######## toy_cpu_mc ########
--- config.mk ---
export PLATFORM = sky130hd
export DESIGN_NAME = toy_cpu_mc
export DESIGN_NICKNAME = d
export VERILOG_FILES = /design/src/rtl/toy_cpu_mc.sv
export SDC_FILE = /design/constraint.sdc
export NUM_CORES = 1
export LEC_CHECK = 0
export CAP_MARGIN = 10
export CORE_MARGIN = 10
export CORE_UTILIZATION = 39
export CTS_CLUSTER_DIAMETER = 150
export CTS_CLUSTER_SIZE = 28
export DETAILED_ROUTE_END_ITERATION = 8
export DONT_BUFFER_PORTS = 1
export PLACE_DENSITY_LB_ADDON = 0.15
export SLEW_MARGIN = 10
export SYNTH_ARGS = -nofsm -noshare
export SYNTH_HDL_FRONTEND = slang
export SYNTH_SLANG_ARGS = --single-unit
--- constraint.sdc ---
create_clock -name clk -period 7.4 [get_ports clk]
set_clock_uncertainty 0.15 [all_clocks]
set_input_delay 1.11 -clock clk [delete_from_list [all_inputs] [get_ports clk]]
set_output_delay 1.11 -clock clk [all_outputs]
set_load 0.03 [all_outputs]
--- src/rtl/toy_cpu_mc.sv ---
// Small multi-cycle CPU core: register file, single-cycle ALU ops and an
// iterative shift-add multiplier that stalls issue while it runs.
module toy_cpu_mc #(
  parameter  int DATA_W  = 8,
  parameter  int REG_CNT = 8,
  localparam int AW      = $clog2(REG_CNT)
) (
  input  logic              clk,
  input  logic              rst_n,
  input  logic              op_valid,
  output logic              op_ready,
  input  logic [2:0]        opcode,
  input  logic [AW-1:0]     src_a,
  input  logic [AW-1:0]     src_b,
  input  logic [AW-1:0]     dest,
  input  logic [DATA_W-1:0] imm,
  output logic [DATA_W-1:0] out,
  output logic              res_valid,
  output logic              flag_z,
  output logic              flag_c
);

  localparam int CW = $clog2(DATA_W);
  localparam logic [CW-1:0] MUL_LAST = CW'(DATA_W - 1);

  localparam logic [0:0] S_IDLE     = 1'b0;
  localparam logic [0:0] S_MUL_BUSY = 1'b1;

  localparam logic [2:0] OP_NOP  = 3'd0;
  localparam logic [2:0] OP_ADD  = 3'd1;
  localparam logic [2:0] OP_ADDI = 3'd2;
  localparam logic [2:0] OP_SUB  = 3'd3;
  localparam logic [2:0] OP_SUBI = 3'd4;
  localparam logic [2:0] OP_MUL  = 3'd5;
  localparam logic [2:0] OP_XORI = 3'd6;
  localparam logic [2:0] OP_LDI  = 3'd7;

  logic [0:0]        r_state;
  logic [DATA_W-1:0] r_mul_a;
  logic [DATA_W-1:0] r_mul_b;
  logic [DATA_W-1:0] r_acc;
  logic [AW-1:0]     r_mul_dest;
  logic [CW-1:0]     r_cnt;
  logic [DATA_W-1:0] r_out;
  logic              r_res_valid;
  logic              r_flag_z;
  logic              r_flag_c;

  logic [DATA_W-1:0] w_rd [REG_CNT];
  logic [DATA_W-1:0] w_a;
  logic [DATA_W-1:0] w_b;
  logic [DATA_W-1:0] w_opnd;
  logic [DATA_W:0]   w_sum;
  logic [DATA_W:0]   w_diff;
  logic [DATA_W-1:0] w_res;
  logic              w_c;
  logic              w_has_res;
  logic              w_accept;
  logic              w_mul_last;
  logic [DATA_W-1:0] w_acc_next;
  logic              w_wr_en;
  logic [AW-1:0]     w_wr_addr;
  logic [DATA_W-1:0] w_wr_data;
  logic              w_wr_c;

  // Register 0 has no storage, so it reads zero and silently drops writes.
  assign w_rd[0] = '0;
  for (genvar gi = 1; gi < REG_CNT; gi++) begin : g_reg
    logic [DATA_W-1:0] r_q;
    always_ff @(posedge clk or negedge rst_n) begin
      if (!rst_n) begin
        r_q <= '0;
      end else if (w_wr_en && (w_wr_addr == AW'(gi))) begin
        r_q <= w_wr_data;
      end
    end
    assign w_rd[gi] = r_q;
  end

  assign w_a    = w_rd[src_a];
  assign w_b    = w_rd[src_b];
  assign w_opnd = ((opcode == OP_ADD) || (opcode == OP_SUB)) ? w_b : imm;
  assign w_sum  = {1'b0, w_a} + {1'b0, w_opnd};
  assign w_diff = {1'b0, w_a} - {1'b0, w_opnd};

  always_comb begin
    w_res = '0;
    w_c   = 1'b0;
    case (opcode)
      OP_ADD, OP_ADDI: begin w_res = w_sum[DATA_W-1:0];  w_c = w_sum[DATA_W];  end
      OP_SUB, OP_SUBI: begin w_res = w_diff[DATA_W-1:0]; w_c = w_diff[DATA_W]; end
      OP_XORI:         w_res = w_a ^ imm;
      OP_LDI:          w_res = imm;
      default:         w_res = '0;
    endcase
  end

  assign w_has_res  = (opcode != OP_NOP) && (opcode != OP_MUL);
  assign op_ready   = (r_state == S_IDLE);
  assign w_accept   = op_valid && op_ready;
  assign w_mul_last = (r_state == S_MUL_BUSY) && (r_cnt == MUL_LAST);
  assign w_acc_next = r_mul_b[0] ? (r_acc + r_mul_a) : r_acc;

  // Single write port shared by ALU ops and multiply completion; they never coincide.
  assign w_wr_en   = (w_accept && w_has_res) || w_mul_last;
  assign w_wr_addr = w_mul_last ? r_mul_dest : dest;
  assign w_wr_data = w_mul_last ? w_acc_next : w_res;
  assign w_wr_c    = w_mul_last ? 1'b0 : w_c;

  always_ff @(posedge clk or negedge rst_n) begin
    if (!rst_n) begin
      r_state     <= S_IDLE;
      r_mul_a     <= '0;
      r_mul_b     <= '0;
      r_acc       <= '0;
      r_mul_dest  <= '0;
      r_cnt       <= '0;
      r_out       <= '0;
      r_res_valid <= 1'b0;
      r_flag_z    <= 1'b0;
      r_flag_c    <= 1'b0;
    end else begin
      r_res_valid <= w_wr_en;
      if (w_wr_en) begin
        r_out    <= w_wr_data;
        r_flag_z <= (w_wr_data == '0);
        r_flag_c <= w_wr_c;
      end
      if (r_state == S_IDLE) begin
        if (w_accept && (opcode == OP_MUL)) begin
          r_mul_a    <= w_a;
          r_mul_b    <= w_b;
          r_acc      <= '0;
          r_mul_dest <= dest;
          r_cnt      <= '0;
          r_state    <= S_MUL_BUSY;
        end
      end else begin
        r_acc   <= w_acc_next;
        r_mul_a <= {r_mul_a[DATA_W-2:0], 1'b0};
        r_mul_b <= {1'b0, r_mul_b[DATA_W-1:1]};
        r_cnt   <= r_cnt + CW'(1);
        if (r_cnt == MUL_LAST) begin
          r_state <= S_IDLE;
        end
      end
    end
  end

  assign out       = r_out;
  assign res_valid = r_res_valid;
  assign flag_z    = r_flag_z;
  assign flag_c    = r_flag_c;

endmodule

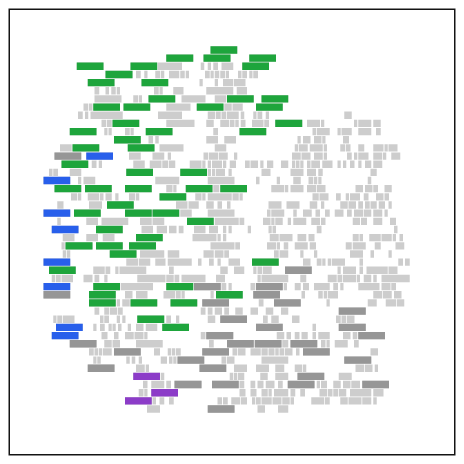
**Above:** toy_cpu_mc (sequential cells grouped by signal name).
(3 px per µm) Other sequential cells in the stronger gray, the rest of the logic in the fainter gray.
Key: `out` = blue [placed flops 8, where west]; `r_cnt` = purple [placed flops 3]; `g_reg.r_q` = green [placed flops 56]
Another 31 sequential cells are not colored.

==> flow_metrics.tcl <==
# flow metrics
set metrics [dict create \
    outcome "finished clean" \
    root_buffer "clkbuf_16" \
    finalSetupViolations 0 \
    tightest_slew_ns 1.070 \
    grt_setup_unrepaired "false" \
    min_period_over_period_pct 66.43 \
    ys_warn_count 0 \
    cpMaxStageDelayCell "a211oi_2" \
    synth_flops 98 \
    setup_slack_ns 2.484 \
    nClkBuffers 10 \
    wl_per_cell_um 20.79 \
    area.combinational_um2 3623 \
    htree_levels 3 \
    cts_tree "built" \
    ys_dominant_reg_cell "dfrtp_1" \
    topCellsByArea "dfrtp_1 38%, mux2_2 6.5%, ha_1 5.1%" \
    gp_congestion 0.8610 \
    timing.rr.end "flag_z" \
    crit_fanout 18 \
    slew_headroom_pct 28.64 \
    ys_sh_xor_pct 2.194 \
    comb_power_share_pct 40.3 \
    drc_errors 0 \
    n_all_buffers 4 \
    clock_latency_ns 0.36 \
]

######## dram_arbiter_flat ########
**dram_arbiter_flat: floorplan with the power grid**

(3 px per µm) Pins as bars on the die edge.
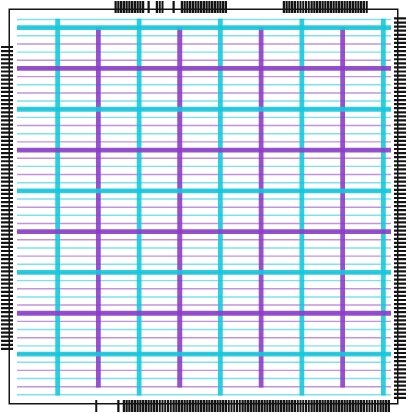
### config.mk
export PLATFORM = sky130hd
export DESIGN_NAME = dram_arbiter_flat
export DESIGN_NICKNAME = d
export VERILOG_FILES = /design/src/rtl/dram_arbiter_pkg.sv /design/src/rtl/dram_arbiter_if.sv /design/src/rtl/dram_arbiter_rr_picker.sv /design/src/rtl/dram_arbiter.sv /design/src/flat_wrapper.sv
export SDC_FILE = /design/constraint.sdc
export NUM_CORES = 1
export LEC_CHECK = 0
export CAP_MARGIN = 25
export CORE_AREA = 2 2 127 129
export CTS_CLUSTER_SIZE = 24
export DETAILED_ROUTE_END_ITERATION = 7
export DIE_AREA = 0 0 129 131
export PLACE_DENSITY = 0.72
export SLEW_MARGIN = 20
export SYNTH_ARGS = -nofsm -noshare
export SYNTH_HDL_FRONTEND = slang
export SYNTH_HIERARCHICAL = 1
export SYNTH_SLANG_ARGS = --single-unit
### constraint.sdc
create_clock -name clk -period 9.9 [get_ports clk]
set_clock_uncertainty 0.05 [all_clocks]
set_input_delay 1.98 -clock clk [delete_from_list [all_inputs] [get_ports clk]]
set_output_delay 1.98 -clock clk [all_outputs]
set_load 0.05 [all_outputs]
### src/rtl/dram_arbiter_pkg.sv
// Shared widths, burst geometry and state encoding for the DRAM port arbiter.
package dram_arbiter_pkg;

    localparam int unsigned ADDRESS_LEN        = 16;
    localparam int unsigned BURST_ACCESS_WIDTH = 32;
    localparam int unsigned BURST_LEN          = 4;
    localparam int unsigned ROW_WIDTH          = 128;
    localparam int unsigned WIDTH              = 32;
    localparam bit          PIM_ENABLE         = 1'b0;

    // Beats a well-formed burst must deliver before dram_complete.
    localparam int unsigned BURST_BEATS = (PIM_ENABLE != 1'b0) ? (ROW_WIDTH / WIDTH) : BURST_LEN;

    typedef logic [ADDRESS_LEN-1:0]        addr_t;
    typedef logic [BURST_ACCESS_WIDTH-1:0] beat_t;

    typedef enum logic [1:0] {
        IDLE  = 2'd0,
        BURST = 2'd1,
        DONE  = 2'd2
    } arb_state_e;

    // Command presented to the DRAM for the whole open burst.
    typedef struct packed {
        logic  read_en;
        logic  write_en;
        addr_t addr;
    } dram_cmd_t;

endpackage

### src/rtl/dram_arbiter_if.sv
// Requester-side and DRAM-side signals of the arbiter, bundled as one interface.
interface dram_arbiter_if import dram_arbiter_pkg::*; #(
    parameter int unsigned NUM_REQ = 4
) ();

    logic [NUM_REQ-1:0]        req_valid;
    logic [NUM_REQ-1:0]        req_we;
    addr_t [NUM_REQ-1:0]       req_addr;
    beat_t [NUM_REQ-1:0]       req_wdata;
    logic [NUM_REQ-1:0]        req_gnt;
    logic [NUM_REQ-1:0]        req_beat;
    logic [NUM_REQ-1:0]        req_done;
    beat_t                     rsp_rdata;
    logic                      err;

    addr_t                     addr;
    logic                      read_en;
    logic                      write_en;
    beat_t                     wdata;
    logic                      dram_ready;
    logic                      dram_complete;
    logic                      valid;
    beat_t                     rdata;

    modport slave (
        input  req_valid, req_we, req_addr, req_wdata,
        input  dram_ready, dram_complete, valid, rdata,
        output req_gnt, req_beat, req_done, rsp_rdata, err,
        output addr, read_en, write_en, wdata
    );

    modport master (
        output req_valid, req_we, req_addr, req_wdata,
        output dram_ready, dram_complete, valid, rdata,
        input  req_gnt, req_beat, req_done, rsp_rdata, err,
        input  addr, read_en, write_en, wdata
    );

endinterface

### src/rtl/dram_arbiter_rr_picker.sv
// Round-robin pick: first requesting index after ptr, wrapping modulo NUM_REQ.
module rr_picker #(
    parameter int unsigned NUM_REQ = 4
) (
    input  logic [NUM_REQ-1:0]         req,
    input  logic [$clog2(NUM_REQ)-1:0] ptr,
    output logic                       valid_c,
    output logic [NUM_REQ-1:0]         onehot_c,
    output logic [$clog2(NUM_REQ)-1:0] idx_c
);

    localparam int unsigned IDX_W = $clog2(NUM_REQ);

    logic [IDX_W-1:0] cand;

    // Offsets 1..NUM_REQ from ptr; the nearest requester wins, ptr itself is last.
    always_comb begin
        valid_c  = 1'b0;
        onehot_c = '0;
        idx_c    = '0;
        cand     = '0;
        for (int unsigned i = 1; i <= NUM_REQ; i++) begin
            cand = IDX_W'((32'(ptr) + i) % NUM_REQ);
            if (!valid_c && req[cand]) begin
                valid_c        = 1'b1;
                onehot_c[cand] = 1'b1;
                idx_c          = cand;
            end
        end
    end

endmodule

### src/rtl/dram_arbiter.sv
// Round-robin arbiter granting NUM_REQ requesters one DRAM burst at a time,
// with beat-count checking and a burst watchdog feeding a sticky error flag.
module dram_arbiter import dram_arbiter_pkg::*; #(
    parameter int unsigned NUM_REQ = 4,
    parameter int unsigned TIMEOUT = 1024
) (
    input  logic         clk,
    input  logic         rst_n,
    dram_arbiter_if.slave bus
);

    localparam int unsigned IDX_W = $clog2(NUM_REQ);
    localparam int unsigned CNT_W = $clog2(TIMEOUT + 1);

    arb_state_e         state_q, state_d;
    logic [IDX_W-1:0]   ptr_q, ptr_d;
    logic [IDX_W-1:0]   owner_q, owner_d;
    dram_cmd_t          cmd_q, cmd_d;
    logic [NUM_REQ-1:0] gnt_q, gnt_d;
    logic [NUM_REQ-1:0] done_q, done_d;
    logic               err_q, err_d;
    logic [CNT_W-1:0]   beat_cnt_q, beat_cnt_d;
    logic [CNT_W-1:0]   wd_cnt_q, wd_cnt_d;
    logic               end_burst;

    logic               pick_valid_c;
    logic [NUM_REQ-1:0] pick_oh_c;
    logic [IDX_W-1:0]   pick_idx_c;
    logic [NUM_REQ-1:0] owner_oh;
    logic               in_burst_c;
    logic [NUM_REQ-1:0] req_beat_c;
    beat_t              rsp_rdata_c;
    beat_t              wdata_c;

    rr_picker #(
        .NUM_REQ (NUM_REQ)
    ) u_picker (
        .req      (bus.req_valid),
        .ptr      (ptr_q),
        .valid_c  (pick_valid_c),
        .onehot_c (pick_oh_c),
        .idx_c    (pick_idx_c)
    );

    always_comb begin
        owner_oh          = '0;
        owner_oh[owner_q] = 1'b1;
    end

    // Beat strobe and data paths follow the DRAM directly, only while a burst is open.
    assign in_burst_c  = (state_q == BURST);
    assign req_beat_c  = (in_burst_c && bus.valid) ? owner_oh : '0;
    assign rsp_rdata_c = in_burst_c ? bus.rdata : '0;
    assign wdata_c     = in_burst_c ? bus.req_wdata[owner_q] : '0;

    always_ff @(posedge clk or negedge rst_n) begin
        if (!rst_n) begin
            state_q    <= IDLE;
            ptr_q      <= IDX_W'(NUM_REQ - 1);
            owner_q    <= '0;
            cmd_q      <= '0;
            gnt_q      <= '0;
            done_q     <= '0;
            err_q      <= 1'b0;
            beat_cnt_q <= '0;
            wd_cnt_q   <= '0;
        end else begin
            state_q    <= state_d;
            ptr_q      <= ptr_d;
            owner_q    <= owner_d;
            cmd_q      <= cmd_d;
            gnt_q      <= gnt_d;
            done_q     <= done_d;
            err_q      <= err_d;
            beat_cnt_q <= beat_cnt_d;
            wd_cnt_q   <= wd_cnt_d;
        end
    end

    always_comb begin
        state_d    = state_q;
        ptr_d      = ptr_q;
        owner_d    = owner_q;
        cmd_d      = cmd_q;
        gnt_d      = '0;
        done_d     = '0;
        err_d      = err_q;
        beat_cnt_d = beat_cnt_q;
        wd_cnt_d   = wd_cnt_q;
        end_burst  = 1'b0;

        unique case (state_q)
            IDLE: begin
                if (bus.dram_ready && pick_valid_c) begin
                    owner_d        = pick_idx_c;
                    cmd_d.addr     = bus.req_addr[pick_idx_c];
                    cmd_d.write_en = bus.req_we[pick_idx_c];
                    cmd_d.read_en  = !bus.req_we[pick_idx_c];
                    gnt_d          = pick_oh_c;
                    beat_cnt_d     = '0;
                    wd_cnt_d       = '0;
                    state_d        = BURST;
                end
            end
            BURST: begin
                beat_cnt_d = beat_cnt_q + CNT_W'(bus.valid);
                wd_cnt_d   = wd_cnt_q + CNT_W'(1);
                // A beat arriving with dram_complete is part of the final count.
                if (bus.dram_complete) begin
                    end_burst = 1'b1;
                    if (beat_cnt_d != CNT_W'(BURST_BEATS)) begin
                        err_d = 1'b1;
                    end
                end else if (wd_cnt_q == CNT_W'(TIMEOUT - 1)) begin
                    end_burst = 1'b1;
                    err_d     = 1'b1;
                end
                if (end_burst) begin
                    cmd_d   = '0;
                    done_d  = owner_oh;
                    state_d = DONE;
                end
            end
            DONE: begin
                ptr_d   = owner_q;
                state_d = IDLE;
            end
            default: begin
                state_d = IDLE;
            end
        endcase
    end

    assign bus.req_gnt   = gnt_q;
    assign bus.req_done  = done_q;
    assign bus.err       = err_q;
    assign bus.addr      = cmd_q.addr;
    assign bus.read_en   = cmd_q.read_en;
    assign bus.write_en  = cmd_q.write_en;
    assign bus.req_beat  = req_beat_c;
    assign bus.rsp_rdata = rsp_rdata_c;
    assign bus.wdata     = wdata_c;

endmodule

### src/flat_wrapper.sv
// flat-port wrapper written by rule: the top's interface ports become plain ports
module dram_arbiter_flat import dram_arbiter_pkg::*;
#(
    parameter int unsigned NUM_REQ = 4,
    parameter int unsigned TIMEOUT = 1024
)
  (clk, rst_n, bus_req_valid, bus_req_we, bus_req_addr, bus_req_wdata, bus_dram_ready, bus_dram_complete, bus_valid, bus_rdata, bus_req_gnt, bus_req_beat, bus_req_done, bus_rsp_rdata, bus_err, bus_addr, bus_read_en, bus_write_en, bus_wdata);
  dram_arbiter_if #(.NUM_REQ(NUM_REQ)) bus_i ();
  input  logic clk;
  input  logic rst_n;
  input wire logic [$bits(bus_i.req_valid)-1:0] bus_req_valid;
  input wire logic [$bits(bus_i.req_we)-1:0] bus_req_we;
  input wire logic [$bits(bus_i.req_addr)-1:0] bus_req_addr;
  input wire logic [$bits(bus_i.req_wdata)-1:0] bus_req_wdata;
  input wire logic [$bits(bus_i.dram_ready)-1:0] bus_dram_ready;
  input wire logic [$bits(bus_i.dram_complete)-1:0] bus_dram_complete;
  input wire logic [$bits(bus_i.valid)-1:0] bus_valid;
  input wire logic [$bits(bus_i.rdata)-1:0] bus_rdata;
  output wire logic [$bits(bus_i.req_gnt)-1:0] bus_req_gnt;
  output wire logic [$bits(bus_i.req_beat)-1:0] bus_req_beat;
  output wire logic [$bits(bus_i.req_done)-1:0] bus_req_done;
  output wire logic [$bits(bus_i.rsp_rdata)-1:0] bus_rsp_rdata;
  output wire logic [$bits(bus_i.err)-1:0] bus_err;
  output wire logic [$bits(bus_i.addr)-1:0] bus_addr;
  output wire logic [$bits(bus_i.read_en)-1:0] bus_read_en;
  output wire logic [$bits(bus_i.write_en)-1:0] bus_write_en;
  output wire logic [$bits(bus_i.wdata)-1:0] bus_wdata;
  assign bus_i.req_valid = bus_req_valid;
  assign bus_i.req_we = bus_req_we;
  assign bus_i.req_addr = bus_req_addr;
  assign bus_i.req_wdata = bus_req_wdata;
  assign bus_i.dram_ready = bus_dram_ready;
  assign bus_i.dram_complete = bus_dram_complete;
  assign bus_i.valid = bus_valid;
  assign bus_i.rdata = bus_rdata;
  assign bus_req_gnt = bus_i.req_gnt;
  assign bus_req_beat = bus_i.req_beat;
  assign bus_req_done = bus_i.req_done;
  assign bus_rsp_rdata = bus_i.rsp_rdata;
  assign bus_err = bus_i.err;
  assign bus_addr = bus_i.addr;
  assign bus_read_en = bus_i.read_en;
  assign bus_write_en = bus_i.write_en;
  assign bus_wdata = bus_i.wdata;
  dram_arbiter #(.NUM_REQ(NUM_REQ), .TIMEOUT(TIMEOUT)) u_core (.clk(clk), .rst_n(rst_n), .bus(bus_i));
endmodule
==> flow_metrics.tcl <==
# flow metrics
set metrics [dict create \
    ys_warn_count 6 \
    sequentialPowerShare_pct 17.6 \
    swShare_pct 48.34 \
    ff_count 55 \
    ys_sh_mux_pct 26.28 \
    path_buffers 2 \
    outcome "finished clean" \
    internal_power_uw 990.6 \
    pg_seq_uw 338 \
    drive_above_1_share_pct 10.38 \
    finalSetupViolations 0 \
    tool_warnings 33 \
    n_fill_cell 1400 \
    cts-buffers-inserted 5 \
    regToRegStartpoint "u_core/ptr_q[0]" \
    portBuffers 331 \
    cp_num_cells 4 \
    initial_core_util_pct 30.31 \
    whs_ns 0.4358 \
    critPathKind "primary input to output pin" \
    post-cts-setup-buffers 0 \
    netlist-cell-type-count 53 \
    crit_chain "clkdlybuf4s50_1 -> mux4_2 -> and2_1 -> clkdlybuf4s50_1" \
    antenna_found_initial 3 \
    finalHoldViolCount 0 \
]
About 'floorplan with the power grid' of dram_arbiter_flat:
Key: VDD = purple; VSS = cyan
The core has 46 rows. 9 straps on met4. 47 met1 rails follow the rows.
die height: 131 µm
Chip Width: 129 µm
Core ar.: 15600 µm²


######## video_dither_flat ########
$ cat src/rtl/video_dither_if.sv
// ---------------------------------------------------------------------------
// video_dither_if
// Video stream bundle between the RTG/native video mux and the dither stage.
//   master : upstream side   - drives pixel/de_in/hs_in/vs_in/r_in/g_in/b_in,
//                              receives r_out/g_out/b_out/de_out/hs_out/vs_out
//   slave  : dither side     - the reverse directions
// OUT_BITS sets the width of the dithered colour outputs.
// ---------------------------------------------------------------------------
interface video_dither_if #(
    parameter int OUT_BITS = 6
);
    logic                pixel;
    logic                de_in;
    logic                hs_in;
    logic                vs_in;
    logic [7:0]          r_in;
    logic [7:0]          g_in;
    logic [7:0]          b_in;
    logic [OUT_BITS-1:0] r_out;
    logic [OUT_BITS-1:0] g_out;
    logic [OUT_BITS-1:0] b_out;
    logic                de_out;
    logic                hs_out;
    logic                vs_out;

    modport master (
        output pixel, de_in, hs_in, vs_in, r_in, g_in, b_in,
        input  r_out, g_out, b_out, de_out, hs_out, vs_out
    );

    modport slave (
        input  pixel, de_in, hs_in, vs_in, r_in, g_in, b_in,
        output r_out, g_out, b_out, de_out, hs_out, vs_out
    );
endinterface

$ cat src/rtl/video_dither.sv
// ---------------------------------------------------------------------------
// video_dither
// Reduces 8-bit RGB to OUT_BITS per channel for the VGA DAC using a 4x4
// ordered (Bayer) dither, optionally rotated per frame. Sync and DE are
// delayed so they stay aligned with the colour (2-clock latency throughout).
// Ports:
//   clk          video clock, rising edge
//   reset_n      asynchronous active-low reset
//   dither_ena   1 = ordered dither, 0 = plain truncation
//   temporal_ena 1 = rotate matrix index by frame counter
//   use_strobe   1 = x advances only on pixel strobe, 0 = every DE cycle
//   vid          video stream (slave): colour/strobe/sync in, dithered out
// ---------------------------------------------------------------------------
module video_dither #(
    parameter int OUT_BITS = 6
) (
    input  logic                 clk,
    input  logic                 reset_n,
    input  logic                 dither_ena,
    input  logic                 temporal_ena,
    input  logic                 use_strobe,
    video_dither_if.slave        vid
);
    localparam int D     = 8 - OUT_BITS;
    localparam int SHIFT = 4 - D;

    // Position / frame counters and edge-detect history
    logic [1:0] r_x;
    logic [1:0] r_y;
    logic [1:0] r_frame;
    logic       r_de_d;
    logic       r_vs_d;

    // Stage 1
    logic [7:0] r_r1, r_g1, r_b1;
    logic [3:0] r_t1;
    logic       r_de1, r_hs1, r_vs1;

    // Stage 2 (outputs)
    logic [OUT_BITS-1:0] r_r2, r_g2, r_b2;
    logic                r_de2, r_hs2, r_vs2;

    logic       w_de_fall;
    logic       w_vs_rise;
    logic [1:0] w_ix;
    logic [1:0] w_iy;
    logic [3:0] w_bayer;
    logic [3:0] w_t;
    logic [8:0] w_sum_r, w_sum_g, w_sum_b;

    assign w_de_fall = r_de_d & ~vid.de_in;
    assign w_vs_rise = vid.vs_in & ~r_vs_d;

    // Temporal rotation offsets y by the bit-reversed frame count so the
    // four frames visit distinct rows as well as columns.
    assign w_ix = r_x + (temporal_ena ? r_frame : 2'd0);
    assign w_iy = r_y + (temporal_ena ? {r_frame[0], r_frame[1]} : 2'd0);

    always_comb begin
        w_bayer = '0;
        case ({w_iy, w_ix})
            4'h0: w_bayer = 4'd0;
            4'h1: w_bayer = 4'd8;
            4'h2: w_bayer = 4'd2;
            4'h3: w_bayer = 4'd10;
            4'h4: w_bayer = 4'd12;
            4'h5: w_bayer = 4'd4;
            4'h6: w_bayer = 4'd14;
            4'h7: w_bayer = 4'd6;
            4'h8: w_bayer = 4'd3;
            4'h9: w_bayer = 4'd11;
            4'hA: w_bayer = 4'd1;
            4'hB: w_bayer = 4'd9;
            4'hC: w_bayer = 4'd15;
            4'hD: w_bayer = 4'd7;
            4'hE: w_bayer = 4'd13;
            4'hF: w_bayer = 4'd5;
            default: w_bayer = '0;
        endcase
    end

    // Threshold scaled to the number of dropped bits
    assign w_t = w_bayer >> SHIFT;

    always_ff @(posedge clk or negedge reset_n) begin
        if (!reset_n) begin
            r_x     <= '0;
            r_y     <= '0;
            r_frame <= '0;
            r_de_d  <= 1'b0;
            r_vs_d  <= 1'b0;
        end else begin
            r_de_d <= vid.de_in;
            r_vs_d <= vid.vs_in;

            if (!vid.de_in)
                r_x <= '0;
            else if (vid.pixel || !use_strobe)
                r_x <= r_x + 2'd1;

            // Frame start clear takes priority over the line increment
            if (w_vs_rise)
                r_y <= '0;
            else if (w_de_fall)
                r_y <= r_y + 2'd1;

            if (w_vs_rise)
                r_frame <= r_frame + 2'd1;
        end
    end

    always_ff @(posedge clk or negedge reset_n) begin
        if (!reset_n) begin
            r_r1  <= '0;
            r_g1  <= '0;
            r_b1  <= '0;
            r_t1  <= '0;
            r_de1 <= 1'b0;
            r_hs1 <= 1'b0;
            r_vs1 <= 1'b0;
        end else begin
            r_r1  <= vid.r_in;
            r_g1  <= vid.g_in;
            r_b1  <= vid.b_in;
            // Blanking colour passes through; only the threshold is dropped
            r_t1  <= (dither_ena && vid.de_in) ? w_t : 4'd0;
            r_de1 <= vid.de_in;
            r_hs1 <= vid.hs_in;
            r_vs1 <= vid.vs_in;
        end
    end

    assign w_sum_r = {1'b0, r_r1} + {5'b0, r_t1};
    assign w_sum_g = {1'b0, r_g1} + {5'b0, r_t1};
    assign w_sum_b = {1'b0, r_b1} + {5'b0, r_t1};

    // Carry out of the add saturates instead of wrapping to a low code
    function automatic logic [OUT_BITS-1:0] f_sat(input logic [8:0] s);
        f_sat = s[8] ? '1 : s[7:D];
    endfunction

    always_ff @(posedge clk or negedge reset_n) begin
        if (!reset_n) begin
            r_r2  <= '0;
            r_g2  <= '0;
            r_b2  <= '0;
            r_de2 <= 1'b0;
            r_hs2 <= 1'b0;
            r_vs2 <= 1'b0;
        end else begin
            r_r2  <= f_sat(w_sum_r);
            r_g2  <= f_sat(w_sum_g);
            r_b2  <= f_sat(w_sum_b);
            r_de2 <= r_de1;
            r_hs2 <= r_hs1;
            r_vs2 <= r_vs1;
        end
    end

    assign vid.r_out  = r_r2;
    assign vid.g_out  = r_g2;
    assign vid.b_out  = r_b2;
    assign vid.de_out = r_de2;
    assign vid.hs_out = r_hs2;
    assign vid.vs_out = r_vs2;

endmodule

$ cat src/flat_wrapper.sv
// flat-port wrapper written by rule: the top's interface ports become plain ports
module video_dither_flat 
#(
    parameter int OUT_BITS = 6
)
  (clk, reset_n, dither_ena, temporal_ena, use_strobe, vid_pixel, vid_de_in, vid_hs_in, vid_vs_in, vid_r_in, vid_g_in, vid_b_in, vid_r_out, vid_g_out, vid_b_out, vid_de_out, vid_hs_out, vid_vs_out);
  video_dither_if #(.OUT_BITS(OUT_BITS)) vid_i ();
  input  logic clk;
  input  logic reset_n;
  input  logic dither_ena;
  input  logic temporal_ena;
  input  logic use_strobe;
  input wire logic [$bits(vid_i.pixel)-1:0] vid_pixel;
  input wire logic [$bits(vid_i.de_in)-1:0] vid_de_in;
  input wire logic [$bits(vid_i.hs_in)-1:0] vid_hs_in;
  input wire logic [$bits(vid_i.vs_in)-1:0] vid_vs_in;
  input wire logic [$bits(vid_i.r_in)-1:0] vid_r_in;
  input wire logic [$bits(vid_i.g_in)-1:0] vid_g_in;
  input wire logic [$bits(vid_i.b_in)-1:0] vid_b_in;
  output wire logic [$bits(vid_i.r_out)-1:0] vid_r_out;
  output wire logic [$bits(vid_i.g_out)-1:0] vid_g_out;
  output wire logic [$bits(vid_i.b_out)-1:0] vid_b_out;
  output wire logic [$bits(vid_i.de_out)-1:0] vid_de_out;
  output wire logic [$bits(vid_i.hs_out)-1:0] vid_hs_out;
  output wire logic [$bits(vid_i.vs_out)-1:0] vid_vs_out;
  assign vid_i.pixel = vid_pixel;
  assign vid_i.de_in = vid_de_in;
  assign vid_i.hs_in = vid_hs_in;
  assign vid_i.vs_in = vid_vs_in;
  assign vid_i.r_in = vid_r_in;
  assign vid_i.g_in = vid_g_in;
  assign vid_i.b_in = vid_b_in;
  assign vid_r_out = vid_i.r_out;
  assign vid_g_out = vid_i.g_out;
  assign vid_b_out = vid_i.b_out;
  assign vid_de_out = vid_i.de_out;
  assign vid_hs_out = vid_i.hs_out;
  assign vid_vs_out = vid_i.vs_out;
  video_dither #(.OUT_BITS(OUT_BITS)) u_core (.clk(clk), .reset_n(reset_n), .dither_ena(dither_ena), .temporal_ena(temporal_ena), .use_strobe(use_strobe), .vid(vid_i));
endmodule
$ cat config.mk
export PLATFORM = sky130hd
export DESIGN_NAME = video_dither_flat
export DESIGN_NICKNAME = d
export VERILOG_FILES = /design/src/rtl/video_dither_if.sv /design/src/rtl/video_dither.sv /design/src/flat_wrapper.sv
export SDC_FILE = /design/constraint.sdc
export NUM_CORES = 1
export LEC_CHECK = 0
export CORE_ASPECT_RATIO = 0.8
export CORE_MARGIN = 4
export CORE_UTILIZATION = 40
export DETAILED_ROUTE_END_ITERATION = 8
export GPL_TIMING_DRIVEN = 0
export PLACE_DENSITY_LB_ADDON = 0.1
export SYNTH_ARGS = -nofsm -noshare
export SYNTH_HDL_FRONTEND = slang
export SYNTH_SLANG_ARGS = --single-unit
$ cat constraint.sdc
create_clock -name clk -period 1.8 [get_ports clk]
set_input_delay 0.18 -clock clk [delete_from_list [all_inputs] [get_ports clk]]
set_output_delay 0.18 -clock clk [all_outputs]
set_load 0.05 [all_outputs]
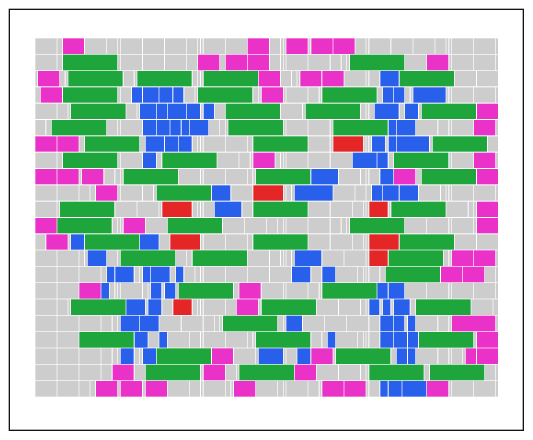
**Above:** video_dither_flat (cells colored by class).
(6 px per µm) Fill, decap, tap and diode cells in gray.
Key: flip-flops = green [cells 54, share of their area 53%]; other buffers and delay cells = magenta [cells 55, share of their area 22%]; all other logic = blue [cells 81, share of their area 22%]; clock drivers and dummy loads = red [cells 8, share of their area 3.7%]
final core utilization: 57.17%
Core ar.: 4624 µm²

==> flow_metrics.tcl <==
# flow metrics
set metrics [dict create \
    overflow 0 \
    outcome "finished clean" \
    io_pins 54 \
    enable_flop_cells 0 \
    finalPower_uw 2601 \
    place_area_um2 2539 \
    tool_warnings 26 \
    ff_latch_area_um2 1351 \
    cts_tree "built" \
    r2r_setup_slack_ns 0.23 \
    ctsLongestPathBuffers 2 \
    dominant-cell-class "sequential cells" \
    final_cell_area_um2 2644 \
    ys_sh_simple_pct 10.57 \
    drtPass1Iterations 4 \
    dr.max_layer_used "met4" \
    ys_warn_count 0 \
    startpoint "u_core.vid.b_out[1]" \
    tns_ns 0 \
]
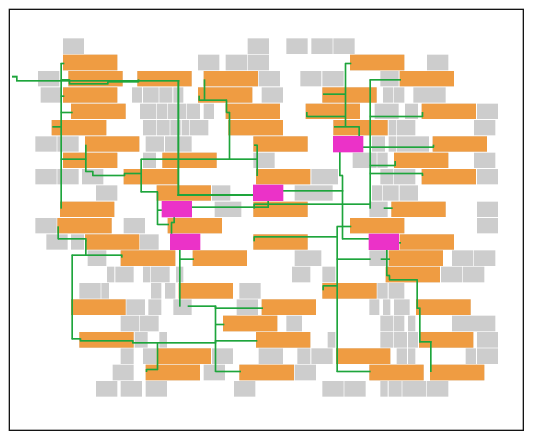
**Above:** video_dither_flat (clock network drawn from the DEF).
(6 px per µm)
Key: cells driving clock nets = magenta [count 5]; flip-flops = orange [count 54]; clock wires = green [length 562 µm]
There are 6 routed clock nets.


######## block_dispatcher ########
**src/rtl/block_dispatcher.sv**
```systemverilog
// Block-grid dispatcher: walks a raster block grid and feeds offsets to the tile
// accumulation unit under a credit limit. Optional stall counter: BLOCK_DISPATCHER_PERF_EN.
module block_dispatcher #(
   parameter int VDIM         = 4,
   parameter int WBW          = 16,
   parameter int MAX_INFLIGHT = 2,
   parameter int IF_BW        = $clog2(MAX_INFLIGHT + 1)
) (
   input  logic                       i_clk,
   input  logic                       i_rst,
   input  logic                       i_cfg_rdy,
   output logic                       o_cfg_ack,
   input  logic [VDIM-1:0][WBW-1:0]   i_bgrid_step,
   input  logic [VDIM-1:0][WBW-1:0]   i_bgrid_end,
   output logic                       o_bofs_rdy,
   input  logic                       i_bofs_ack,
   output logic [VDIM-1:0][WBW-1:0]   o_bofs,
   input  logic                       i_blkdone_dval,
   output logic                       o_done_dval,
   output logic                       o_busy
`ifdef BLOCK_DISPATCHER_PERF_EN
   ,
   output logic [31:0]                o_stall_cycles
`endif
);

   // Handshake: a transfer happens on any cycle with rdy && ack; once rdy is
   // raised, the offset is held stable and rdy stays high until that transfer.
   localparam logic [1:0] S_IDLE     = 2'd0;
   localparam logic [1:0] S_DISPATCH = 2'd1;
   localparam logic [1:0] S_DRAIN    = 2'd2;
   localparam logic [1:0] S_DONE     = 2'd3;

   localparam logic [IF_BW-1:0] C_MAX = IF_BW'(MAX_INFLIGHT);

   logic [1:0]                r_state;
   logic [VDIM-1:0][WBW-1:0]  r_step;
   logic [VDIM-1:0][WBW-1:0]  r_end;
   logic [VDIM-1:0][WBW-1:0]  r_bofs;
   logic [IF_BW-1:0]          r_inflight;

   logic                      w_cfg_xfer;
   logic                      w_bofs_rdy;
   logic                      w_bofs_xfer;
   logic                      w_retire;
   logic                      w_empty;
   logic                      w_last;
   logic [VDIM:0]             w_carry;
   logic [VDIM-1:0][WBW:0]    w_sum;
   logic [VDIM-1:0]           w_wrap;
   logic [VDIM-1:0][WBW-1:0]  w_nxt_bofs;

   assign w_cfg_xfer  = i_cfg_rdy && (r_state == S_IDLE);
   assign w_bofs_rdy  = (r_state == S_DISPATCH) && (r_inflight < C_MAX);
   assign w_bofs_xfer = w_bofs_rdy && i_bofs_ack;
   // Retire pulses outside an active job, or with nothing outstanding, are dropped.
   assign w_retire    = i_blkdone_dval && (r_inflight != '0) &&
                        ((r_state == S_DISPATCH) || (r_state == S_DRAIN));

   always_comb begin
      w_empty = 1'b0;
      for (int d = 0; d < VDIM; d++) begin
         if (i_bgrid_end[d] == '0) w_empty = 1'b1;
      end
   end

   // Raster advance, last dimension fastest; the sum is one bit wider so it never wraps.
   always_comb begin
      w_carry       = '0;
      w_sum         = '0;
      w_wrap        = '0;
      w_nxt_bofs    = r_bofs;
      w_carry[VDIM] = 1'b1;
      for (int d = VDIM - 1; d >= 0; d--) begin
         w_sum[d]   = {1'b0, r_bofs[d]} + {1'b0, r_step[d]};
         w_wrap[d]  = (w_sum[d] >= {1'b0, r_end[d]}) || (r_step[d] == '0);
         w_carry[d] = w_carry[d+1] && w_wrap[d];
         if (w_carry[d+1]) begin
            w_nxt_bofs[d] = w_wrap[d] ? '0 : w_sum[d][WBW-1:0];
         end
      end
   end

   assign w_last = w_carry[0];

   always_ff @(posedge i_clk) begin
      if (i_rst) begin
         r_state    <= S_IDLE;
         r_step     <= '0;
         r_end      <= '0;
         r_bofs     <= '0;
         r_inflight <= '0;
      end else begin
         case (r_state)
            S_IDLE: begin
               if (w_cfg_xfer) begin
                  r_step  <= i_bgrid_step;
                  r_end   <= i_bgrid_end;
                  r_bofs  <= '0;
                  r_state <= w_empty ? S_DONE : S_DISPATCH;
               end
            end
            S_DISPATCH: begin
               if (w_bofs_xfer) begin
                  r_bofs <= w_nxt_bofs;
                  if (w_last) r_state <= S_DRAIN;
               end
            end
            S_DRAIN: begin
               if (r_inflight == '0) r_state <= S_DONE;
            end
            S_DONE: begin
               r_state <= S_IDLE;
            end
            default: begin
               r_state <= S_IDLE;
            end
         endcase

         if (w_bofs_xfer && !w_retire) begin
            r_inflight <= r_inflight + IF_BW'(1);
         end else if (!w_bofs_xfer && w_retire) begin
            r_inflight <= r_inflight - IF_BW'(1);
         end
      end
   end

   assign o_cfg_ack   = w_cfg_xfer;
   assign o_bofs_rdy  = w_bofs_rdy;
   assign o_bofs      = r_bofs;
   assign o_done_dval = (r_state == S_DONE);
   assign o_busy      = (r_state != S_IDLE);

`ifdef BLOCK_DISPATCHER_PERF_EN
   logic [31:0] r_stall_cycles;

   // Consumer stalls and credit stalls both count, only while dispatching.
   always_ff @(posedge i_clk) begin
      if (i_rst) begin
         r_stall_cycles <= '0;
      end else if (w_cfg_xfer) begin
         r_stall_cycles <= '0;
      end else if ((r_state == S_DISPATCH) &&
                   ((w_bofs_rdy && !i_bofs_ack) || (r_inflight == C_MAX)) &&
                   (r_stall_cycles != '1)) begin
         r_stall_cycles <= r_stall_cycles + 32'd1;
      end
   end

   assign o_stall_cycles = r_stall_cycles;
`endif

endmodule

```
**config.mk**
```make
export PLATFORM = sky130hd
export DESIGN_NAME = block_dispatcher
export DESIGN_NICKNAME = d
export VERILOG_FILES = /design/src/rtl/block_dispatcher.sv
export SDC_FILE = /design/constraint.sdc
export NUM_CORES = 1
export LEC_CHECK = 0
export ABC_CLOCK_PERIOD_IN_PS = 5700
export CAP_MARGIN = 20
export CORE_ASPECT_RATIO = 0.6
export CORE_MARGIN = 2
export CORE_UTILIZATION = 54
export CTS_BUF_LIST = sky130_fd_sc_hd__clkbuf_16
export DETAILED_ROUTE_END_ITERATION = 12
export PLACE_DENSITY_LB_ADDON = 0.25
export SLEW_MARGIN = 15
export SYNTH_ARGS = -nofsm -noshare
export SYNTH_HDL_FRONTEND = slang
export SYNTH_SLANG_ARGS = --single-unit
export TNS_END_PERCENT = 50
```
**constraint.sdc**
```tcl
create_clock -name i_clk -period 5.7 [get_ports i_clk]
set_input_delay 0.57 -clock i_clk [delete_from_list [all_inputs] [get_ports i_clk]]
set_output_delay 0.57 -clock i_clk [all_outputs]
set_load 0.005 [all_outputs]
```
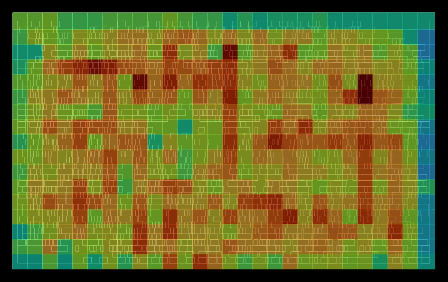
**Above:** block_dispatcher (congestion heat map).
Global Route Usage Sum: 29.98%
final core utilization: 68.63%
GRT Max-Usage Layer: met1

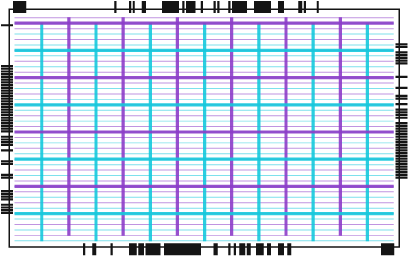
**Above:** block_dispatcher (floorplan with the power grid).
(2 px per µm) Pins as bars on the die edge.
Key: VSS = cyan; VDD = purple
13 straps on met4. 42 met1 rails follow the rows. 201 signal pins sit on the boundary.
Max rail drop VDD: 295.7 µV
Core ar.: 21140 µm²

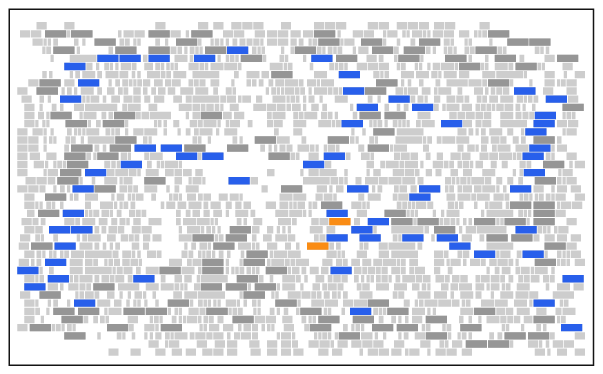
**Above:** block_dispatcher (sequential cells grouped by signal name).
(3 px per µm) Other sequential cells in the stronger gray, the rest of the logic in the fainter gray.
Key: `o_bofs` = blue [placed flops 64]; `r_inflight` = orange [placed flops 2]

==> flow_metrics.tcl <==
# flow metrics
set metrics [dict create \
    met1Wirelength_um 17090 \
    async_flop_share_pct 0 \
    outcome "finished clean" \
    comb_power_share_pct 41.3 \
    finalHoldViolCount 0 \
    netlist-cell-type-count 68 \
    comb_area_share_pct 49.70 \
    min-delay-start "r_end[17]" \
    inv_count 92 \
    antenna_found_initial 0 \
    n_all_buffers 211 \
    ff_count 196 \
    ys_sh_simple_pct 21.91 \
    fmaxAchievable_mhz 207.7 \
    r2r_setup_slack_ns 0.89 \
    slowest_delay_ns 0.43 \
    power_density_nw_per_um2 339.0 \
    met1_usage_pct 45.15 \
    gp_congestion 0.9694 \
    period_needed_ns 4.814 \
    critPathKind "flop to flop" \
    top_area_cell "dfxtp_1" \
    grt_pass1_wl_um 55530 \
    n_fill_cell 1768 \
    ff_latch_area_um2 3924 \
    top_area_share_pct 33.47 \
]

######## wb_write_arbiter_flat ########
**src/rtl/wb_write_arbiter_if.sv**
```systemverilog
// wb_write_arbiter_if: bundle of the writeback arbiter's producer, register-file
// and hazard-query signals.
//   master: ALU/load and mul/div producers, ID-stage query (drives the inputs)
//   slave : the arbiter (drives md_ready, RegWrite/WB_*, q_*_pend)
interface wb_write_arbiter_if #(
  parameter int unsigned DATA_W = 32,
  parameter int unsigned ADDR_W = 5
);
  logic              alu_valid;
  logic [ADDR_W-1:0] alu_dst;
  logic [DATA_W-1:0] alu_data;
  logic              md_valid;
  logic              md_ready;
  logic [ADDR_W-1:0] md_dst;
  logic [DATA_W-1:0] md_data;
  logic              RegWrite;
  logic [ADDR_W-1:0] WB_DstReg;
  logic [DATA_W-1:0] WB_Data;
  logic [ADDR_W-1:0] q_rs;
  logic [ADDR_W-1:0] q_rt;
  logic              q_rs_pend;
  logic              q_rt_pend;

  modport master (
    output alu_valid, alu_dst, alu_data,
    output md_valid, md_dst, md_data,
    output q_rs, q_rt,
    input  md_ready, RegWrite, WB_DstReg, WB_Data, q_rs_pend, q_rt_pend
  );

  modport slave (
    input  alu_valid, alu_dst, alu_data,
    input  md_valid, md_dst, md_data,
    input  q_rs, q_rt,
    output md_ready, RegWrite, WB_DstReg, WB_Data, q_rs_pend, q_rt_pend
  );
endinterface

```
**src/rtl/wb_write_arbiter.sv**
```systemverilog
// wb_write_arbiter: drives the register file's single write port from the
// ALU/load path (priority, never stalled) and a FIFO of multiply/divide results.
// Queued results superseded by a younger ALU write to the same register are
// killed and popped silently. Pending-write query for ID-stage hazard stalls.
// Ports:
//   clk, rst      clock, synchronous active-high reset
//   bus (slave)   producer inputs, md_ready, registered RegWrite/WB_DstReg/
//                 WB_Data, combinational q_rs_pend/q_rt_pend
//   stall_cnt, kill_cnt  saturating 16-bit statistics, only when the macro
//                 WB_ARB_STATS_EN is defined
module wb_write_arbiter #(
  parameter int unsigned DEPTH  = 4,
  parameter int unsigned DATA_W = 32,
  parameter int unsigned ADDR_W = 5
) (
  input  logic                clk,
  input  logic                rst,
  wb_write_arbiter_if.slave   bus
`ifdef WB_ARB_STATS_EN
  ,
  output logic [15:0]         stall_cnt,
  output logic [15:0]         kill_cnt
`endif
);

  localparam int unsigned PTR_W = $clog2(DEPTH);
  localparam int unsigned CNT_W = $clog2(DEPTH + 1);

  logic [ADDR_W-1:0] dst_q  [DEPTH];
  logic [DATA_W-1:0] data_q [DEPTH];
  logic [DEPTH-1:0]  live_q;
  logic [DEPTH-1:0]  live_next;
  logic [DEPTH-1:0]  kill_mask;
  logic [PTR_W-1:0]  wr_ptr;
  logic [PTR_W-1:0]  rd_ptr;
  logic [CNT_W-1:0]  count;

  logic full;
  logic empty;
  logic alu_issue;
  logic push;
  logic pop;
  logic rs_hit;
  logic rt_hit;

  assign full      = (count == CNT_W'(DEPTH));
  assign empty     = (count == '0);
  assign alu_issue = bus.alu_valid && (bus.alu_dst != '0);
  // Register 0 results are accepted but never stored.
  assign push      = bus.md_valid && !full && (bus.md_dst != '0);
  assign pop       = !alu_issue && !empty;

  // Ready reflects occupancy only, not a same-cycle pop.
  assign bus.md_ready  = !full;
  assign bus.q_rs_pend = rs_hit && (bus.q_rs != '0);
  assign bus.q_rt_pend = rt_hit && (bus.q_rt != '0);

  // Kill matches and pending-write lookups over live entries.
  always_comb begin
    kill_mask = '0;
    rs_hit    = 1'b0;
    rt_hit    = 1'b0;
    for (int i = 0; i < DEPTH; i++) begin
      if (live_q[i] && alu_issue && (dst_q[i] == bus.alu_dst)) kill_mask[i] = 1'b1;
      if (live_q[i] && (dst_q[i] == bus.q_rs)) rs_hit = 1'b1;
      if (live_q[i] && (dst_q[i] == bus.q_rt)) rt_hit = 1'b1;
    end
  end

  // Live bits: kills first, popped slot cleared, new entry stored live.
  always_comb begin
    live_next = live_q & ~kill_mask;
    if (pop)  live_next[rd_ptr] = 1'b0;
    if (push) live_next[wr_ptr] = 1'b1;
  end

  // Entry payload storage; needs no reset since live bits qualify it.
  always_ff @(posedge clk) begin
    if (push) begin
      dst_q[wr_ptr]  <= bus.md_dst;
      data_q[wr_ptr] <= bus.md_data;
    end
  end

  // FIFO control and registered write port.
  always_ff @(posedge clk) begin
    if (rst) begin
      wr_ptr        <= '0;
      rd_ptr        <= '0;
      count         <= '0;
      live_q        <= '0;
      bus.RegWrite  <= 1'b0;
      bus.WB_DstReg <= '0;
      bus.WB_Data   <= '0;
    end else begin
      live_q <= live_next;
      if (push) wr_ptr <= wr_ptr + PTR_W'(1);
      if (pop)  rd_ptr <= rd_ptr + PTR_W'(1);
      if (push && !pop)      count <= count + CNT_W'(1);
      else if (pop && !push) count <= count - CNT_W'(1);

      if (alu_issue) begin
        bus.RegWrite  <= 1'b1;
        bus.WB_DstReg <= bus.alu_dst;
        bus.WB_Data   <= bus.alu_data;
      end else if (pop && live_q[rd_ptr]) begin
        bus.RegWrite  <= 1'b1;
        bus.WB_DstReg <= dst_q[rd_ptr];
        bus.WB_Data   <= data_q[rd_ptr];
      end else begin
        bus.RegWrite  <= 1'b0;
      end
    end
  end

`ifdef WB_ARB_STATS_EN
  logic [CNT_W-1:0] kill_num;
  logic [16:0]      kill_sum;

  // Several entries may be killed by one ALU write.
  always_comb begin
    kill_num = '0;
    for (int i = 0; i < DEPTH; i++) begin
      if (kill_mask[i]) kill_num = kill_num + CNT_W'(1);
    end
    kill_sum = {1'b0, kill_cnt} + 17'(kill_num);
  end

  // Saturating statistics counters.
  always_ff @(posedge clk) begin
    if (rst) begin
      stall_cnt <= '0;
      kill_cnt  <= '0;
    end else begin
      if (bus.md_valid && full && (stall_cnt != 16'hFFFF)) stall_cnt <= stall_cnt + 16'd1;
      kill_cnt <= kill_sum[16] ? 16'hFFFF : kill_sum[15:0];
    end
  end
`endif

endmodule
```
**src/flat_wrapper.sv**
```systemverilog
// flat-port wrapper written by rule: the top's interface ports become plain ports
module wb_write_arbiter_flat 
#(
  parameter int unsigned DEPTH  = 4,
  parameter int unsigned DATA_W = 32,
  parameter int unsigned ADDR_W = 5
)
  (clk, rst, bus_alu_valid, bus_alu_dst, bus_alu_data, bus_md_valid, bus_md_dst, bus_md_data, bus_q_rs, bus_q_rt, bus_md_ready, bus_RegWrite, bus_WB_DstReg, bus_WB_Data, bus_q_rs_pend, bus_q_rt_pend);
  wb_write_arbiter_if #(.DATA_W(DATA_W), .ADDR_W(ADDR_W)) bus_i ();
  input  logic clk;
  input  logic rst;
  input wire logic [$bits(bus_i.alu_valid)-1:0] bus_alu_valid;
  input wire logic [$bits(bus_i.alu_dst)-1:0] bus_alu_dst;
  input wire logic [$bits(bus_i.alu_data)-1:0] bus_alu_data;
  input wire logic [$bits(bus_i.md_valid)-1:0] bus_md_valid;
  input wire logic [$bits(bus_i.md_dst)-1:0] bus_md_dst;
  input wire logic [$bits(bus_i.md_data)-1:0] bus_md_data;
  input wire logic [$bits(bus_i.q_rs)-1:0] bus_q_rs;
  input wire logic [$bits(bus_i.q_rt)-1:0] bus_q_rt;
  output wire logic [$bits(bus_i.md_ready)-1:0] bus_md_ready;
  output wire logic [$bits(bus_i.RegWrite)-1:0] bus_RegWrite;
  output wire logic [$bits(bus_i.WB_DstReg)-1:0] bus_WB_DstReg;
  output wire logic [$bits(bus_i.WB_Data)-1:0] bus_WB_Data;
  output wire logic [$bits(bus_i.q_rs_pend)-1:0] bus_q_rs_pend;
  output wire logic [$bits(bus_i.q_rt_pend)-1:0] bus_q_rt_pend;
  assign bus_i.alu_valid = bus_alu_valid;
  assign bus_i.alu_dst = bus_alu_dst;
  assign bus_i.alu_data = bus_alu_data;
  assign bus_i.md_valid = bus_md_valid;
  assign bus_i.md_dst = bus_md_dst;
  assign bus_i.md_data = bus_md_data;
  assign bus_i.q_rs = bus_q_rs;
  assign bus_i.q_rt = bus_q_rt;
  assign bus_md_ready = bus_i.md_ready;
  assign bus_RegWrite = bus_i.RegWrite;
  assign bus_WB_DstReg = bus_i.WB_DstReg;
  assign bus_WB_Data = bus_i.WB_Data;
  assign bus_q_rs_pend = bus_i.q_rs_pend;
  assign bus_q_rt_pend = bus_i.q_rt_pend;
  wb_write_arbiter #(.DEPTH(DEPTH), .DATA_W(DATA_W), .ADDR_W(ADDR_W)) u_core (.clk(clk), .rst(rst), .bus(bus_i));
endmodule
```
**config.mk**
```make
export PLATFORM = sky130hd
export DESIGN_NAME = wb_write_arbiter_flat
export DESIGN_NICKNAME = d
export VERILOG_FILES = /design/src/rtl/wb_write_arbiter_if.sv /design/src/rtl/wb_write_arbiter.sv /design/src/flat_wrapper.sv
export SDC_FILE = /design/constraint.sdc
export NUM_CORES = 1
export LEC_CHECK = 0
export CAP_MARGIN = 20
export CORE_AREA = 2 2 129 131
export CTS_CLUSTER_DIAMETER = 150
export DETAILED_ROUTE_END_ITERATION = 8
export DIE_AREA = 0 0 131 133
export PLACE_DENSITY = 0.79
export SYNTH_ARGS = -nofsm -noshare
export SYNTH_HDL_FRONTEND = slang
export SYNTH_SLANG_ARGS = --single-unit
```
**constraint.sdc**
```tcl
create_clock -name clk -period 2.9 [get_ports clk]
set_input_delay 0.58 -clock clk [delete_from_list [all_inputs] [get_ports clk]]
set_output_delay 0.58 -clock clk [all_outputs]
set_load 0.02 [all_outputs]
```
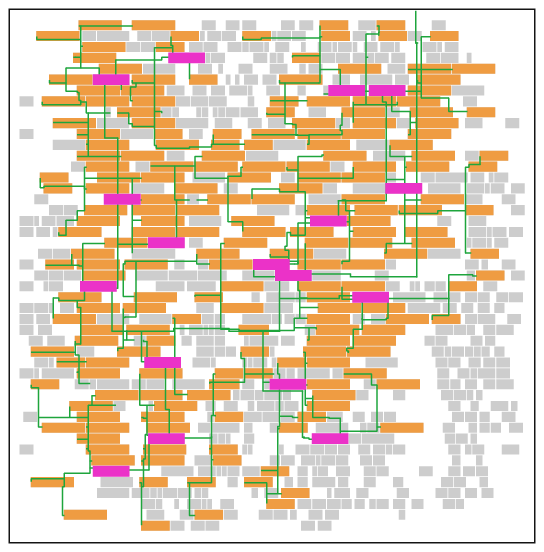
**Above:** wb_write_arbiter_flat (clock network drawn from the DEF).
(4 px per µm)
Key: cells driving clock nets = magenta [count 17]; clock wires = green [length 2040 µm]; flip-flops = orange [count 199]
Position of the flops: widely spread.
Final Skew: 0.01158 ns
clk latency late pin: 0.43 ns
P_clk: 2220 µW

==> flow_metrics.tcl <==
# flow metrics
set metrics [dict create \
    enable_flop_cells 148 \
    cp.required_ns 2.32 \
    dp_cells 878 \
    arrival_ns 2.24 \
    top_area_share_pct 51.97 \
    whs_ns 0.5014 \
    root_buffer "clkbuf_16" \
    reg_top3 "u_core.data_q (128), u_core.bus.WB_Data (32), u_core.dst_q (20)" \
    cp_num_cells 7 \
    slowest_delay_ns 0.51 \
    postCtsHoldBufs 0 \
    dr_total_vias 5096 \
    n_all_buffers 162 \
    netlist_instances 538 \
    adder_share_pct 1.551 \
    finalSetupViolations 0 \
    tns_ns 0 \
    outcome "finished clean" \
    ff_count 199 \
]

######## pm_load_sequencer ########
**pm_load_sequencer: congestion heat map**

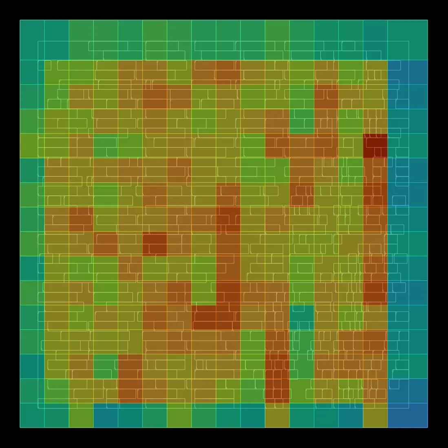
**pm_load_sequencer: clock network drawn from the DEF**

(4 px per µm)
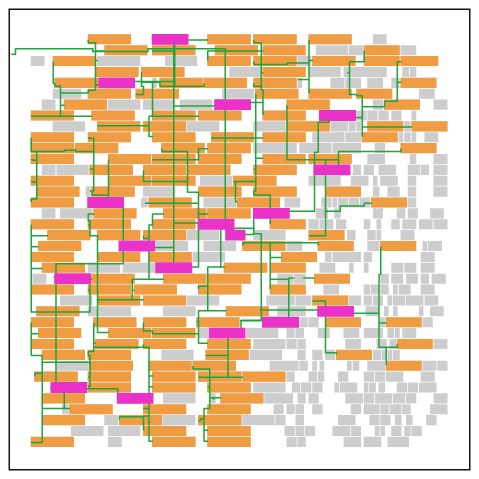
$ cat config.mk
export PLATFORM = sky130hd
export DESIGN_NAME = pm_load_sequencer
export DESIGN_NICKNAME = d
export VERILOG_FILES = /design/src/rtl/cpu_lite_pkg.sv /design/src/rtl/pm_ram.sv /design/src/rtl/pm_load_sequencer.sv
export SDC_FILE = /design/constraint.sdc
export NUM_CORES = 1
export LEC_CHECK = 0
export CAP_MARGIN = 20
export CORE_MARGIN = 5
export CORE_UTILIZATION = 59
export DETAILED_ROUTE_END_ITERATION = 8
export PLACE_DENSITY_LB_ADDON = 0.05
export SKIP_CTS_REPAIR_TIMING = 1
export SLEW_MARGIN = 20
export SYNTH_ARGS = -nofsm -noshare
export SYNTH_HDL_FRONTEND = slang
export SYNTH_SLANG_ARGS = --single-unit
export TNS_END_PERCENT = 5
$ cat constraint.sdc
create_clock -name clk -period 2.89 [get_ports clk]
set_input_delay 0.867 -clock clk [delete_from_list [all_inputs] [get_ports clk]]
set_output_delay 0.867 -clock clk [all_outputs]
set_load 0.03 [all_outputs]
$ cat src/rtl/cpu_lite_pkg.sv
// Shared definitions for the program-memory load/issue path.
package cpu_lite_pkg;

  localparam int         ADD_WIDTH   = 4;
  localparam logic [7:0] HALT_OPCODE = 8'hFF;

  typedef enum logic [1:0] {
    LOAD = 2'd0,
    RUN  = 2'd1,
    DONE = 2'd2
  } pm_seq_state_t;

endpackage

$ cat src/rtl/pm_ram.sv
// Program memory: one synchronous write port and one registered read port.
module pm_ram #(
  parameter int AW = 4,
  parameter int DW = 8
) (
  input  logic          clk_i,
  input  logic          rst_ni,
  input  logic          we_i,
  input  logic [AW-1:0] wr_addr_i,
  input  logic [DW-1:0] wr_data_i,
  input  logic          re_i,
  input  logic [AW-1:0] rd_addr_i,
  output logic [DW-1:0] rd_data_o
);

  localparam int DEPTH = 1 << AW;

  logic [DW-1:0] mem_q [DEPTH];
  logic [DW-1:0] rd_data_q;

  // The array itself keeps its contents across reset.
  always_ff @(posedge clk_i) begin
    if (we_i) begin
      mem_q[wr_addr_i] <= wr_data_i;
    end
  end

  // Only the output register is cleared, so a reset blanks the issued instruction.
  always_ff @(posedge clk_i or negedge rst_ni) begin
    if (!rst_ni) begin
      rd_data_q <= '0;
    end else if (re_i) begin
      rd_data_q <= mem_q[rd_addr_i];
    end
  end

  assign rd_data_o = rd_data_q;

endmodule

$ cat src/rtl/pm_load_sequencer.sv
// Captures a program over the load port, then issues it in address order to the
// core over a valid/ready handshake until the last address or a halt opcode.
module pm_load_sequencer #(
  parameter int                    ADD_WIDTH   = cpu_lite_pkg::ADD_WIDTH,
  parameter int                    DATA_WIDTH  = 8,
  parameter logic [DATA_WIDTH-1:0] HALT_OPCODE = DATA_WIDTH'(cpu_lite_pkg::HALT_OPCODE)
) (
  input  logic                  clk,
  input  logic                  rst,
  input  logic                  pmWrEn,
  input  logic [ADD_WIDTH-1:0]  pm_addr,
  input  logic [DATA_WIDTH-1:0] instructionIn,
  input  logic                  start,
  input  logic                  instr_ready,
  output logic [DATA_WIDTH-1:0] instr_out,
  output logic [ADD_WIDTH-1:0]  instr_addr,
  output logic                  instr_valid,
  output logic [ADD_WIDTH:0]    prog_len,
  output logic                  busy,
  output logic                  done,
  output logic                  wr_err
);

  localparam int LW = ADD_WIDTH + 1;

  cpu_lite_pkg::pm_seq_state_t state_q;

  logic [LW-1:0]         pc_q;
  logic [LW-1:0]         prog_len_q;
  logic [LW-1:0]         prog_len_d;
  logic [LW-1:0]         wr_len;
  logic [ADD_WIDTH-1:0]  instr_addr_q;
  logic                  instr_valid_q;
  logic                  wr_err_q;
  logic                  wr_en;
  logic                  beat;
  logic                  run_end;
  logic                  refill;
  logic [DATA_WIDTH-1:0] rd_data;

  // Writes land in memory in LOAD and DONE; a write during RUN only flags an error.
  assign wr_en      = pmWrEn && (state_q != cpu_lite_pkg::RUN);
  assign wr_len     = {1'b0, pm_addr} + LW'(1);
  assign prog_len_d = (wr_en && (wr_len > prog_len_q)) ? wr_len : prog_len_q;

  assign beat    = (state_q == cpu_lite_pkg::RUN) && instr_valid_q && instr_ready;
  assign run_end = beat && (({1'b0, instr_addr_q} == (prog_len_q - LW'(1))) ||
                            (rd_data == HALT_OPCODE));
  // pc is one bit wider than the address, so it stops at prog_len instead of wrapping.
  assign refill  = (state_q == cpu_lite_pkg::RUN) && (!instr_valid_q || instr_ready) &&
                   (pc_q < prog_len_q) && !run_end;

  pm_ram #(
    .AW (ADD_WIDTH),
    .DW (DATA_WIDTH)
  ) u_pm_ram (
    .clk_i     (clk),
    .rst_ni    (rst),
    .we_i      (wr_en),
    .wr_addr_i (pm_addr),
    .wr_data_i (instructionIn),
    .re_i      (refill),
    .rd_addr_i (pc_q[ADD_WIDTH-1:0]),
    .rd_data_o (rd_data)
  );

  always_ff @(posedge clk or negedge rst) begin
    if (!rst) begin
      state_q       <= cpu_lite_pkg::LOAD;
      pc_q          <= '0;
      prog_len_q    <= '0;
      instr_addr_q  <= '0;
      instr_valid_q <= 1'b0;
      wr_err_q      <= 1'b0;
    end else begin
      prog_len_q <= prog_len_d;
      case (state_q)
        cpu_lite_pkg::LOAD: begin
          if (start) begin
            pc_q    <= '0;
            state_q <= (prog_len_d == '0) ? cpu_lite_pkg::DONE : cpu_lite_pkg::RUN;
          end
        end
        cpu_lite_pkg::RUN: begin
          if (pmWrEn) begin
            wr_err_q <= 1'b1;
          end
          if (run_end) begin
            state_q       <= cpu_lite_pkg::DONE;
            instr_valid_q <= 1'b0;
          end else if (refill) begin
            instr_addr_q  <= pc_q[ADD_WIDTH-1:0];
            instr_valid_q <= 1'b1;
            pc_q          <= pc_q + LW'(1);
          end else if (beat) begin
            instr_valid_q <= 1'b0;
          end
        end
        cpu_lite_pkg::DONE: begin
          if (start) begin
            pc_q     <= '0;
            wr_err_q <= 1'b0;
            state_q  <= (prog_len_d == '0) ? cpu_lite_pkg::DONE : cpu_lite_pkg::RUN;
          end else if (pmWrEn) begin
            state_q <= cpu_lite_pkg::LOAD;
          end
        end
        default: begin
          state_q       <= cpu_lite_pkg::LOAD;
          instr_valid_q <= 1'b0;
        end
      endcase
    end
  end

  assign instr_out   = rd_data;
  assign instr_addr  = instr_addr_q;
  assign instr_valid = instr_valid_q;
  assign prog_len    = prog_len_q;
  assign busy        = (state_q == cpu_lite_pkg::RUN);
  assign done        = (state_q == cpu_lite_pkg::DONE);
  assign wr_err      = wr_err_q;

endmodule
==> flow_metrics.tcl <==
# flow metrics
set metrics [dict create \
    ys_dominant_reg_cell "edfxtp_1" \
    outcome "finished clean" \
    enable_flop_cells 128 \
    fin_skew_ns 0.005395 \
    min-delay-start "pc_q[4]" \
    syn_to_final_growth_pct 22.55 \
    comb_area_share_pct 23.40 \
    async_flop_share_pct 16.88 \
    cpMaxStageDelayCell "clkdlybuf4s50_1" \
    numClockSinks 154 \
    first_iter_violations 292 \
    comb_power_share_pct 33.8 \
    cts_tree "built" \
    end_kind "output pin" \
    period_needed_ns 2.784 \
    clk_pin_slew_worst_paths_ns 0.06 \
    grt_pass1_wl_um 20970 \
    drive_above_1_share_pct 28.28 \
    ctsLongestPathBuffers 2 \
    arrival_ns 1.92 \
    area.combinational_um2 1857 \
    reg2regPathDepth 8 \
    mostFrequentLayoutCells "128 x edfxtp_1, 40 x mux4_2, 34 x clkdlybuf4s50_1" \
]
## Picture notes: 'congestion heat map' of pm_load_sequencer
final core utilization: 73.53%
met3 global-route usage: 4.842%
met1 Use GR: 30.23%

## Picture notes: 'clock network drawn from the DEF' of pm_load_sequencer
Key: clock wires = green [length 1560 µm]; cells driving clock nets = magenta [count 17]; flip-flops = orange [count 154]
There are 18 routed clock nets. Position of the flops: widely spread.
clock share of power: 29.0%
clk latency late pin: 0.52 ns


######## fdc_disk_server ########
**fdc_disk_server: congestion heat map**

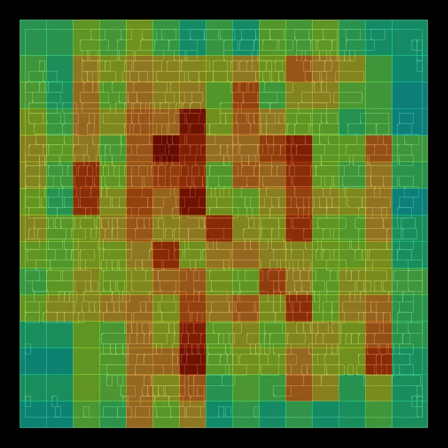
**fdc_disk_server: cells colored by class**

(4 px per µm) Fill, decap, tap and diode cells in gray.
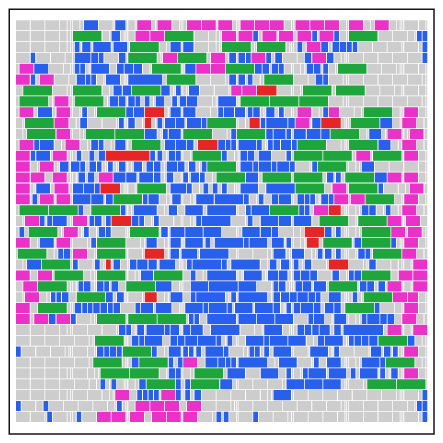
**fdc_disk_server: sequential cells grouped by signal name**

(4 px per µm) Other sequential cells in the stronger gray, the rest of the logic in the fainter gray.
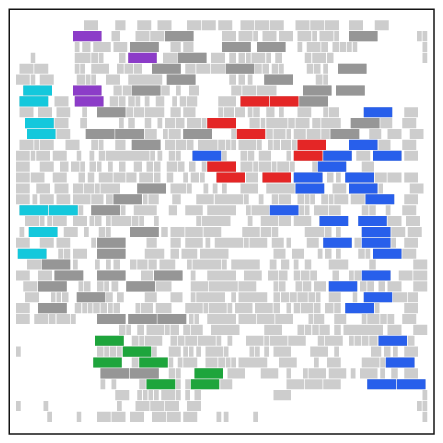
<file path="config.mk">
export PLATFORM = sky130hd
export DESIGN_NAME = fdc_disk_server
export DESIGN_NICKNAME = d
export VERILOG_FILES = /design/src/rtl/fdc_disk_pkg.sv /design/src/rtl/fdc_lba_calc.sv /design/src/rtl/fdc_disk_server.sv
export SDC_FILE = /design/constraint.sdc
export NUM_CORES = 1
export LEC_CHECK = 0
export CAP_MARGIN = 20
export CORE_UTILIZATION = 50
export CTS_CLUSTER_SIZE = 24
export DETAILED_ROUTE_END_ITERATION = 7
export PLACE_DENSITY = 0.78
export REMOVE_ABC_BUFFERS = 1
export SKIP_CTS_REPAIR_TIMING = 1
export SLEW_MARGIN = 20
export SYNTH_ARGS = -nofsm -noshare
export SYNTH_HDL_FRONTEND = slang
export SYNTH_SLANG_ARGS = --single-unit
</file>
<file path="constraint.sdc">
create_clock -name clk -period 6.85 [get_ports clk]
set_input_delay 1.0275 -clock clk [delete_from_list [all_inputs] [get_ports clk]]
set_output_delay 1.0275 -clock clk [all_outputs]
set_load 0.02 [all_outputs]
</file>
<file path="src/rtl/fdc_disk_pkg.sv">
// rtl/fdc_disk_pkg.sv - shared constants, state enum and helpers for the FDC disk server
package fdc_disk_pkg;

  // disk_sr field positions
  localparam int SR_TRK_LSB  = 8;
  localparam int SR_HEAD     = 15;
  localparam int SR_ACK      = 16;
  localparam int SR_RD_LSB   = 17;
  localparam int SR_WR_LSB   = 20;
  localparam int SR_RID_LSB  = 22;
  localparam int SR_SEEK_LSB = 24;

  // disk_cr field positions
  localparam int CR_SEC_LSB  = 24;
  localparam int CR_RDY_LSB  = 5;
  localparam int CR_DONE     = 4;
  localparam int CR_ERR      = 3;

  localparam int SECTOR_BYTES = 512;

  typedef enum logic [2:0] {
    ST_IDLE,
    ST_SEEK,
    ST_READID,
    ST_LOOKUP,
    ST_BLK_RD,
    ST_BLK_WR,
    ST_ACKWAIT
  } state_e;

  // One-hot drive select to drive index; 2'b10 is drive 1, anything else drive 0.
  function automatic logic drive_idx(input logic [1:0] sel);
    return sel[1] & ~sel[0];
  endfunction

endpackage

</file>
<file path="src/rtl/fdc_lba_calc.sv">
// rtl/fdc_lba_calc.sv - combinational CHRS to linear block address with range check
// Ports: sector/track/head/drive/mounted in; lba (32 bit) and range_err out.
module fdc_lba_calc
  import fdc_disk_pkg::*;
#(
  parameter int SECTOR_BASE = 8'hC1,
  parameter int SPT         = 9,
  parameter int SIDES       = 1,
  parameter int MAX_TRACKS  = 40
) (
  input  logic [7:0]  sector,
  input  logic [6:0]  track,
  input  logic        head,
  input  logic        drive,
  input  logic        mounted,
  output logic [31:0] lba,
  output logic        range_err
);

  always_comb begin
    lba = 32'(drive) * 32'(MAX_TRACKS * SIDES * SPT)
        + (32'(track) * 32'(SIDES) + 32'(head)) * 32'(SPT)
        + 32'(sector) - 32'(SECTOR_BASE);
    range_err = (32'(sector) <  32'(SECTOR_BASE))
              | (32'(sector) >= 32'(SECTOR_BASE + SPT))
              | (32'(track)  >= 32'(MAX_TRACKS))
              | (32'(head)   >= 32'(SIDES))
              | ~mounted;
  end

endmodule

</file>
<file path="src/rtl/fdc_disk_server.sv">
// rtl/fdc_disk_server.sv - NEC765 disk-side back end: command decode, LBA mapping, sector moves
// Ports: clk/rst_n; disk_sr command in, disk_cr status out; FDC FIFO byte ports
// (disk_data_in/clkin, disk_data_out/clkout); img_mounted; block-device port blk_*.
// Optional: DSKSRV_READID_ROTATE_EN makes READID report a rotating sector index.
module fdc_disk_server
  import fdc_disk_pkg::*;
#(
  parameter int SECTOR_BASE = 8'hC1,
  parameter int SPT         = 9,
  parameter int SIDES       = 1,
  parameter int MAX_TRACKS  = 40,
  parameter int FIFO_RD_LAT = 1
) (
  input  logic        clk,
  input  logic        rst_n,
  input  logic [31:0] disk_sr,
  output logic [31:0] disk_cr,
  output logic [7:0]  disk_data_in,
  output logic        disk_data_clkin,
  input  logic [7:0]  disk_data_out,
  output logic        disk_data_clkout,
  input  logic [1:0]  img_mounted,
  output logic        blk_req,
  output logic        blk_we,
  output logic [31:0] blk_lba,
  input  logic [7:0]  blk_rdata,
  input  logic        blk_rvalid,
  output logic [7:0]  blk_wdata,
  output logic        blk_wvalid,
  input  logic        blk_wready,
  input  logic        blk_done,
  input  logic        blk_err
);

  state_e      state_q, state_d;
  logic [7:0]  sec_q, sec_d, cr_sec_q, cr_sec_d, rd_data_q, rd_data_d, wdata_q, wdata_d;
  logic [6:0]  trk_q, trk_d;
  logic        head_q, head_d, drv_q, drv_d, is_wr_q, is_wr_d;
  logic [31:0] lba_q, lba_d;
  logic [8:0]  cnt_q, cnt_d;
  logic        full_q, full_d;
  logic        clkin_q, clkin_d, clkout_q, clkout_d;
  logic        wvalid_q, wvalid_d, wpend_q, wpend_d;
  logic [3:0]  wlat_q, wlat_d;
  logic [1:0]  rdy_q, rdy_d, seek_done_q, seek_done_d;
  logic        done_q, done_d, err_q, err_d;

  logic [1:0]  sk_sel, rid_sel, rd_sel, wr_sel, cmd_sel;
  logic        ack, any_cmd;
  logic [31:0] lba_calc;
  logic        range_err;
  logic [7:0]  rot_idx;
  logic        unused_sr;

  assign sk_sel    = disk_sr[SR_SEEK_LSB +: 2];
  assign rid_sel   = disk_sr[SR_RID_LSB +: 2];
  assign rd_sel    = disk_sr[SR_RD_LSB +: 2];
  assign wr_sel    = disk_sr[SR_WR_LSB +: 2];
  assign ack       = disk_sr[SR_ACK];
  assign any_cmd   = |{sk_sel, rid_sel, rd_sel, wr_sel};
  assign unused_sr = ^{disk_sr[31:26], disk_sr[19]};
  // Seek > read ID > read > write
  assign cmd_sel   = (sk_sel != 2'b00) ? sk_sel : (rid_sel != 2'b00) ? rid_sel :
                     (rd_sel != 2'b00) ? rd_sel : wr_sel;

  fdc_lba_calc #(
    .SECTOR_BASE(SECTOR_BASE), .SPT(SPT), .SIDES(SIDES), .MAX_TRACKS(MAX_TRACKS)
  ) u_lba (
    .sector(sec_q), .track(trk_q), .head(head_q), .drive(drv_q),
    .mounted(img_mounted[drv_q]), .lba(lba_calc), .range_err(range_err)
  );

`ifdef DSKSRV_READID_ROTATE_EN
  logic [15:0] rot_tick_q, rot_tick_d;
  logic [7:0]  rot_q, rot_d;
  always_comb begin
    rot_tick_d = rot_tick_q + 16'd1;
    rot_d      = rot_q;
    if (rot_tick_q == 16'hFFFF) rot_d = (rot_q == 8'(SPT - 1)) ? 8'd0 : rot_q + 8'd1;
  end
  always_ff @(posedge clk) begin
    if (!rst_n) begin
      rot_tick_q <= '0;
      rot_q      <= '0;
    end else begin
      rot_tick_q <= rot_tick_d;
      rot_q      <= rot_d;
    end
  end
  assign rot_idx = rot_q;
`else
  assign rot_idx = 8'd0;
`endif

  always_comb begin
    state_d = state_q;  sec_d = sec_q;  trk_d = trk_q;  head_d = head_q;  drv_d = drv_q;
    is_wr_d = is_wr_q;  lba_d = lba_q;  cnt_d = cnt_q;  full_d = full_q;
    rd_data_d = rd_data_q;  wdata_d = wdata_q;  wvalid_d = wvalid_q;  wpend_d = wpend_q;
    wlat_d = wlat_q;  cr_sec_d = cr_sec_q;  seek_done_d = seek_done_q;
    done_d = done_q;  err_d = err_q;
    clkin_d = 1'b0;  clkout_d = 1'b0;
    rdy_d = img_mounted;

    case (state_q)
      ST_IDLE: begin
        if (any_cmd) begin
          sec_d  = disk_sr[7:0];
          trk_d  = disk_sr[SR_TRK_LSB +: 7];
          head_d = disk_sr[SR_HEAD];
          drv_d  = drive_idx(cmd_sel);
          is_wr_d = (sk_sel == 2'b00) && (rid_sel == 2'b00) && (rd_sel == 2'b00);
          if (sk_sel != 2'b00)       state_d = ST_SEEK;
          else if (rid_sel != 2'b00) state_d = ST_READID;
          else                       state_d = ST_LOOKUP;
        end
      end
      ST_SEEK: begin
        seek_done_d[drv_q] = 1'b1;
        err_d   = (32'(trk_q) >= 32'(MAX_TRACKS)) | ~img_mounted[drv_q];
        state_d = ST_ACKWAIT;
      end
      ST_READID: begin
        cr_sec_d = 8'(SECTOR_BASE) + rot_idx;
        done_d   = 1'b1;
        err_d    = ~img_mounted[drv_q];
        state_d  = ST_ACKWAIT;
      end
      ST_LOOKUP: begin
        cnt_d = '0;  full_d = 1'b0;  wvalid_d = 1'b0;  wpend_d = 1'b0;
        if (range_err) begin
          cr_sec_d = sec_q;
          done_d   = 1'b1;
          err_d    = 1'b1;
          state_d  = ST_ACKWAIT;
        end else begin
          lba_d   = lba_calc;
          state_d = is_wr_q ? ST_BLK_WR : ST_BLK_RD;
        end
      end
      ST_BLK_RD: begin
        // Bytes beyond a full sector are silently dropped.
        if (blk_rvalid && !full_q) begin
          rd_data_d = blk_rdata;
          clkin_d   = 1'b1;
          cnt_d     = cnt_q + 9'd1;
          if (cnt_q == 9'(SECTOR_BYTES - 1)) full_d = 1'b1;
        end
      end
      ST_BLK_WR: begin
        // One byte in flight: pop, wait out FIFO latency, present until accepted.
        if (wvalid_q) begin
          if (blk_wready) begin
            wvalid_d = 1'b0;
            cnt_d    = cnt_q + 9'd1;
            if (cnt_q == 9'(SECTOR_BYTES - 1)) full_d = 1'b1;
          end
        end else if (wpend_q) begin
          if (wlat_q == 4'(FIFO_RD_LAT)) begin
            wdata_d  = disk_data_out;
            wvalid_d = 1'b1;
            wpend_d  = 1'b0;
          end else begin
            wlat_d = wlat_q + 4'd1;
          end
        end else if (!full_q) begin
          clkout_d = 1'b1;
          wpend_d  = 1'b1;
          wlat_d   = '0;
        end
      end
      ST_ACKWAIT: begin
        // Release on a clean ack, or on a fresh command issued without one.
        if ((ack && !any_cmd) || (!ack && any_cmd)) begin
          done_d      = 1'b0;
          err_d       = 1'b0;
          seek_done_d = 2'b00;
          state_d     = ST_IDLE;
        end
      end
      default: state_d = ST_IDLE;
    endcase

    // A short transfer (fewer than a full sector) reports as an error.
    if (blk_done && (state_q == ST_BLK_RD || state_q == ST_BLK_WR)) begin
      done_d   = 1'b1;
      err_d    = blk_err | ~full_d;
      cr_sec_d = sec_q;
      wvalid_d = 1'b0;
      wpend_d  = 1'b0;
      state_d  = ST_ACKWAIT;
    end
  end

  always_ff @(posedge clk) begin
    if (!rst_n) begin
      state_q <= ST_IDLE;  sec_q <= '0;  trk_q <= '0;  head_q <= 1'b0;  drv_q <= 1'b0;
      is_wr_q <= 1'b0;  lba_q <= '0;  cnt_q <= '0;  full_q <= 1'b0;
      rd_data_q <= '0;  wdata_q <= '0;  wvalid_q <= 1'b0;  wpend_q <= 1'b0;  wlat_q <= '0;
      clkin_q <= 1'b0;  clkout_q <= 1'b0;  cr_sec_q <= '0;  rdy_q <= '0;
      seek_done_q <= '0;  done_q <= 1'b0;  err_q <= 1'b0;
    end else begin
      state_q <= state_d;  sec_q <= sec_d;  trk_q <= trk_d;  head_q <= head_d;  drv_q <= drv_d;
      is_wr_q <= is_wr_d;  lba_q <= lba_d;  cnt_q <= cnt_d;  full_q <= full_d;
      rd_data_q <= rd_data_d;  wdata_q <= wdata_d;  wvalid_q <= wvalid_d;  wpend_q <= wpend_d;
      wlat_q <= wlat_d;  clkin_q <= clkin_d;  clkout_q <= clkout_d;  cr_sec_q <= cr_sec_d;
      rdy_q <= rdy_d;  seek_done_q <= seek_done_d;  done_q <= done_d;  err_q <= err_d;
    end
  end

  assign disk_cr          = {cr_sec_q, 17'd0, rdy_q, done_q, err_q, 1'b0, seek_done_q};
  assign disk_data_in     = rd_data_q;
  assign disk_data_clkin  = clkin_q;
  assign disk_data_clkout = clkout_q;
  assign blk_req          = (state_q == ST_BLK_RD) || (state_q == ST_BLK_WR);
  assign blk_we           = (state_q == ST_BLK_WR);
  assign blk_lba          = lba_q;
  assign blk_wdata        = wdata_q;
  assign blk_wvalid       = wvalid_q;

endmodule
</file>
==> flow_metrics.tcl <==
# flow metrics
set metrics [dict create \
    ff_latch_area_um2 1902 \
    crit_chain "ha_1 -> nand4_1 -> nor2_1 -> xnor2_1 -> inv_1 -> fa_1 -> inv_1 -> fa_1 -> inv_1 -> fa_1 -> ha_1 -> ha_1 -> a21o_1 -> a21oi_1 -> a32oi_1 -> a2111oi_4 -> a31o_2" \
    die_w_um 105.8 \
    cts-buffers-inserted 9 \
    timing.rr.end "blk_lba[24]" \
    grt_pass1_vias 4402 \
    ff_count 95 \
    met3_length_um 704 \
    reg2regPathDepth 17 \
    mappedNetlistArea_um2 5388 \
    diodes 0 \
    most_common_cell "dfxtp_1" \
    die_h_um 105.8 \
    drv_cap 0 \
    outcome "finished clean" \
    tool_warnings 40 \
    grt_pass1_wl_um 19780 \
    cts_tree "built" \
    dominant-cell-class "combinational gates" \
    swShare_pct 42.45 \
    start_kind "flop" \
    regToRegStartpoint "head_q" \
    grt_setup_unrepaired "false" \
    ys_top_logic_family "simple AND/OR/NAND/NOR gates" \
    top_cells_by_count "95 x dfxtp_1, 89 x nand2_1, 70 x a21oi_1, 44 x ha_1, 41 x inv_1" \
    syn_to_final_growth_pct 23.83 \
]
## Picture notes: 'congestion heat map' of fdc_disk_server
DR WL/cell: 13.97 µm
GRT Max-Usage Layer: met2
final core utilization: 64.33%

## Picture notes: 'cells colored by class' of fdc_disk_server
Key: all other logic = blue [cells 491, share of their area 50%]; flip-flops = green [cells 95, share of their area 29%]; clock drivers and dummy loads = red [cells 16, share of their area 3.0%]; other buffers and delay cells = magenta [cells 118, share of their area 18%]
Seq area share: 28.51%
Core ar.: 10370 µm²
row cnt: 37
fin area: 6671 µm²

## Picture notes: 'sequential cells grouped by signal name' of fdc_disk_server
Key: `cnt_q` = red [placed flops 9]; `trk_q` = green [placed flops 7]; `blk_lba` = blue [placed flops 26, where east]; `blk_wdata` = cyan [placed flops 8]; `wlat_q` = purple [placed flops 4, where north-west]
Another 41 sequential cells are not colored.


######## rom_word_fetch_flat ########
**rom_word_fetch_flat: clock network drawn from the DEF**

(4 px per µm)
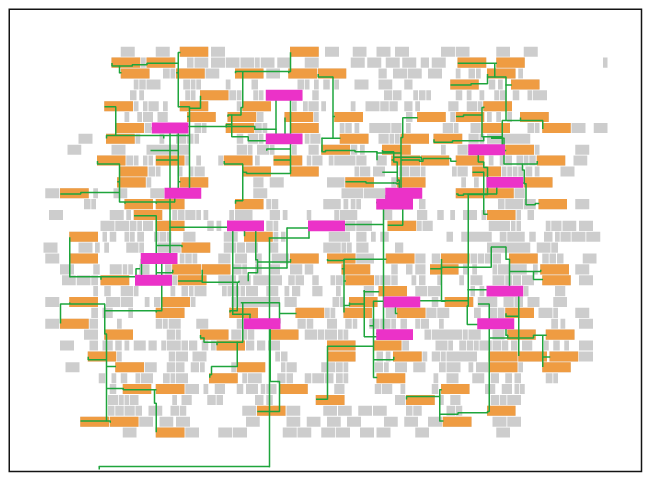
**rom_word_fetch_flat: floorplan with the power grid**

(2 px per µm) Pins as bars on the die edge.
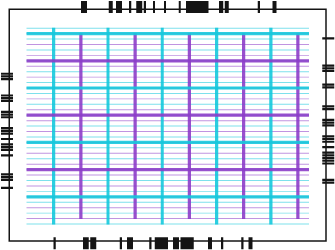
**rom_word_fetch_flat: congestion heat map**

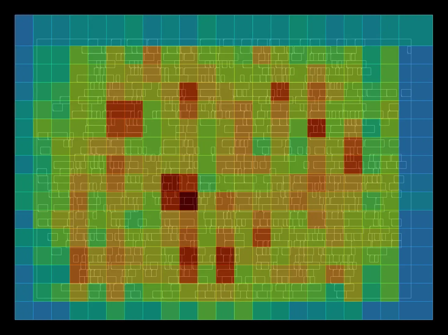
**src/rtl/rom_word_fetch_if.sv**
```systemverilog
// Request/ROM/response bundle for rom_word_fetch.
// The slave modport is the fetch block's view; master is the requester/ROM side.
interface rom_word_fetch_if #(
    parameter int ADDR_W = 32
);
    logic              req_valid;
    logic              req_ready;
    logic [ADDR_W-1:0] req_addr;
    logic [ADDR_W-1:0] rom_addr;
    logic [7:0]        rom_data;
    logic              rom_illegal;
    logic              rsp_valid;
    logic              rsp_ready;
    logic [31:0]       rsp_data;
    logic              rsp_error;
    logic              rsp_misaligned;

    modport slave (
        input  req_valid, req_addr, rom_data, rom_illegal, rsp_ready,
        output req_ready, rom_addr, rsp_valid, rsp_data, rsp_error, rsp_misaligned
    );

    modport master (
        output req_valid, req_addr, rom_data, rom_illegal, rsp_ready,
        input  req_ready, rom_addr, rsp_valid, rsp_data, rsp_error, rsp_misaligned
    );
endinterface

```
**src/rtl/rom_word_fetch.sv**
```systemverilog
// Byte-wide ROM to 32-bit little-endian word fetch front-end.
// Optional ALIGN_CHECK_EN: misaligned requests skip the ROM and return an error response.
module rom_word_fetch #(
    parameter int ROM_LATENCY = 0,
    parameter int ADDR_W      = 32
) (
    input  logic             w_clk_low,
    input  logic             rst,
    rom_word_fetch_if.slave  bus
);
    localparam int WW = (ROM_LATENCY > 0) ? $clog2(ROM_LATENCY + 1) : 1;

    typedef enum logic [1:0] {IDLE, FETCH, RESP} state_t;

    state_t            state_q, state_d;
    logic [ADDR_W-1:0] base_q, base_d;
    logic [ADDR_W-1:0] rom_addr_q, rom_addr_d;
    logic [1:0]        idx_q, idx_d;
    logic [WW-1:0]     wait_q, wait_d;
    logic [31:0]       word_q, word_d;
    logic              err_q, err_d;
    logic              req_ready_q, req_ready_d;
    logic              rsp_valid_q, rsp_valid_d;
    logic [31:0]       rsp_data_q, rsp_data_d;
    logic              rsp_error_q, rsp_error_d;
    logic              rsp_mis_q, rsp_mis_d;
    logic              mis;
    logic [7:0]        byte_v;

    always_comb begin
`ifdef ALIGN_CHECK_EN
        mis = |bus.req_addr[1:0];
`else
        mis = 1'b0;
`endif
    end

    // Illegal bytes are zeroed but never abort the fetch.
    assign byte_v = bus.rom_illegal ? 8'h00 : bus.rom_data;

    always_comb begin
        state_d     = state_q;
        base_d      = base_q;
        rom_addr_d  = rom_addr_q;
        idx_d       = idx_q;
        wait_d      = wait_q;
        word_d      = word_q;
        err_d       = err_q;
        req_ready_d = req_ready_q;
        rsp_valid_d = rsp_valid_q;
        rsp_data_d  = rsp_data_q;
        rsp_error_d = rsp_error_q;
        rsp_mis_d   = rsp_mis_q;
        case (state_q)
            IDLE: begin
                if (bus.req_valid && req_ready_q) begin
                    req_ready_d = 1'b0;
                    base_d      = bus.req_addr;
                    err_d       = 1'b0;
                    if (mis) begin
                        state_d     = RESP;
                        rsp_valid_d = 1'b1;
                        rsp_data_d  = 32'h0;
                        rsp_error_d = 1'b1;
                        rsp_mis_d   = 1'b1;
                    end else begin
                        state_d    = FETCH;
                        rom_addr_d = bus.req_addr;
                        idx_d      = 2'd0;
                        wait_d     = '0;
                    end
                end
            end
            FETCH: begin
                if (wait_q == WW'(ROM_LATENCY)) begin
                    word_d[idx_q*8 +: 8] = byte_v;
                    err_d = err_q | bus.rom_illegal;
                    if (idx_q != 2'd3) begin
                        rom_addr_d = base_q + ADDR_W'(idx_q) + ADDR_W'(1);
                        idx_d      = idx_q + 2'd1;
                        wait_d     = '0;
                    end else begin
                        state_d     = RESP;
                        rsp_valid_d = 1'b1;
                        rsp_data_d  = {byte_v, word_q[23:0]};
                        rsp_error_d = err_q | bus.rom_illegal;
                        rsp_mis_d   = 1'b0;
                    end
                end else begin
                    wait_d = wait_q + WW'(1);
                end
            end
            RESP: begin
                if (bus.rsp_ready) begin
                    rsp_valid_d = 1'b0;
                    req_ready_d = 1'b1;
                    state_d     = IDLE;
                end
            end
            default: state_d = IDLE;
        endcase
    end

    always_ff @(posedge w_clk_low) begin
        if (rst) begin
            state_q     <= IDLE;
            base_q      <= '0;
            rom_addr_q  <= '0;
            idx_q       <= 2'd0;
            wait_q      <= '0;
            word_q      <= 32'h0;
            err_q       <= 1'b0;
            req_ready_q <= 1'b1;
            rsp_valid_q <= 1'b0;
            rsp_data_q  <= 32'h0;
            rsp_error_q <= 1'b0;
            rsp_mis_q   <= 1'b0;
        end else begin
            state_q     <= state_d;
            base_q      <= base_d;
            rom_addr_q  <= rom_addr_d;
            idx_q       <= idx_d;
            wait_q      <= wait_d;
            word_q      <= word_d;
            err_q       <= err_d;
            req_ready_q <= req_ready_d;
            rsp_valid_q <= rsp_valid_d;
            rsp_data_q  <= rsp_data_d;
            rsp_error_q <= rsp_error_d;
            rsp_mis_q   <= rsp_mis_d;
        end
    end

    assign bus.req_ready      = req_ready_q;
    assign bus.rom_addr       = rom_addr_q;
    assign bus.rsp_valid      = rsp_valid_q;
    assign bus.rsp_data       = rsp_data_q;
    assign bus.rsp_error      = rsp_error_q;
    assign bus.rsp_misaligned = rsp_mis_q;
endmodule

```
**src/flat_wrapper.sv**
```systemverilog
// flat-port wrapper written by rule: the top's interface ports become plain ports
module rom_word_fetch_flat 
#(
    parameter int ROM_LATENCY = 0,
    parameter int ADDR_W      = 32
)
  (w_clk_low, rst, bus_req_valid, bus_req_addr, bus_rom_data, bus_rom_illegal, bus_rsp_ready, bus_req_ready, bus_rom_addr, bus_rsp_valid, bus_rsp_data, bus_rsp_error, bus_rsp_misaligned);
  rom_word_fetch_if #(.ADDR_W(ADDR_W)) bus_i ();
  input  logic w_clk_low;
  input  logic rst;
  input wire logic [$bits(bus_i.req_valid)-1:0] bus_req_valid;
  input wire logic [$bits(bus_i.req_addr)-1:0] bus_req_addr;
  input wire logic [$bits(bus_i.rom_data)-1:0] bus_rom_data;
  input wire logic [$bits(bus_i.rom_illegal)-1:0] bus_rom_illegal;
  input wire logic [$bits(bus_i.rsp_ready)-1:0] bus_rsp_ready;
  output wire logic [$bits(bus_i.req_ready)-1:0] bus_req_ready;
  output wire logic [$bits(bus_i.rom_addr)-1:0] bus_rom_addr;
  output wire logic [$bits(bus_i.rsp_valid)-1:0] bus_rsp_valid;
  output wire logic [$bits(bus_i.rsp_data)-1:0] bus_rsp_data;
  output wire logic [$bits(bus_i.rsp_error)-1:0] bus_rsp_error;
  output wire logic [$bits(bus_i.rsp_misaligned)-1:0] bus_rsp_misaligned;
  assign bus_i.req_valid = bus_req_valid;
  assign bus_i.req_addr = bus_req_addr;
  assign bus_i.rom_data = bus_rom_data;
  assign bus_i.rom_illegal = bus_rom_illegal;
  assign bus_i.rsp_ready = bus_rsp_ready;
  assign bus_req_ready = bus_i.req_ready;
  assign bus_rom_addr = bus_i.rom_addr;
  assign bus_rsp_valid = bus_i.rsp_valid;
  assign bus_rsp_data = bus_i.rsp_data;
  assign bus_rsp_error = bus_i.rsp_error;
  assign bus_rsp_misaligned = bus_i.rsp_misaligned;
  rom_word_fetch #(.ROM_LATENCY(ROM_LATENCY), .ADDR_W(ADDR_W)) u_core (.w_clk_low(w_clk_low), .rst(rst), .bus(bus_i));
endmodule
```
**config.mk**
```make
export PLATFORM = sky130hd
export DESIGN_NAME = rom_word_fetch_flat
export DESIGN_NICKNAME = d
export VERILOG_FILES = /design/src/rtl/rom_word_fetch_if.sv /design/src/rtl/rom_word_fetch.sv /design/src/flat_wrapper.sv
export SDC_FILE = /design/constraint.sdc
export NUM_CORES = 1
export LEC_CHECK = 0
export CAP_MARGIN = 30
export CORE_ASPECT_RATIO = 0.7
export CORE_MARGIN = 8
export CORE_UTILIZATION = 40
export CTS_CLUSTER_DIAMETER = 100
export DETAILED_ROUTE_END_ITERATION = 12
export SYNTH_ARGS = -nofsm -noshare
export SYNTH_HDL_FRONTEND = slang
export SYNTH_SLANG_ARGS = --single-unit
```
**constraint.sdc**
```tcl
create_clock -name w_clk_low -period 7.75 [get_ports w_clk_low]
set_input_delay 1.55 -clock w_clk_low [delete_from_list [all_inputs] [get_ports w_clk_low]]
set_output_delay 1.55 -clock w_clk_low [all_outputs]
set_load 0.02 [all_outputs]
```
==> flow_metrics.tcl <==
# flow metrics
set metrics [dict create \
    outcome "finished clean" \
    r2r_setup_slack_ns 4.60 \
    core_area_um2 13830 \
    dieArea_um2 18160 \
    post-cts-setup-buffers 0 \
    slew_headroom_pct 35.41 \
    routed-wl-met2_um 6869 \
    most_common_cell "nand2_1" \
    initial_core_util_pct 40.64 \
    whs_ns 0.4512 \
    nWellTaps 190 \
    n_all_buffers 119 \
    hold_path_depth 2 \
    grt_setup_unrepaired "false" \
    dr_total_vias 5128 \
    num_rows 36 \
    ys_cells 682 \
    internal_power_uw 1391 \
    antenna_left 0 \
    grt_use_met3_pct 4.919 \
    top_area_share_pct 45.60 \
    crit_fanout 42 \
    syn_area_per_cell_um2 8.239 \
    cp_num_cells 7 \
    comb-power_uw 326 \
    crit_end "u_core.bus.rom_addr[28]" \
    met3_length_um 1058 \
    netlist_instances 682 \
]
## Picture notes: 'clock network drawn from the DEF' of rom_word_fetch_flat
Key: clock wires = green [length 1660 µm]; flip-flops = orange [count 128]; cells driving clock nets = magenta [count 17]
Position of the flops: widely spread. There are 18 routed clock nets.
Final Skew: 0.008896 ns
clock share of power: 44.3%
clk latency late pin: 0.42 ns
P_clk: 850 µW

## Picture notes: 'floorplan with the power grid' of rom_word_fetch_flat
Key: VDD = purple; VSS = cyan
37 met1 rails follow the rows. 113 signal pins sit on the boundary.

## Picture notes: 'congestion heat map' of rom_word_fetch_flat
final core utilization: 54.29%
Global Route Usage Sum: 17.54%


######## multicycle_alu ########
**multicycle_alu: close-up of the layout**

Region (204, 204) to (224, 224) µm. Cells in gray, sequential cells in the stronger gray; small squares are vias.
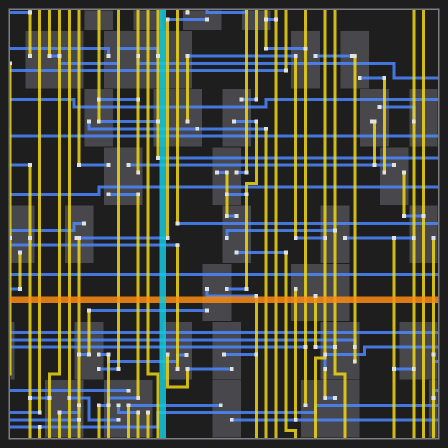
**multicycle_alu: cells colored by class**

(1.5 px per µm) Fill, decap, tap and diode cells in gray.
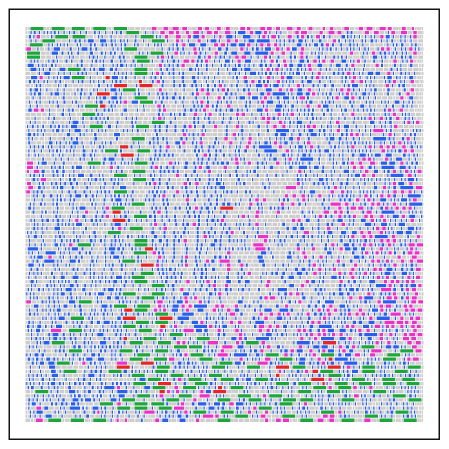
$ cat config.mk
export PLATFORM = sky130hd
export DESIGN_NAME = multicycle_alu
export DESIGN_NICKNAME = d
export VERILOG_FILES = /design/src/rtl/alu_pkg.sv /design/src/rtl/muldiv_engine.sv /design/src/rtl/multicycle_alu.sv
export SDC_FILE = /design/constraint.sdc
export NUM_CORES = 1
export LEC_CHECK = 0
export ABC_AREA = 1
export CAP_MARGIN = 30
export CELL_PAD_IN_SITES_DETAIL_PLACEMENT = 1
export CELL_PAD_IN_SITES_GLOBAL_PLACEMENT = 2
export CORE_MARGIN = 10
export CORE_UTILIZATION = 33
export CTS_CLUSTER_SIZE = 12
export DETAILED_ROUTE_END_ITERATION = 8
export HOLD_SLACK_MARGIN = 0.12
export PLACE_DENSITY_LB_ADDON = 0.2
export SYNTH_ARGS = -nofsm -noshare
export SYNTH_HDL_FRONTEND = slang
export SYNTH_HIERARCHICAL = 1
export SYNTH_SLANG_ARGS = --single-unit
$ cat constraint.sdc
create_clock -name CLK -period 3.44 [get_ports CLK]
set_input_delay 0.344 -clock CLK [delete_from_list [all_inputs] [get_ports CLK]]
set_output_delay 0.344 -clock CLK [all_outputs]
set_load 0.02 [all_outputs]
$ cat src/rtl/alu_pkg.sv
// ============================================================================
// Module      : alu_pkg
// Description : Shared ALUControl codes, engine state encoding and default
//               width for multicycle_alu (SIGNED_MULDIV_EN uses MULT/DIV).
// Revision    : 1.0 - initial release
// ============================================================================
`default_nettype none

package alu_pkg;

    localparam int ALU_WIDTH = 32;

    localparam logic [3:0] ALU_AND   = 4'b0000;
    localparam logic [3:0] ALU_OR    = 4'b0001;
    localparam logic [3:0] ALU_ADD   = 4'b0010;
    localparam logic [3:0] ALU_XOR   = 4'b0011;
    localparam logic [3:0] ALU_SLL   = 4'b0100;
    localparam logic [3:0] ALU_SRL   = 4'b0101;
    localparam logic [3:0] ALU_SUB   = 4'b0110;
    localparam logic [3:0] ALU_SLT   = 4'b0111;
    localparam logic [3:0] ALU_MULTU = 4'b1000;
    localparam logic [3:0] ALU_DIVU  = 4'b1001;
    localparam logic [3:0] ALU_MFHI  = 4'b1010;
    localparam logic [3:0] ALU_MFLO  = 4'b1011;
    localparam logic [3:0] ALU_NOR   = 4'b1100;
    localparam logic [3:0] ALU_MULT  = 4'b1101;
    localparam logic [3:0] ALU_DIV   = 4'b1110;

    typedef enum logic [1:0] {
        S_IDLE = 2'd0,
        S_MUL  = 2'd1,
        S_DIV  = 2'd2,
        S_DONE = 2'd3
    } state_t;

endpackage

`default_nettype wire

$ cat src/rtl/muldiv_engine.sv
// ============================================================================
// Module      : muldiv_engine
// Description : Iterative shift-add multiplier / restoring divider with HI/LO
//               result registers; SIGNED_MULDIV_EN adds signed MULT/DIV.
// Revision    : 1.0 - initial release
// ============================================================================
`default_nettype none

module muldiv_engine
    import alu_pkg::*;
#(
    parameter int WIDTH = ALU_WIDTH
) (
    input  logic             CLK,
    input  logic             RSTn,
    input  logic             i_start,
    input  logic [3:0]       i_op,
    input  logic [WIDTH-1:0] i_a,
    input  logic [WIDTH-1:0] i_b,
    output logic             o_busy,
    output logic             o_done,
    output logic [WIDTH-1:0] o_hi,
    output logic [WIDTH-1:0] o_lo
);

    localparam int              CW     = $clog2(WIDTH);
    localparam logic [CW-1:0]   C_LAST = CW'(WIDTH - 1);

    state_t             r_state;
    logic [CW-1:0]      r_cnt;
    logic [WIDTH-1:0]   r_acc, r_q, r_m, r_hi, r_lo;
    logic               r_busy, r_done, r_neg_lo, r_neg_hi;

    logic               w_go_mul, w_go_div, w_sgn, w_ge;
    logic [WIDTH-1:0]   w_a_in, w_b_in, w_trial, w_acc_nxt, w_q_nxt, w_hi_fin, w_lo_fin;
    logic [WIDTH:0]     w_sum, w_rsh;
    logic [2*WIDTH-1:0] w_prod;

    always_comb begin
        w_go_mul = i_start && (i_op == ALU_MULTU);
        w_go_div = i_start && (i_op == ALU_DIVU);
        w_sgn    = 1'b0;
`ifdef SIGNED_MULDIV_EN
        if (i_start && (i_op == ALU_MULT)) begin
            w_go_mul = 1'b1;
            w_sgn    = 1'b1;
        end
        if (i_start && (i_op == ALU_DIV)) begin
            w_go_div = 1'b1;
            w_sgn    = 1'b1;
        end
`endif
        // Signed operands enter the engine as magnitudes
        w_a_in = (w_sgn && i_a[WIDTH-1]) ? -i_a : i_a;
        w_b_in = (w_sgn && i_b[WIDTH-1]) ? -i_b : i_b;
    end

    always_comb begin
        w_sum   = {1'b0, r_acc} + (r_q[0] ? {1'b0, r_m} : '0);
        w_rsh   = {r_acc, r_q[WIDTH-1]};
        w_ge    = (w_rsh >= {1'b0, r_m});
        // Only the low bits matter: when w_ge holds the difference fits in WIDTH
        w_trial = w_rsh[WIDTH-1:0] - r_m;
        if (r_state == S_MUL) begin
            w_acc_nxt = w_sum[WIDTH:1];
            w_q_nxt   = {w_sum[0], r_q[WIDTH-1:1]};
        end else begin
            w_acc_nxt = w_ge ? w_trial : w_rsh[WIDTH-1:0];
            w_q_nxt   = {r_q[WIDTH-2:0], w_ge};
        end
        w_prod = {w_acc_nxt, w_q_nxt};
        if (r_state == S_MUL) begin
            {w_hi_fin, w_lo_fin} = r_neg_lo ? -w_prod : w_prod;
        end else begin
            w_hi_fin = r_neg_hi ? -w_acc_nxt : w_acc_nxt;
            w_lo_fin = r_neg_lo ? -w_q_nxt : w_q_nxt;
        end
    end

    always_ff @(posedge CLK or negedge RSTn) begin
        if (!RSTn) begin
            r_state  <= S_IDLE;
            r_cnt    <= '0;
            r_acc    <= '0;
            r_q      <= '0;
            r_m      <= '0;
            r_hi     <= '0;
            r_lo     <= '0;
            r_busy   <= 1'b0;
            r_done   <= 1'b0;
            r_neg_lo <= 1'b0;
            r_neg_hi <= 1'b0;
        end else begin
            case (r_state)
                S_IDLE: begin
                    r_done <= 1'b0;
                    if (w_go_mul || w_go_div) begin
                        r_state  <= w_go_mul ? S_MUL : S_DIV;
                        r_busy   <= 1'b1;
                        r_cnt    <= '0;
                        r_acc    <= '0;
                        r_q      <= w_a_in;
                        r_m      <= w_b_in;
                        r_neg_lo <= w_sgn && (i_a[WIDTH-1] ^ i_b[WIDTH-1]);
                        r_neg_hi <= w_sgn && i_a[WIDTH-1];
                    end
                end
                S_MUL, S_DIV: begin
                    r_acc <= w_acc_nxt;
                    r_q   <= w_q_nxt;
                    r_cnt <= r_cnt + 1'b1;
                    if (r_cnt == C_LAST) begin
                        r_state <= S_DONE;
                        r_busy  <= 1'b0;
                        r_done  <= 1'b1;
                        r_hi    <= w_hi_fin;
                        r_lo    <= w_lo_fin;
                    end
                end
                S_DONE: begin
                    r_state <= S_IDLE;
                    r_done  <= 1'b0;
                end
                default: r_state <= S_IDLE;
            endcase
        end
    end

    assign o_busy = r_busy;
    assign o_done = r_done;
    assign o_hi   = r_hi;
    assign o_lo   = r_lo;

endmodule

`default_nettype wire

$ cat src/rtl/multicycle_alu.sv
// ============================================================================
// Module      : multicycle_alu
// Description : Execute-stage ALU: combinational op mux plus iterative
//               mul/div engine; SIGNED_MULDIV_EN enables signed MULT/DIV.
// Revision    : 1.0 - initial release
// ============================================================================
`default_nettype none

module multicycle_alu
    import alu_pkg::*;
#(
    parameter int WIDTH = ALU_WIDTH
) (
    input  logic             CLK,
    input  logic             RSTn,
    input  logic [WIDTH-1:0] A,
    input  logic [WIDTH-1:0] B,
    input  logic [3:0]       ALUControl,
    input  logic             Start,
    output logic [WIDTH-1:0] ALUOut,
    output logic             Zero,
    output logic             Busy,
    output logic             Done
);

    logic [WIDTH-1:0] w_hi, w_lo;

    muldiv_engine #(
        .WIDTH (WIDTH)
    ) u_engine (
        .CLK     (CLK),
        .RSTn    (RSTn),
        .i_start (Start),
        .i_op    (ALUControl),
        .i_a     (A),
        .i_b     (B),
        .o_busy  (Busy),
        .o_done  (Done),
        .o_hi    (w_hi),
        .o_lo    (w_lo)
    );

    // Mul/div launch codes and unused codes all read back as zero
    always_comb begin
        ALUOut = '0;
        case (ALUControl)
            ALU_AND:  ALUOut = A & B;
            ALU_OR:   ALUOut = A | B;
            ALU_ADD:  ALUOut = A + B;
            ALU_XOR:  ALUOut = A ^ B;
            ALU_SLL:  ALUOut = B << A[4:0];
            ALU_SRL:  ALUOut = B >> A[4:0];
            ALU_SUB:  ALUOut = A - B;
            ALU_SLT:  ALUOut = {{(WIDTH-1){1'b0}}, ($signed(A) < $signed(B))};
            ALU_MFHI: ALUOut = w_hi;
            ALU_MFLO: ALUOut = w_lo;
            ALU_NOR:  ALUOut = ~(A | B);
            default:  ALUOut = '0;
        endcase
    end

    assign Zero = (ALUOut == '0);

endmodule

`default_nettype wire

==> flow_metrics.tcl <==
# flow metrics
set metrics [dict create \
    failed_checks "setup timing" \
    fin_util_pct 44.23 \
    pg_clk_uw 2030 \
    die_h_um 285.8 \
    ys_dominant_reg_cell "dfrtp_1" \
    n_all_buffers 658 \
    gp_congestion 1.012 \
    power_density_nw_per_um2 580.1 \
    drtPass1Iterations 5 \
    outcome "finished, violations left" \
    met1_usage_pct 39.38 \
    p_leak_uw 0.01724 \
    max-vdd-ir-drop_uv 911.6 \
    layout_top_cell "nand2_1" \
    setup_slack_ns -0.08772 \
    syn_to_final_growth_pct 32.91 \
    wl_per_cell_um 24.34 \
    comb-power_uw 12700 \
    topCellsByArea "nand2_1 25%, dfrtp_1 18%, nand3_1 13%" \
    finalSetupViolations 1 \
    hold_path_depth 3 \
    cp_num_cells 21 \
    comb_power_share_pct 70.6 \
    antenna_found_initial 6 \
    min_to "u_engine/r_q[0]" \
]
## Picture notes: 'close-up of the layout' of multicycle_alu
Key: met4 = cyan; met2 = yellow; met1 = blue; met3 = orange
Most frequent: nand2_1 (8), inv_1 (6), buf_4 (3). Sequential cells in the window: 0. 27 logic cells have their middle in the window.

## Picture notes: 'cells colored by class' of multicycle_alu
Key: clock drivers and dummy loads = red [cells 32, share of their area 2.0%]; other buffers and delay cells = magenta [cells 658, share of their area 19%]; flip-flops = green [cells 169, share of their area 14%]; all other logic = blue [cells 3897, share of their area 65%]
Seq area share: 13.65%
row cnt: 97


######## dut_reduce_fifo_flat ########
[config.mk]
export PLATFORM = sky130hd
export DESIGN_NAME = dut_reduce_fifo_flat
export DESIGN_NICKNAME = d
export VERILOG_FILES = /design/src/rtl/dut_reduce_fifo_if.sv /design/src/rtl/dut_reduce_fifo.sv /design/src/flat_wrapper.sv
export SDC_FILE = /design/constraint.sdc
export NUM_CORES = 1
export LEC_CHECK = 0
export CORE_MARGIN = 2
export CORE_UTILIZATION = 50
export DETAILED_ROUTE_END_ITERATION = 12
export PLACE_DENSITY = 0.68
export SLEW_MARGIN = 30
export SYNTH_ARGS = -nofsm -noshare
export SYNTH_HDL_FRONTEND = slang
export SYNTH_SLANG_ARGS = --single-unit
export TNS_END_PERCENT = 1
[constraint.sdc]
create_clock -name CLK -period 3 [get_ports CLK]
set_input_delay 0.3 -clock CLK [delete_from_list [all_inputs] [get_ports CLK]]
set_output_delay 0.3 -clock CLK [all_outputs]
set_load 0.005 [all_outputs]
[src/rtl/dut_reduce_fifo_if.sv]
// -----------------------------------------------------------------------------
// dut_reduce_fifo_if
//   Address-mapped write/read bus of the reduce FIFO block.
//   Ports (by direction on the slave side):
//     write_address [2:0]   in   write target
//     write_data    [W-1:0] in   write payload
//     write_en              in   write request
//     write_rdy             out  write target can accept
//     read_address  [2:0]   in   read source
//     read_en               in   read request
//     read_data     [W-1:0] out  registered read result
//     read_rdy              out  read source can supply
//   Modports: master (bus driver), slave (the block).
// -----------------------------------------------------------------------------
interface dut_reduce_fifo_if #(
  parameter int WIDTH = 8
);
  logic [2:0]       write_address;
  logic [WIDTH-1:0] write_data;
  logic             write_en;
  logic             write_rdy;
  logic [2:0]       read_address;
  logic             read_en;
  logic [WIDTH-1:0] read_data;
  logic             read_rdy;

  modport master (
    output write_address, write_data, write_en, read_address, read_en,
    input  write_rdy, read_data, read_rdy
  );

  modport slave (
    input  write_address, write_data, write_en, read_address, read_en,
    output write_rdy, read_data, read_rdy
  );
endinterface

[src/rtl/dut_reduce_fifo.sv]
// -----------------------------------------------------------------------------
// dut_reduce_fifo
//   NCH input channels, each with its own WIDTH-bit FIFO, are popped together
//   whenever all hold data and the result FIFO has room. The channel heads are
//   combined by a runtime-selectable op (OR/AND/XOR/ADD) and pushed into the
//   result FIFO, one result per cycle.
//
//   Write map: 3 = op register, 4+i (i<NCH) = push channel i, others discarded.
//   Read map : 0 = channel not-full flags, 1 = result not-empty, 2 = pop result,
//              3 = op register, 4 = result occupancy, 5 = compute counter,
//              6/7 = 0.
//
//   Ports:
//     CLK    in  clock, all state on rising edge
//     RST_N  in  asynchronous active-low reset
//     bus    slave modport of dut_reduce_fifo_if
//
//   Optional feature: define DUT_REDUCE_RESCNT_EN to add an 8-bit saturating
//   compute counter readable (and cleared) at read address 5. Without it,
//   address 5 reads 0 and no counter logic exists.
// -----------------------------------------------------------------------------
module dut_reduce_fifo #(
  parameter int WIDTH = 8,
  parameter int DEPTH = 4,
  parameter int NCH   = 2
) (
  input  logic               CLK,
  input  logic               RST_N,
  dut_reduce_fifo_if.slave   bus
);

  localparam int AW = $clog2(DEPTH);

  typedef enum logic [1:0] {
    OP_OR  = 2'd0,
    OP_AND = 2'd1,
    OP_XOR = 2'd2,
    OP_ADD = 2'd3
  } op_e;

  op_e op_q;

  // Channel FIFOs. Pointers carry one extra wrap bit so full and empty differ.
  logic [WIDTH-1:0] ch_mem    [NCH][DEPTH];
  logic [AW:0]      ch_wr_ptr [NCH];
  logic [AW:0]      ch_rd_ptr [NCH];
  logic [WIDTH-1:0] ch_head   [NCH];
  logic [NCH-1:0]   ch_full;
  logic [NCH-1:0]   ch_empty;
  logic [NCH-1:0]   ch_push;

  // Result FIFO.
  logic [WIDTH-1:0] res_mem [DEPTH];
  logic [AW:0]      res_wr_ptr;
  logic [AW:0]      res_rd_ptr;
  logic [AW:0]      res_count;
  logic             res_full;
  logic             res_empty;
  logic             res_pop;

  logic             write_fire;
  logic             read_fire;
  logic             compute;
  logic [WIDTH-1:0] reduced;
  logic [WIDTH-1:0] rd_mux;
  logic [WIDTH-1:0] read_data_q;

`ifdef DUT_REDUCE_RESCNT_EN
  logic [7:0] res_cnt;
`endif

  // ---------------------------------------------------------------------------
  // Status flags and handshakes
  // ---------------------------------------------------------------------------
  always_comb begin
    // NOTE: every combinational output gets a default first so no path
    // through the block leaves it unassigned, which would infer a latch.
    ch_full   = '0;
    ch_empty  = '0;
    bus.write_rdy = 1'b1;
    for (int i = 0; i < NCH; i++) begin
      ch_empty[i] = (ch_wr_ptr[i] == ch_rd_ptr[i]);
      ch_full[i]  = (ch_wr_ptr[i][AW] != ch_rd_ptr[i][AW]) &&
                    (ch_wr_ptr[i][AW-1:0] == ch_rd_ptr[i][AW-1:0]);
      ch_head[i]  = ch_mem[i][ch_rd_ptr[i][AW-1:0]];
      // Registered full only: a pop in the same cycle does not free the slot.
      if (bus.write_address == 3'(4 + i) && ch_full[i]) bus.write_rdy = 1'b0;
    end
  end

  assign res_count = res_wr_ptr - res_rd_ptr;
  assign res_empty = (res_wr_ptr == res_rd_ptr);
  assign res_full  = (res_wr_ptr[AW] != res_rd_ptr[AW]) &&
                     (res_wr_ptr[AW-1:0] == res_rd_ptr[AW-1:0]);

  assign bus.read_rdy = !(bus.read_address == 3'd2 && res_empty);
  assign write_fire   = bus.write_en && bus.write_rdy;
  assign read_fire    = bus.read_en && bus.read_rdy;
  assign res_pop      = read_fire && (bus.read_address == 3'd2);
  assign compute      = !(|ch_empty) && !res_full;

  always_comb begin
    ch_push = '0;
    for (int i = 0; i < NCH; i++)
      ch_push[i] = write_fire && (bus.write_address == 3'(4 + i));
  end

  // ---------------------------------------------------------------------------
  // Reduction of the channel heads with the currently registered op
  // ---------------------------------------------------------------------------
  always_comb begin
    // NOTE: combinational blocks use blocking '=' so each iteration sees the
    // partial result of the previous one.
    reduced = ch_head[0];
    for (int i = 1; i < NCH; i++) begin
      case (op_q)
        OP_OR:   reduced = reduced | ch_head[i];
        OP_AND:  reduced = reduced & ch_head[i];
        OP_XOR:  reduced = reduced ^ ch_head[i];
        default: reduced = reduced + ch_head[i];  // carries out of WIDTH dropped
      endcase
    end
  end

  // ---------------------------------------------------------------------------
  // Read source multiplexer (value captured into read_data on accepted read)
  // ---------------------------------------------------------------------------
  always_comb begin
    rd_mux = '0;
    case (bus.read_address)
      3'd0: rd_mux[NCH-1:0] = ~ch_full;
      3'd1: rd_mux[0]       = !res_empty;
      3'd2: rd_mux          = res_mem[res_rd_ptr[AW-1:0]];
      3'd3: rd_mux[1:0]     = op_q;
      3'd4: rd_mux[AW:0]    = res_count;
`ifdef DUT_REDUCE_RESCNT_EN
      3'd5: rd_mux[7:0]     = res_cnt;
`endif
      default: rd_mux = '0;
    endcase
  end

  assign bus.read_data = read_data_q;

  // ---------------------------------------------------------------------------
  // Storage arrays
  // ---------------------------------------------------------------------------
  // NOTE: the data arrays have no reset; validity is tracked by the pointers,
  // which are reset, so clearing the payload would only cost flops.
  always_ff @(posedge CLK) begin
    for (int i = 0; i < NCH; i++)
      if (ch_push[i]) ch_mem[i][ch_wr_ptr[i][AW-1:0]] <= bus.write_data;
    if (compute) res_mem[res_wr_ptr[AW-1:0]] <= reduced;
  end

  // ---------------------------------------------------------------------------
  // Pointers, op register and read data
  // ---------------------------------------------------------------------------
  // NOTE: sequential state uses non-blocking '<=' so every register samples
  // the pre-edge values regardless of statement order.
  always_ff @(posedge CLK or negedge RST_N) begin
    if (!RST_N) begin
      for (int i = 0; i < NCH; i++) begin
        ch_wr_ptr[i] <= '0;
        ch_rd_ptr[i] <= '0;
      end
      res_wr_ptr  <= '0;
      res_rd_ptr  <= '0;
      op_q        <= OP_OR;
      read_data_q <= '0;
    end else begin
      for (int i = 0; i < NCH; i++) begin
        if (ch_push[i]) ch_wr_ptr[i] <= ch_wr_ptr[i] + 1'b1;
        if (compute)    ch_rd_ptr[i] <= ch_rd_ptr[i] + 1'b1;
      end
      if (compute)   res_wr_ptr  <= res_wr_ptr + 1'b1;
      if (res_pop)   res_rd_ptr  <= res_rd_ptr + 1'b1;
      if (write_fire && bus.write_address == 3'd3)
        op_q <= op_e'(bus.write_data[1:0]);
      if (read_fire) read_data_q <= rd_mux;
    end
  end

`ifdef DUT_REDUCE_RESCNT_EN
  // Saturating compute counter; a read of address 5 clears it, but a compute
  // on that same edge is still counted.
  always_ff @(posedge CLK or negedge RST_N) begin
    if (!RST_N) begin
      res_cnt <= '0;
    end else if (read_fire && bus.read_address == 3'd5) begin
      res_cnt <= compute ? 8'd1 : 8'd0;
    end else if (compute && res_cnt != 8'hFF) begin
      res_cnt <= res_cnt + 8'd1;
    end
  end
`endif

endmodule
[src/flat_wrapper.sv]
// flat-port wrapper written by rule: the top's interface ports become plain ports
module dut_reduce_fifo_flat 
#(
  parameter int WIDTH = 8,
  parameter int DEPTH = 4,
  parameter int NCH   = 2
)
  (CLK, RST_N, bus_write_address, bus_write_data, bus_write_en, bus_read_address, bus_read_en, bus_write_rdy, bus_read_data, bus_read_rdy);
  dut_reduce_fifo_if #(.WIDTH(WIDTH)) bus_i ();
  input  logic CLK;
  input  logic RST_N;
  input wire logic [$bits(bus_i.write_address)-1:0] bus_write_address;
  input wire logic [$bits(bus_i.write_data)-1:0] bus_write_data;
  input wire logic [$bits(bus_i.write_en)-1:0] bus_write_en;
  input wire logic [$bits(bus_i.read_address)-1:0] bus_read_address;
  input wire logic [$bits(bus_i.read_en)-1:0] bus_read_en;
  output wire logic [$bits(bus_i.write_rdy)-1:0] bus_write_rdy;
  output wire logic [$bits(bus_i.read_data)-1:0] bus_read_data;
  output wire logic [$bits(bus_i.read_rdy)-1:0] bus_read_rdy;
  assign bus_i.write_address = bus_write_address;
  assign bus_i.write_data = bus_write_data;
  assign bus_i.write_en = bus_write_en;
  assign bus_i.read_address = bus_read_address;
  assign bus_i.read_en = bus_read_en;
  assign bus_write_rdy = bus_i.write_rdy;
  assign bus_read_data = bus_i.read_data;
  assign bus_read_rdy = bus_i.read_rdy;
  dut_reduce_fifo #(.WIDTH(WIDTH), .DEPTH(DEPTH), .NCH(NCH)) u_core (.CLK(CLK), .RST_N(RST_N), .bus(bus_i));
endmodule
==> flow_metrics.tcl <==
# flow metrics
set metrics [dict create \
    outcome "finished clean" \
    finalSetupViolations 0 \
    cts_tree "built" \
    power_density_nw_per_um2 1102 \
    enable_flop_cells 96 \
    met1_usage_pct 20.88 \
    n_all_buffers 35 \
    grt_max_degree 29 \
    gp_congestion 0.7751 \
    finalPower_uw 7597 \
    ys_top_logic_family "multiplexers" \
    slew_viol_final 0 \
    clock_area_share_pct 8.164 \
    cp_num_cells 9 \
    timing.rr.end "u_core.res_mem[3][5]" \
    ys_sh_xor_pct 3.672 \
    mostFrequentLayoutCells "96 x edfxtp_1, 41 x inv_1, 33 x ha_1" \
    nMultiInputCombCells 204 \
]
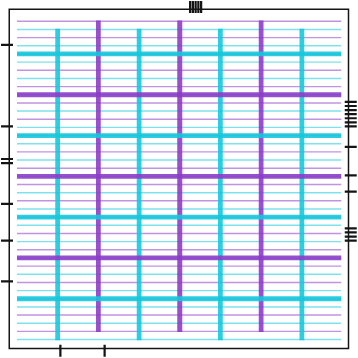
**Above:** dut_reduce_fifo_flat (floorplan with the power grid).
(3 px per µm) Pins as bars on the die edge.
Key: VDD = purple; VSS = cyan
7 straps on met4. 28 signal pins sit on the boundary. 7 straps on met5. 40 met1 rails follow the rows.
Max rail drop VDD: 529.1 µV
Chip Width: 112.6 µm
die height: 112.6 µm
Core ar.: 11470 µm²

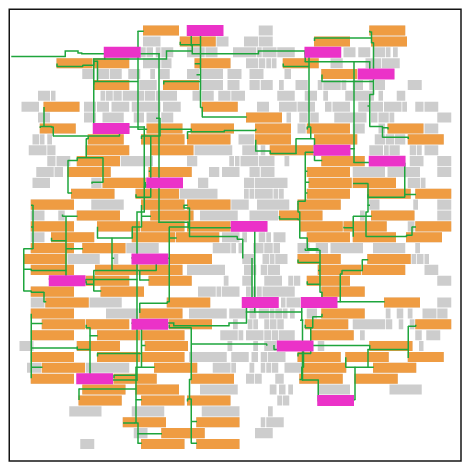
**Above:** dut_reduce_fifo_flat (clock network drawn from the DEF).
(4 px per µm)
Key: flip-flops = orange [count 124]; clock wires = green [length 1530 µm]; cells driving clock nets = magenta [count 17]
Position of the flops: widely spread. There are 18 routed clock nets.
clk latency late pin: 0.43 ns
P_clk: 1920 µW
Final Skew: 0.01105 ns
clock share of power: 25.3%

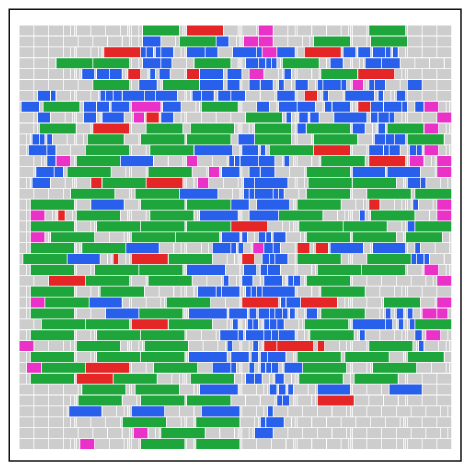
**Above:** dut_reduce_fifo_flat (cells colored by class).
(4 px per µm) Fill, decap, tap and diode cells in gray.
Key: other buffers and delay cells = magenta [cells 35, share of their area 5.1%]; flip-flops = green [cells 124, share of their area 53%]; all other logic = blue [cells 245, share of their area 33%]; clock drivers and dummy loads = red [cells 32, share of their area 8.4%]



==> notes/layouts.md <==
Pictures saved along the way, in no particular order.

Clock network drawn from the DEF.
(a)
(2 px per µm)
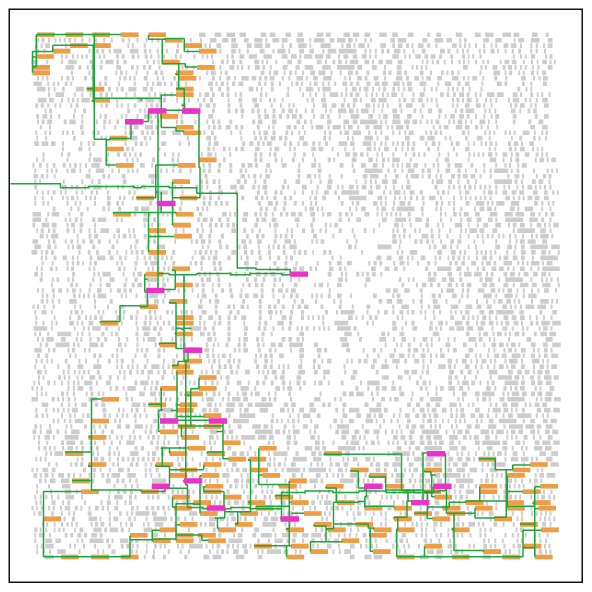
(b)
(4 px per µm)
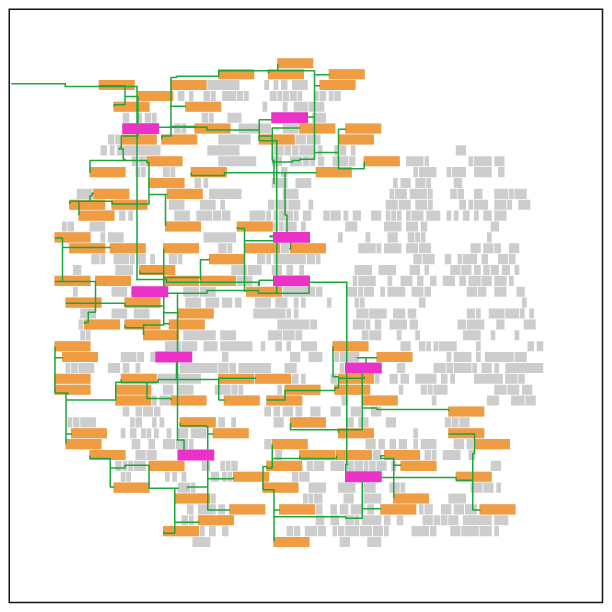
(c)
(4 px per µm)
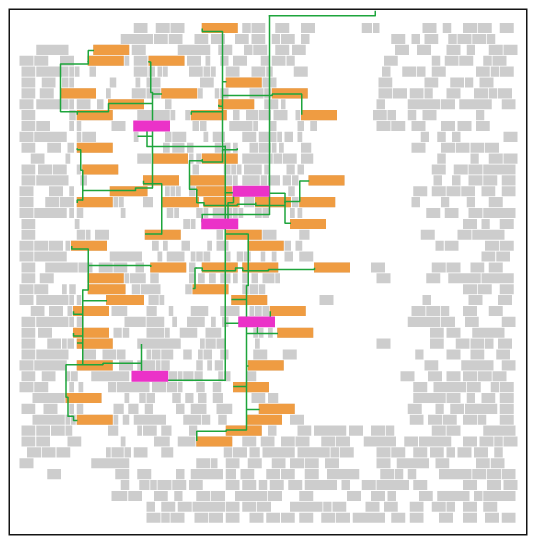
(d)
(6 px per µm)
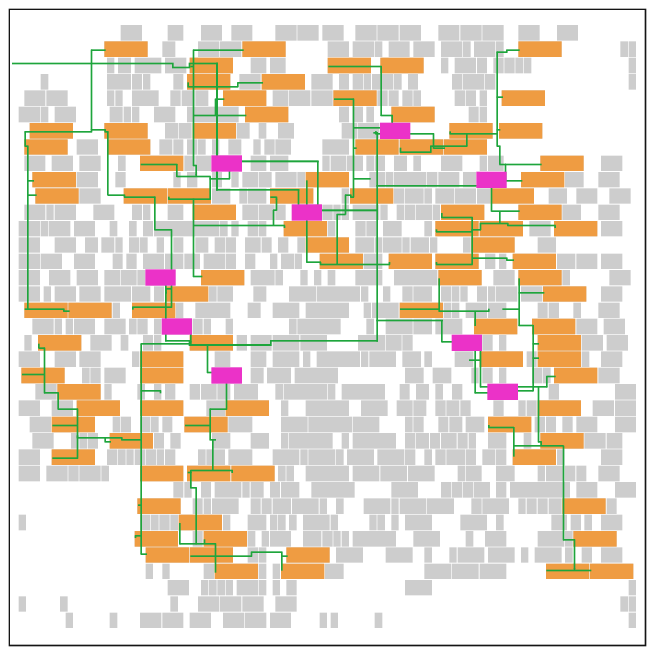
(e)
(4 px per µm)
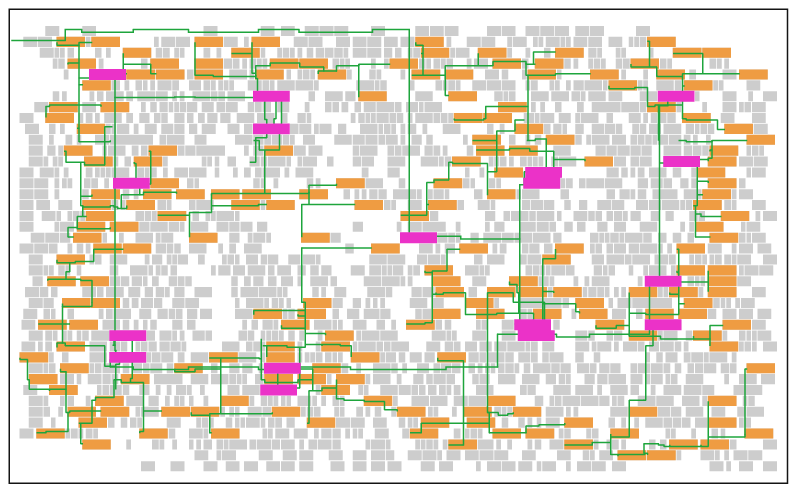
Of these, fewest sequential cells: (c)
- (c) = dram_arbiter_flat
- (e) = block_dispatcher
- (a) = multicycle_alu
- (d) = fdc_disk_server
- (b) = toy_cpu_mc

Key to (b):
Key: cells driving clock nets = magenta [count 9]; flip-flops = orange [count 98]; clock wires = green [length 1330 µm]
There are 10 routed clock nets.


==> screenshots <==
Cells colored by class.
panel A
(4 px per µm) Fill, decap, tap and diode cells in gray.
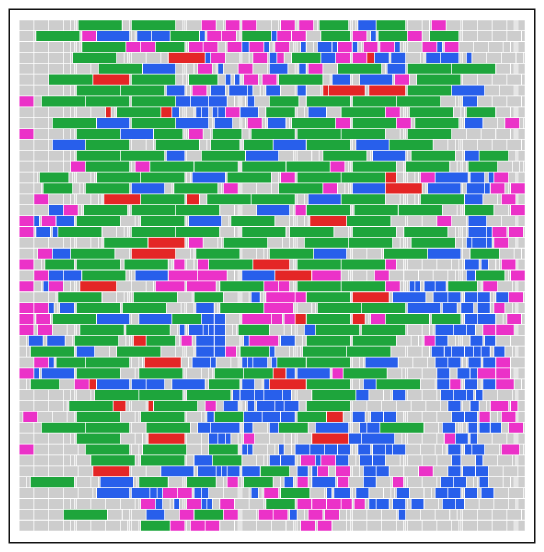
panel B
(4 px per µm) Fill, decap, tap and diode cells in gray.
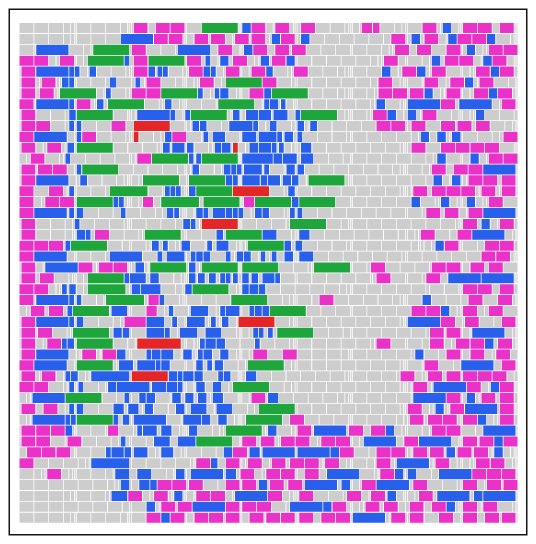
panel C
(3 px per µm) Fill, decap, tap and diode cells in gray.
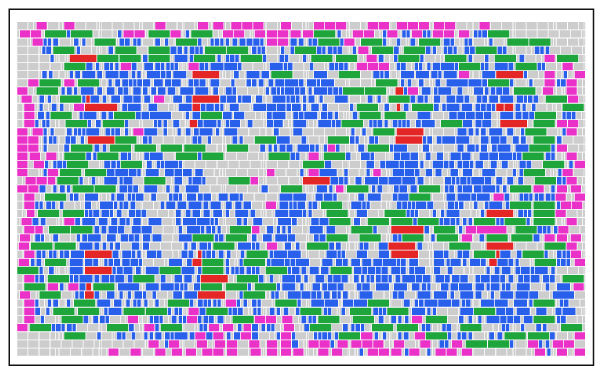
panel D
(3 px per µm) Fill, decap, tap and diode cells in gray.
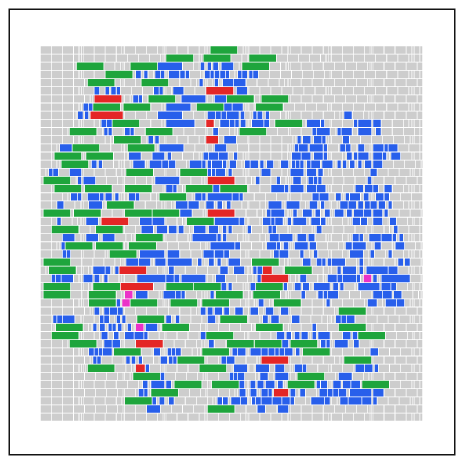
panel E
(4 px per µm) Fill, decap, tap and diode cells in gray.
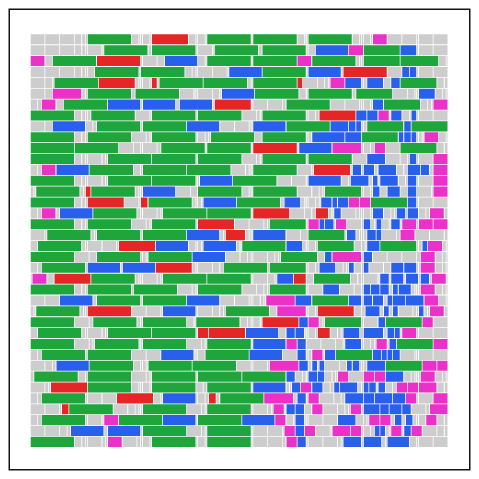
panel F
(3 px per µm) Fill, decap, tap and diode cells in gray.
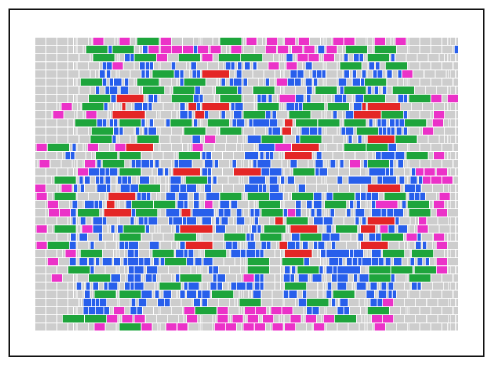
- lowest utilization: panel D
- most cells: panel C
block_dispatcher: panel C
toy_cpu_mc: panel D
dram_arbiter_flat: panel B
pm_load_sequencer: panel E
rom_word_fetch_flat: panel F
wb_write_arbiter_flat: panel A

Power is estimated from default activity; no workload was simulated.
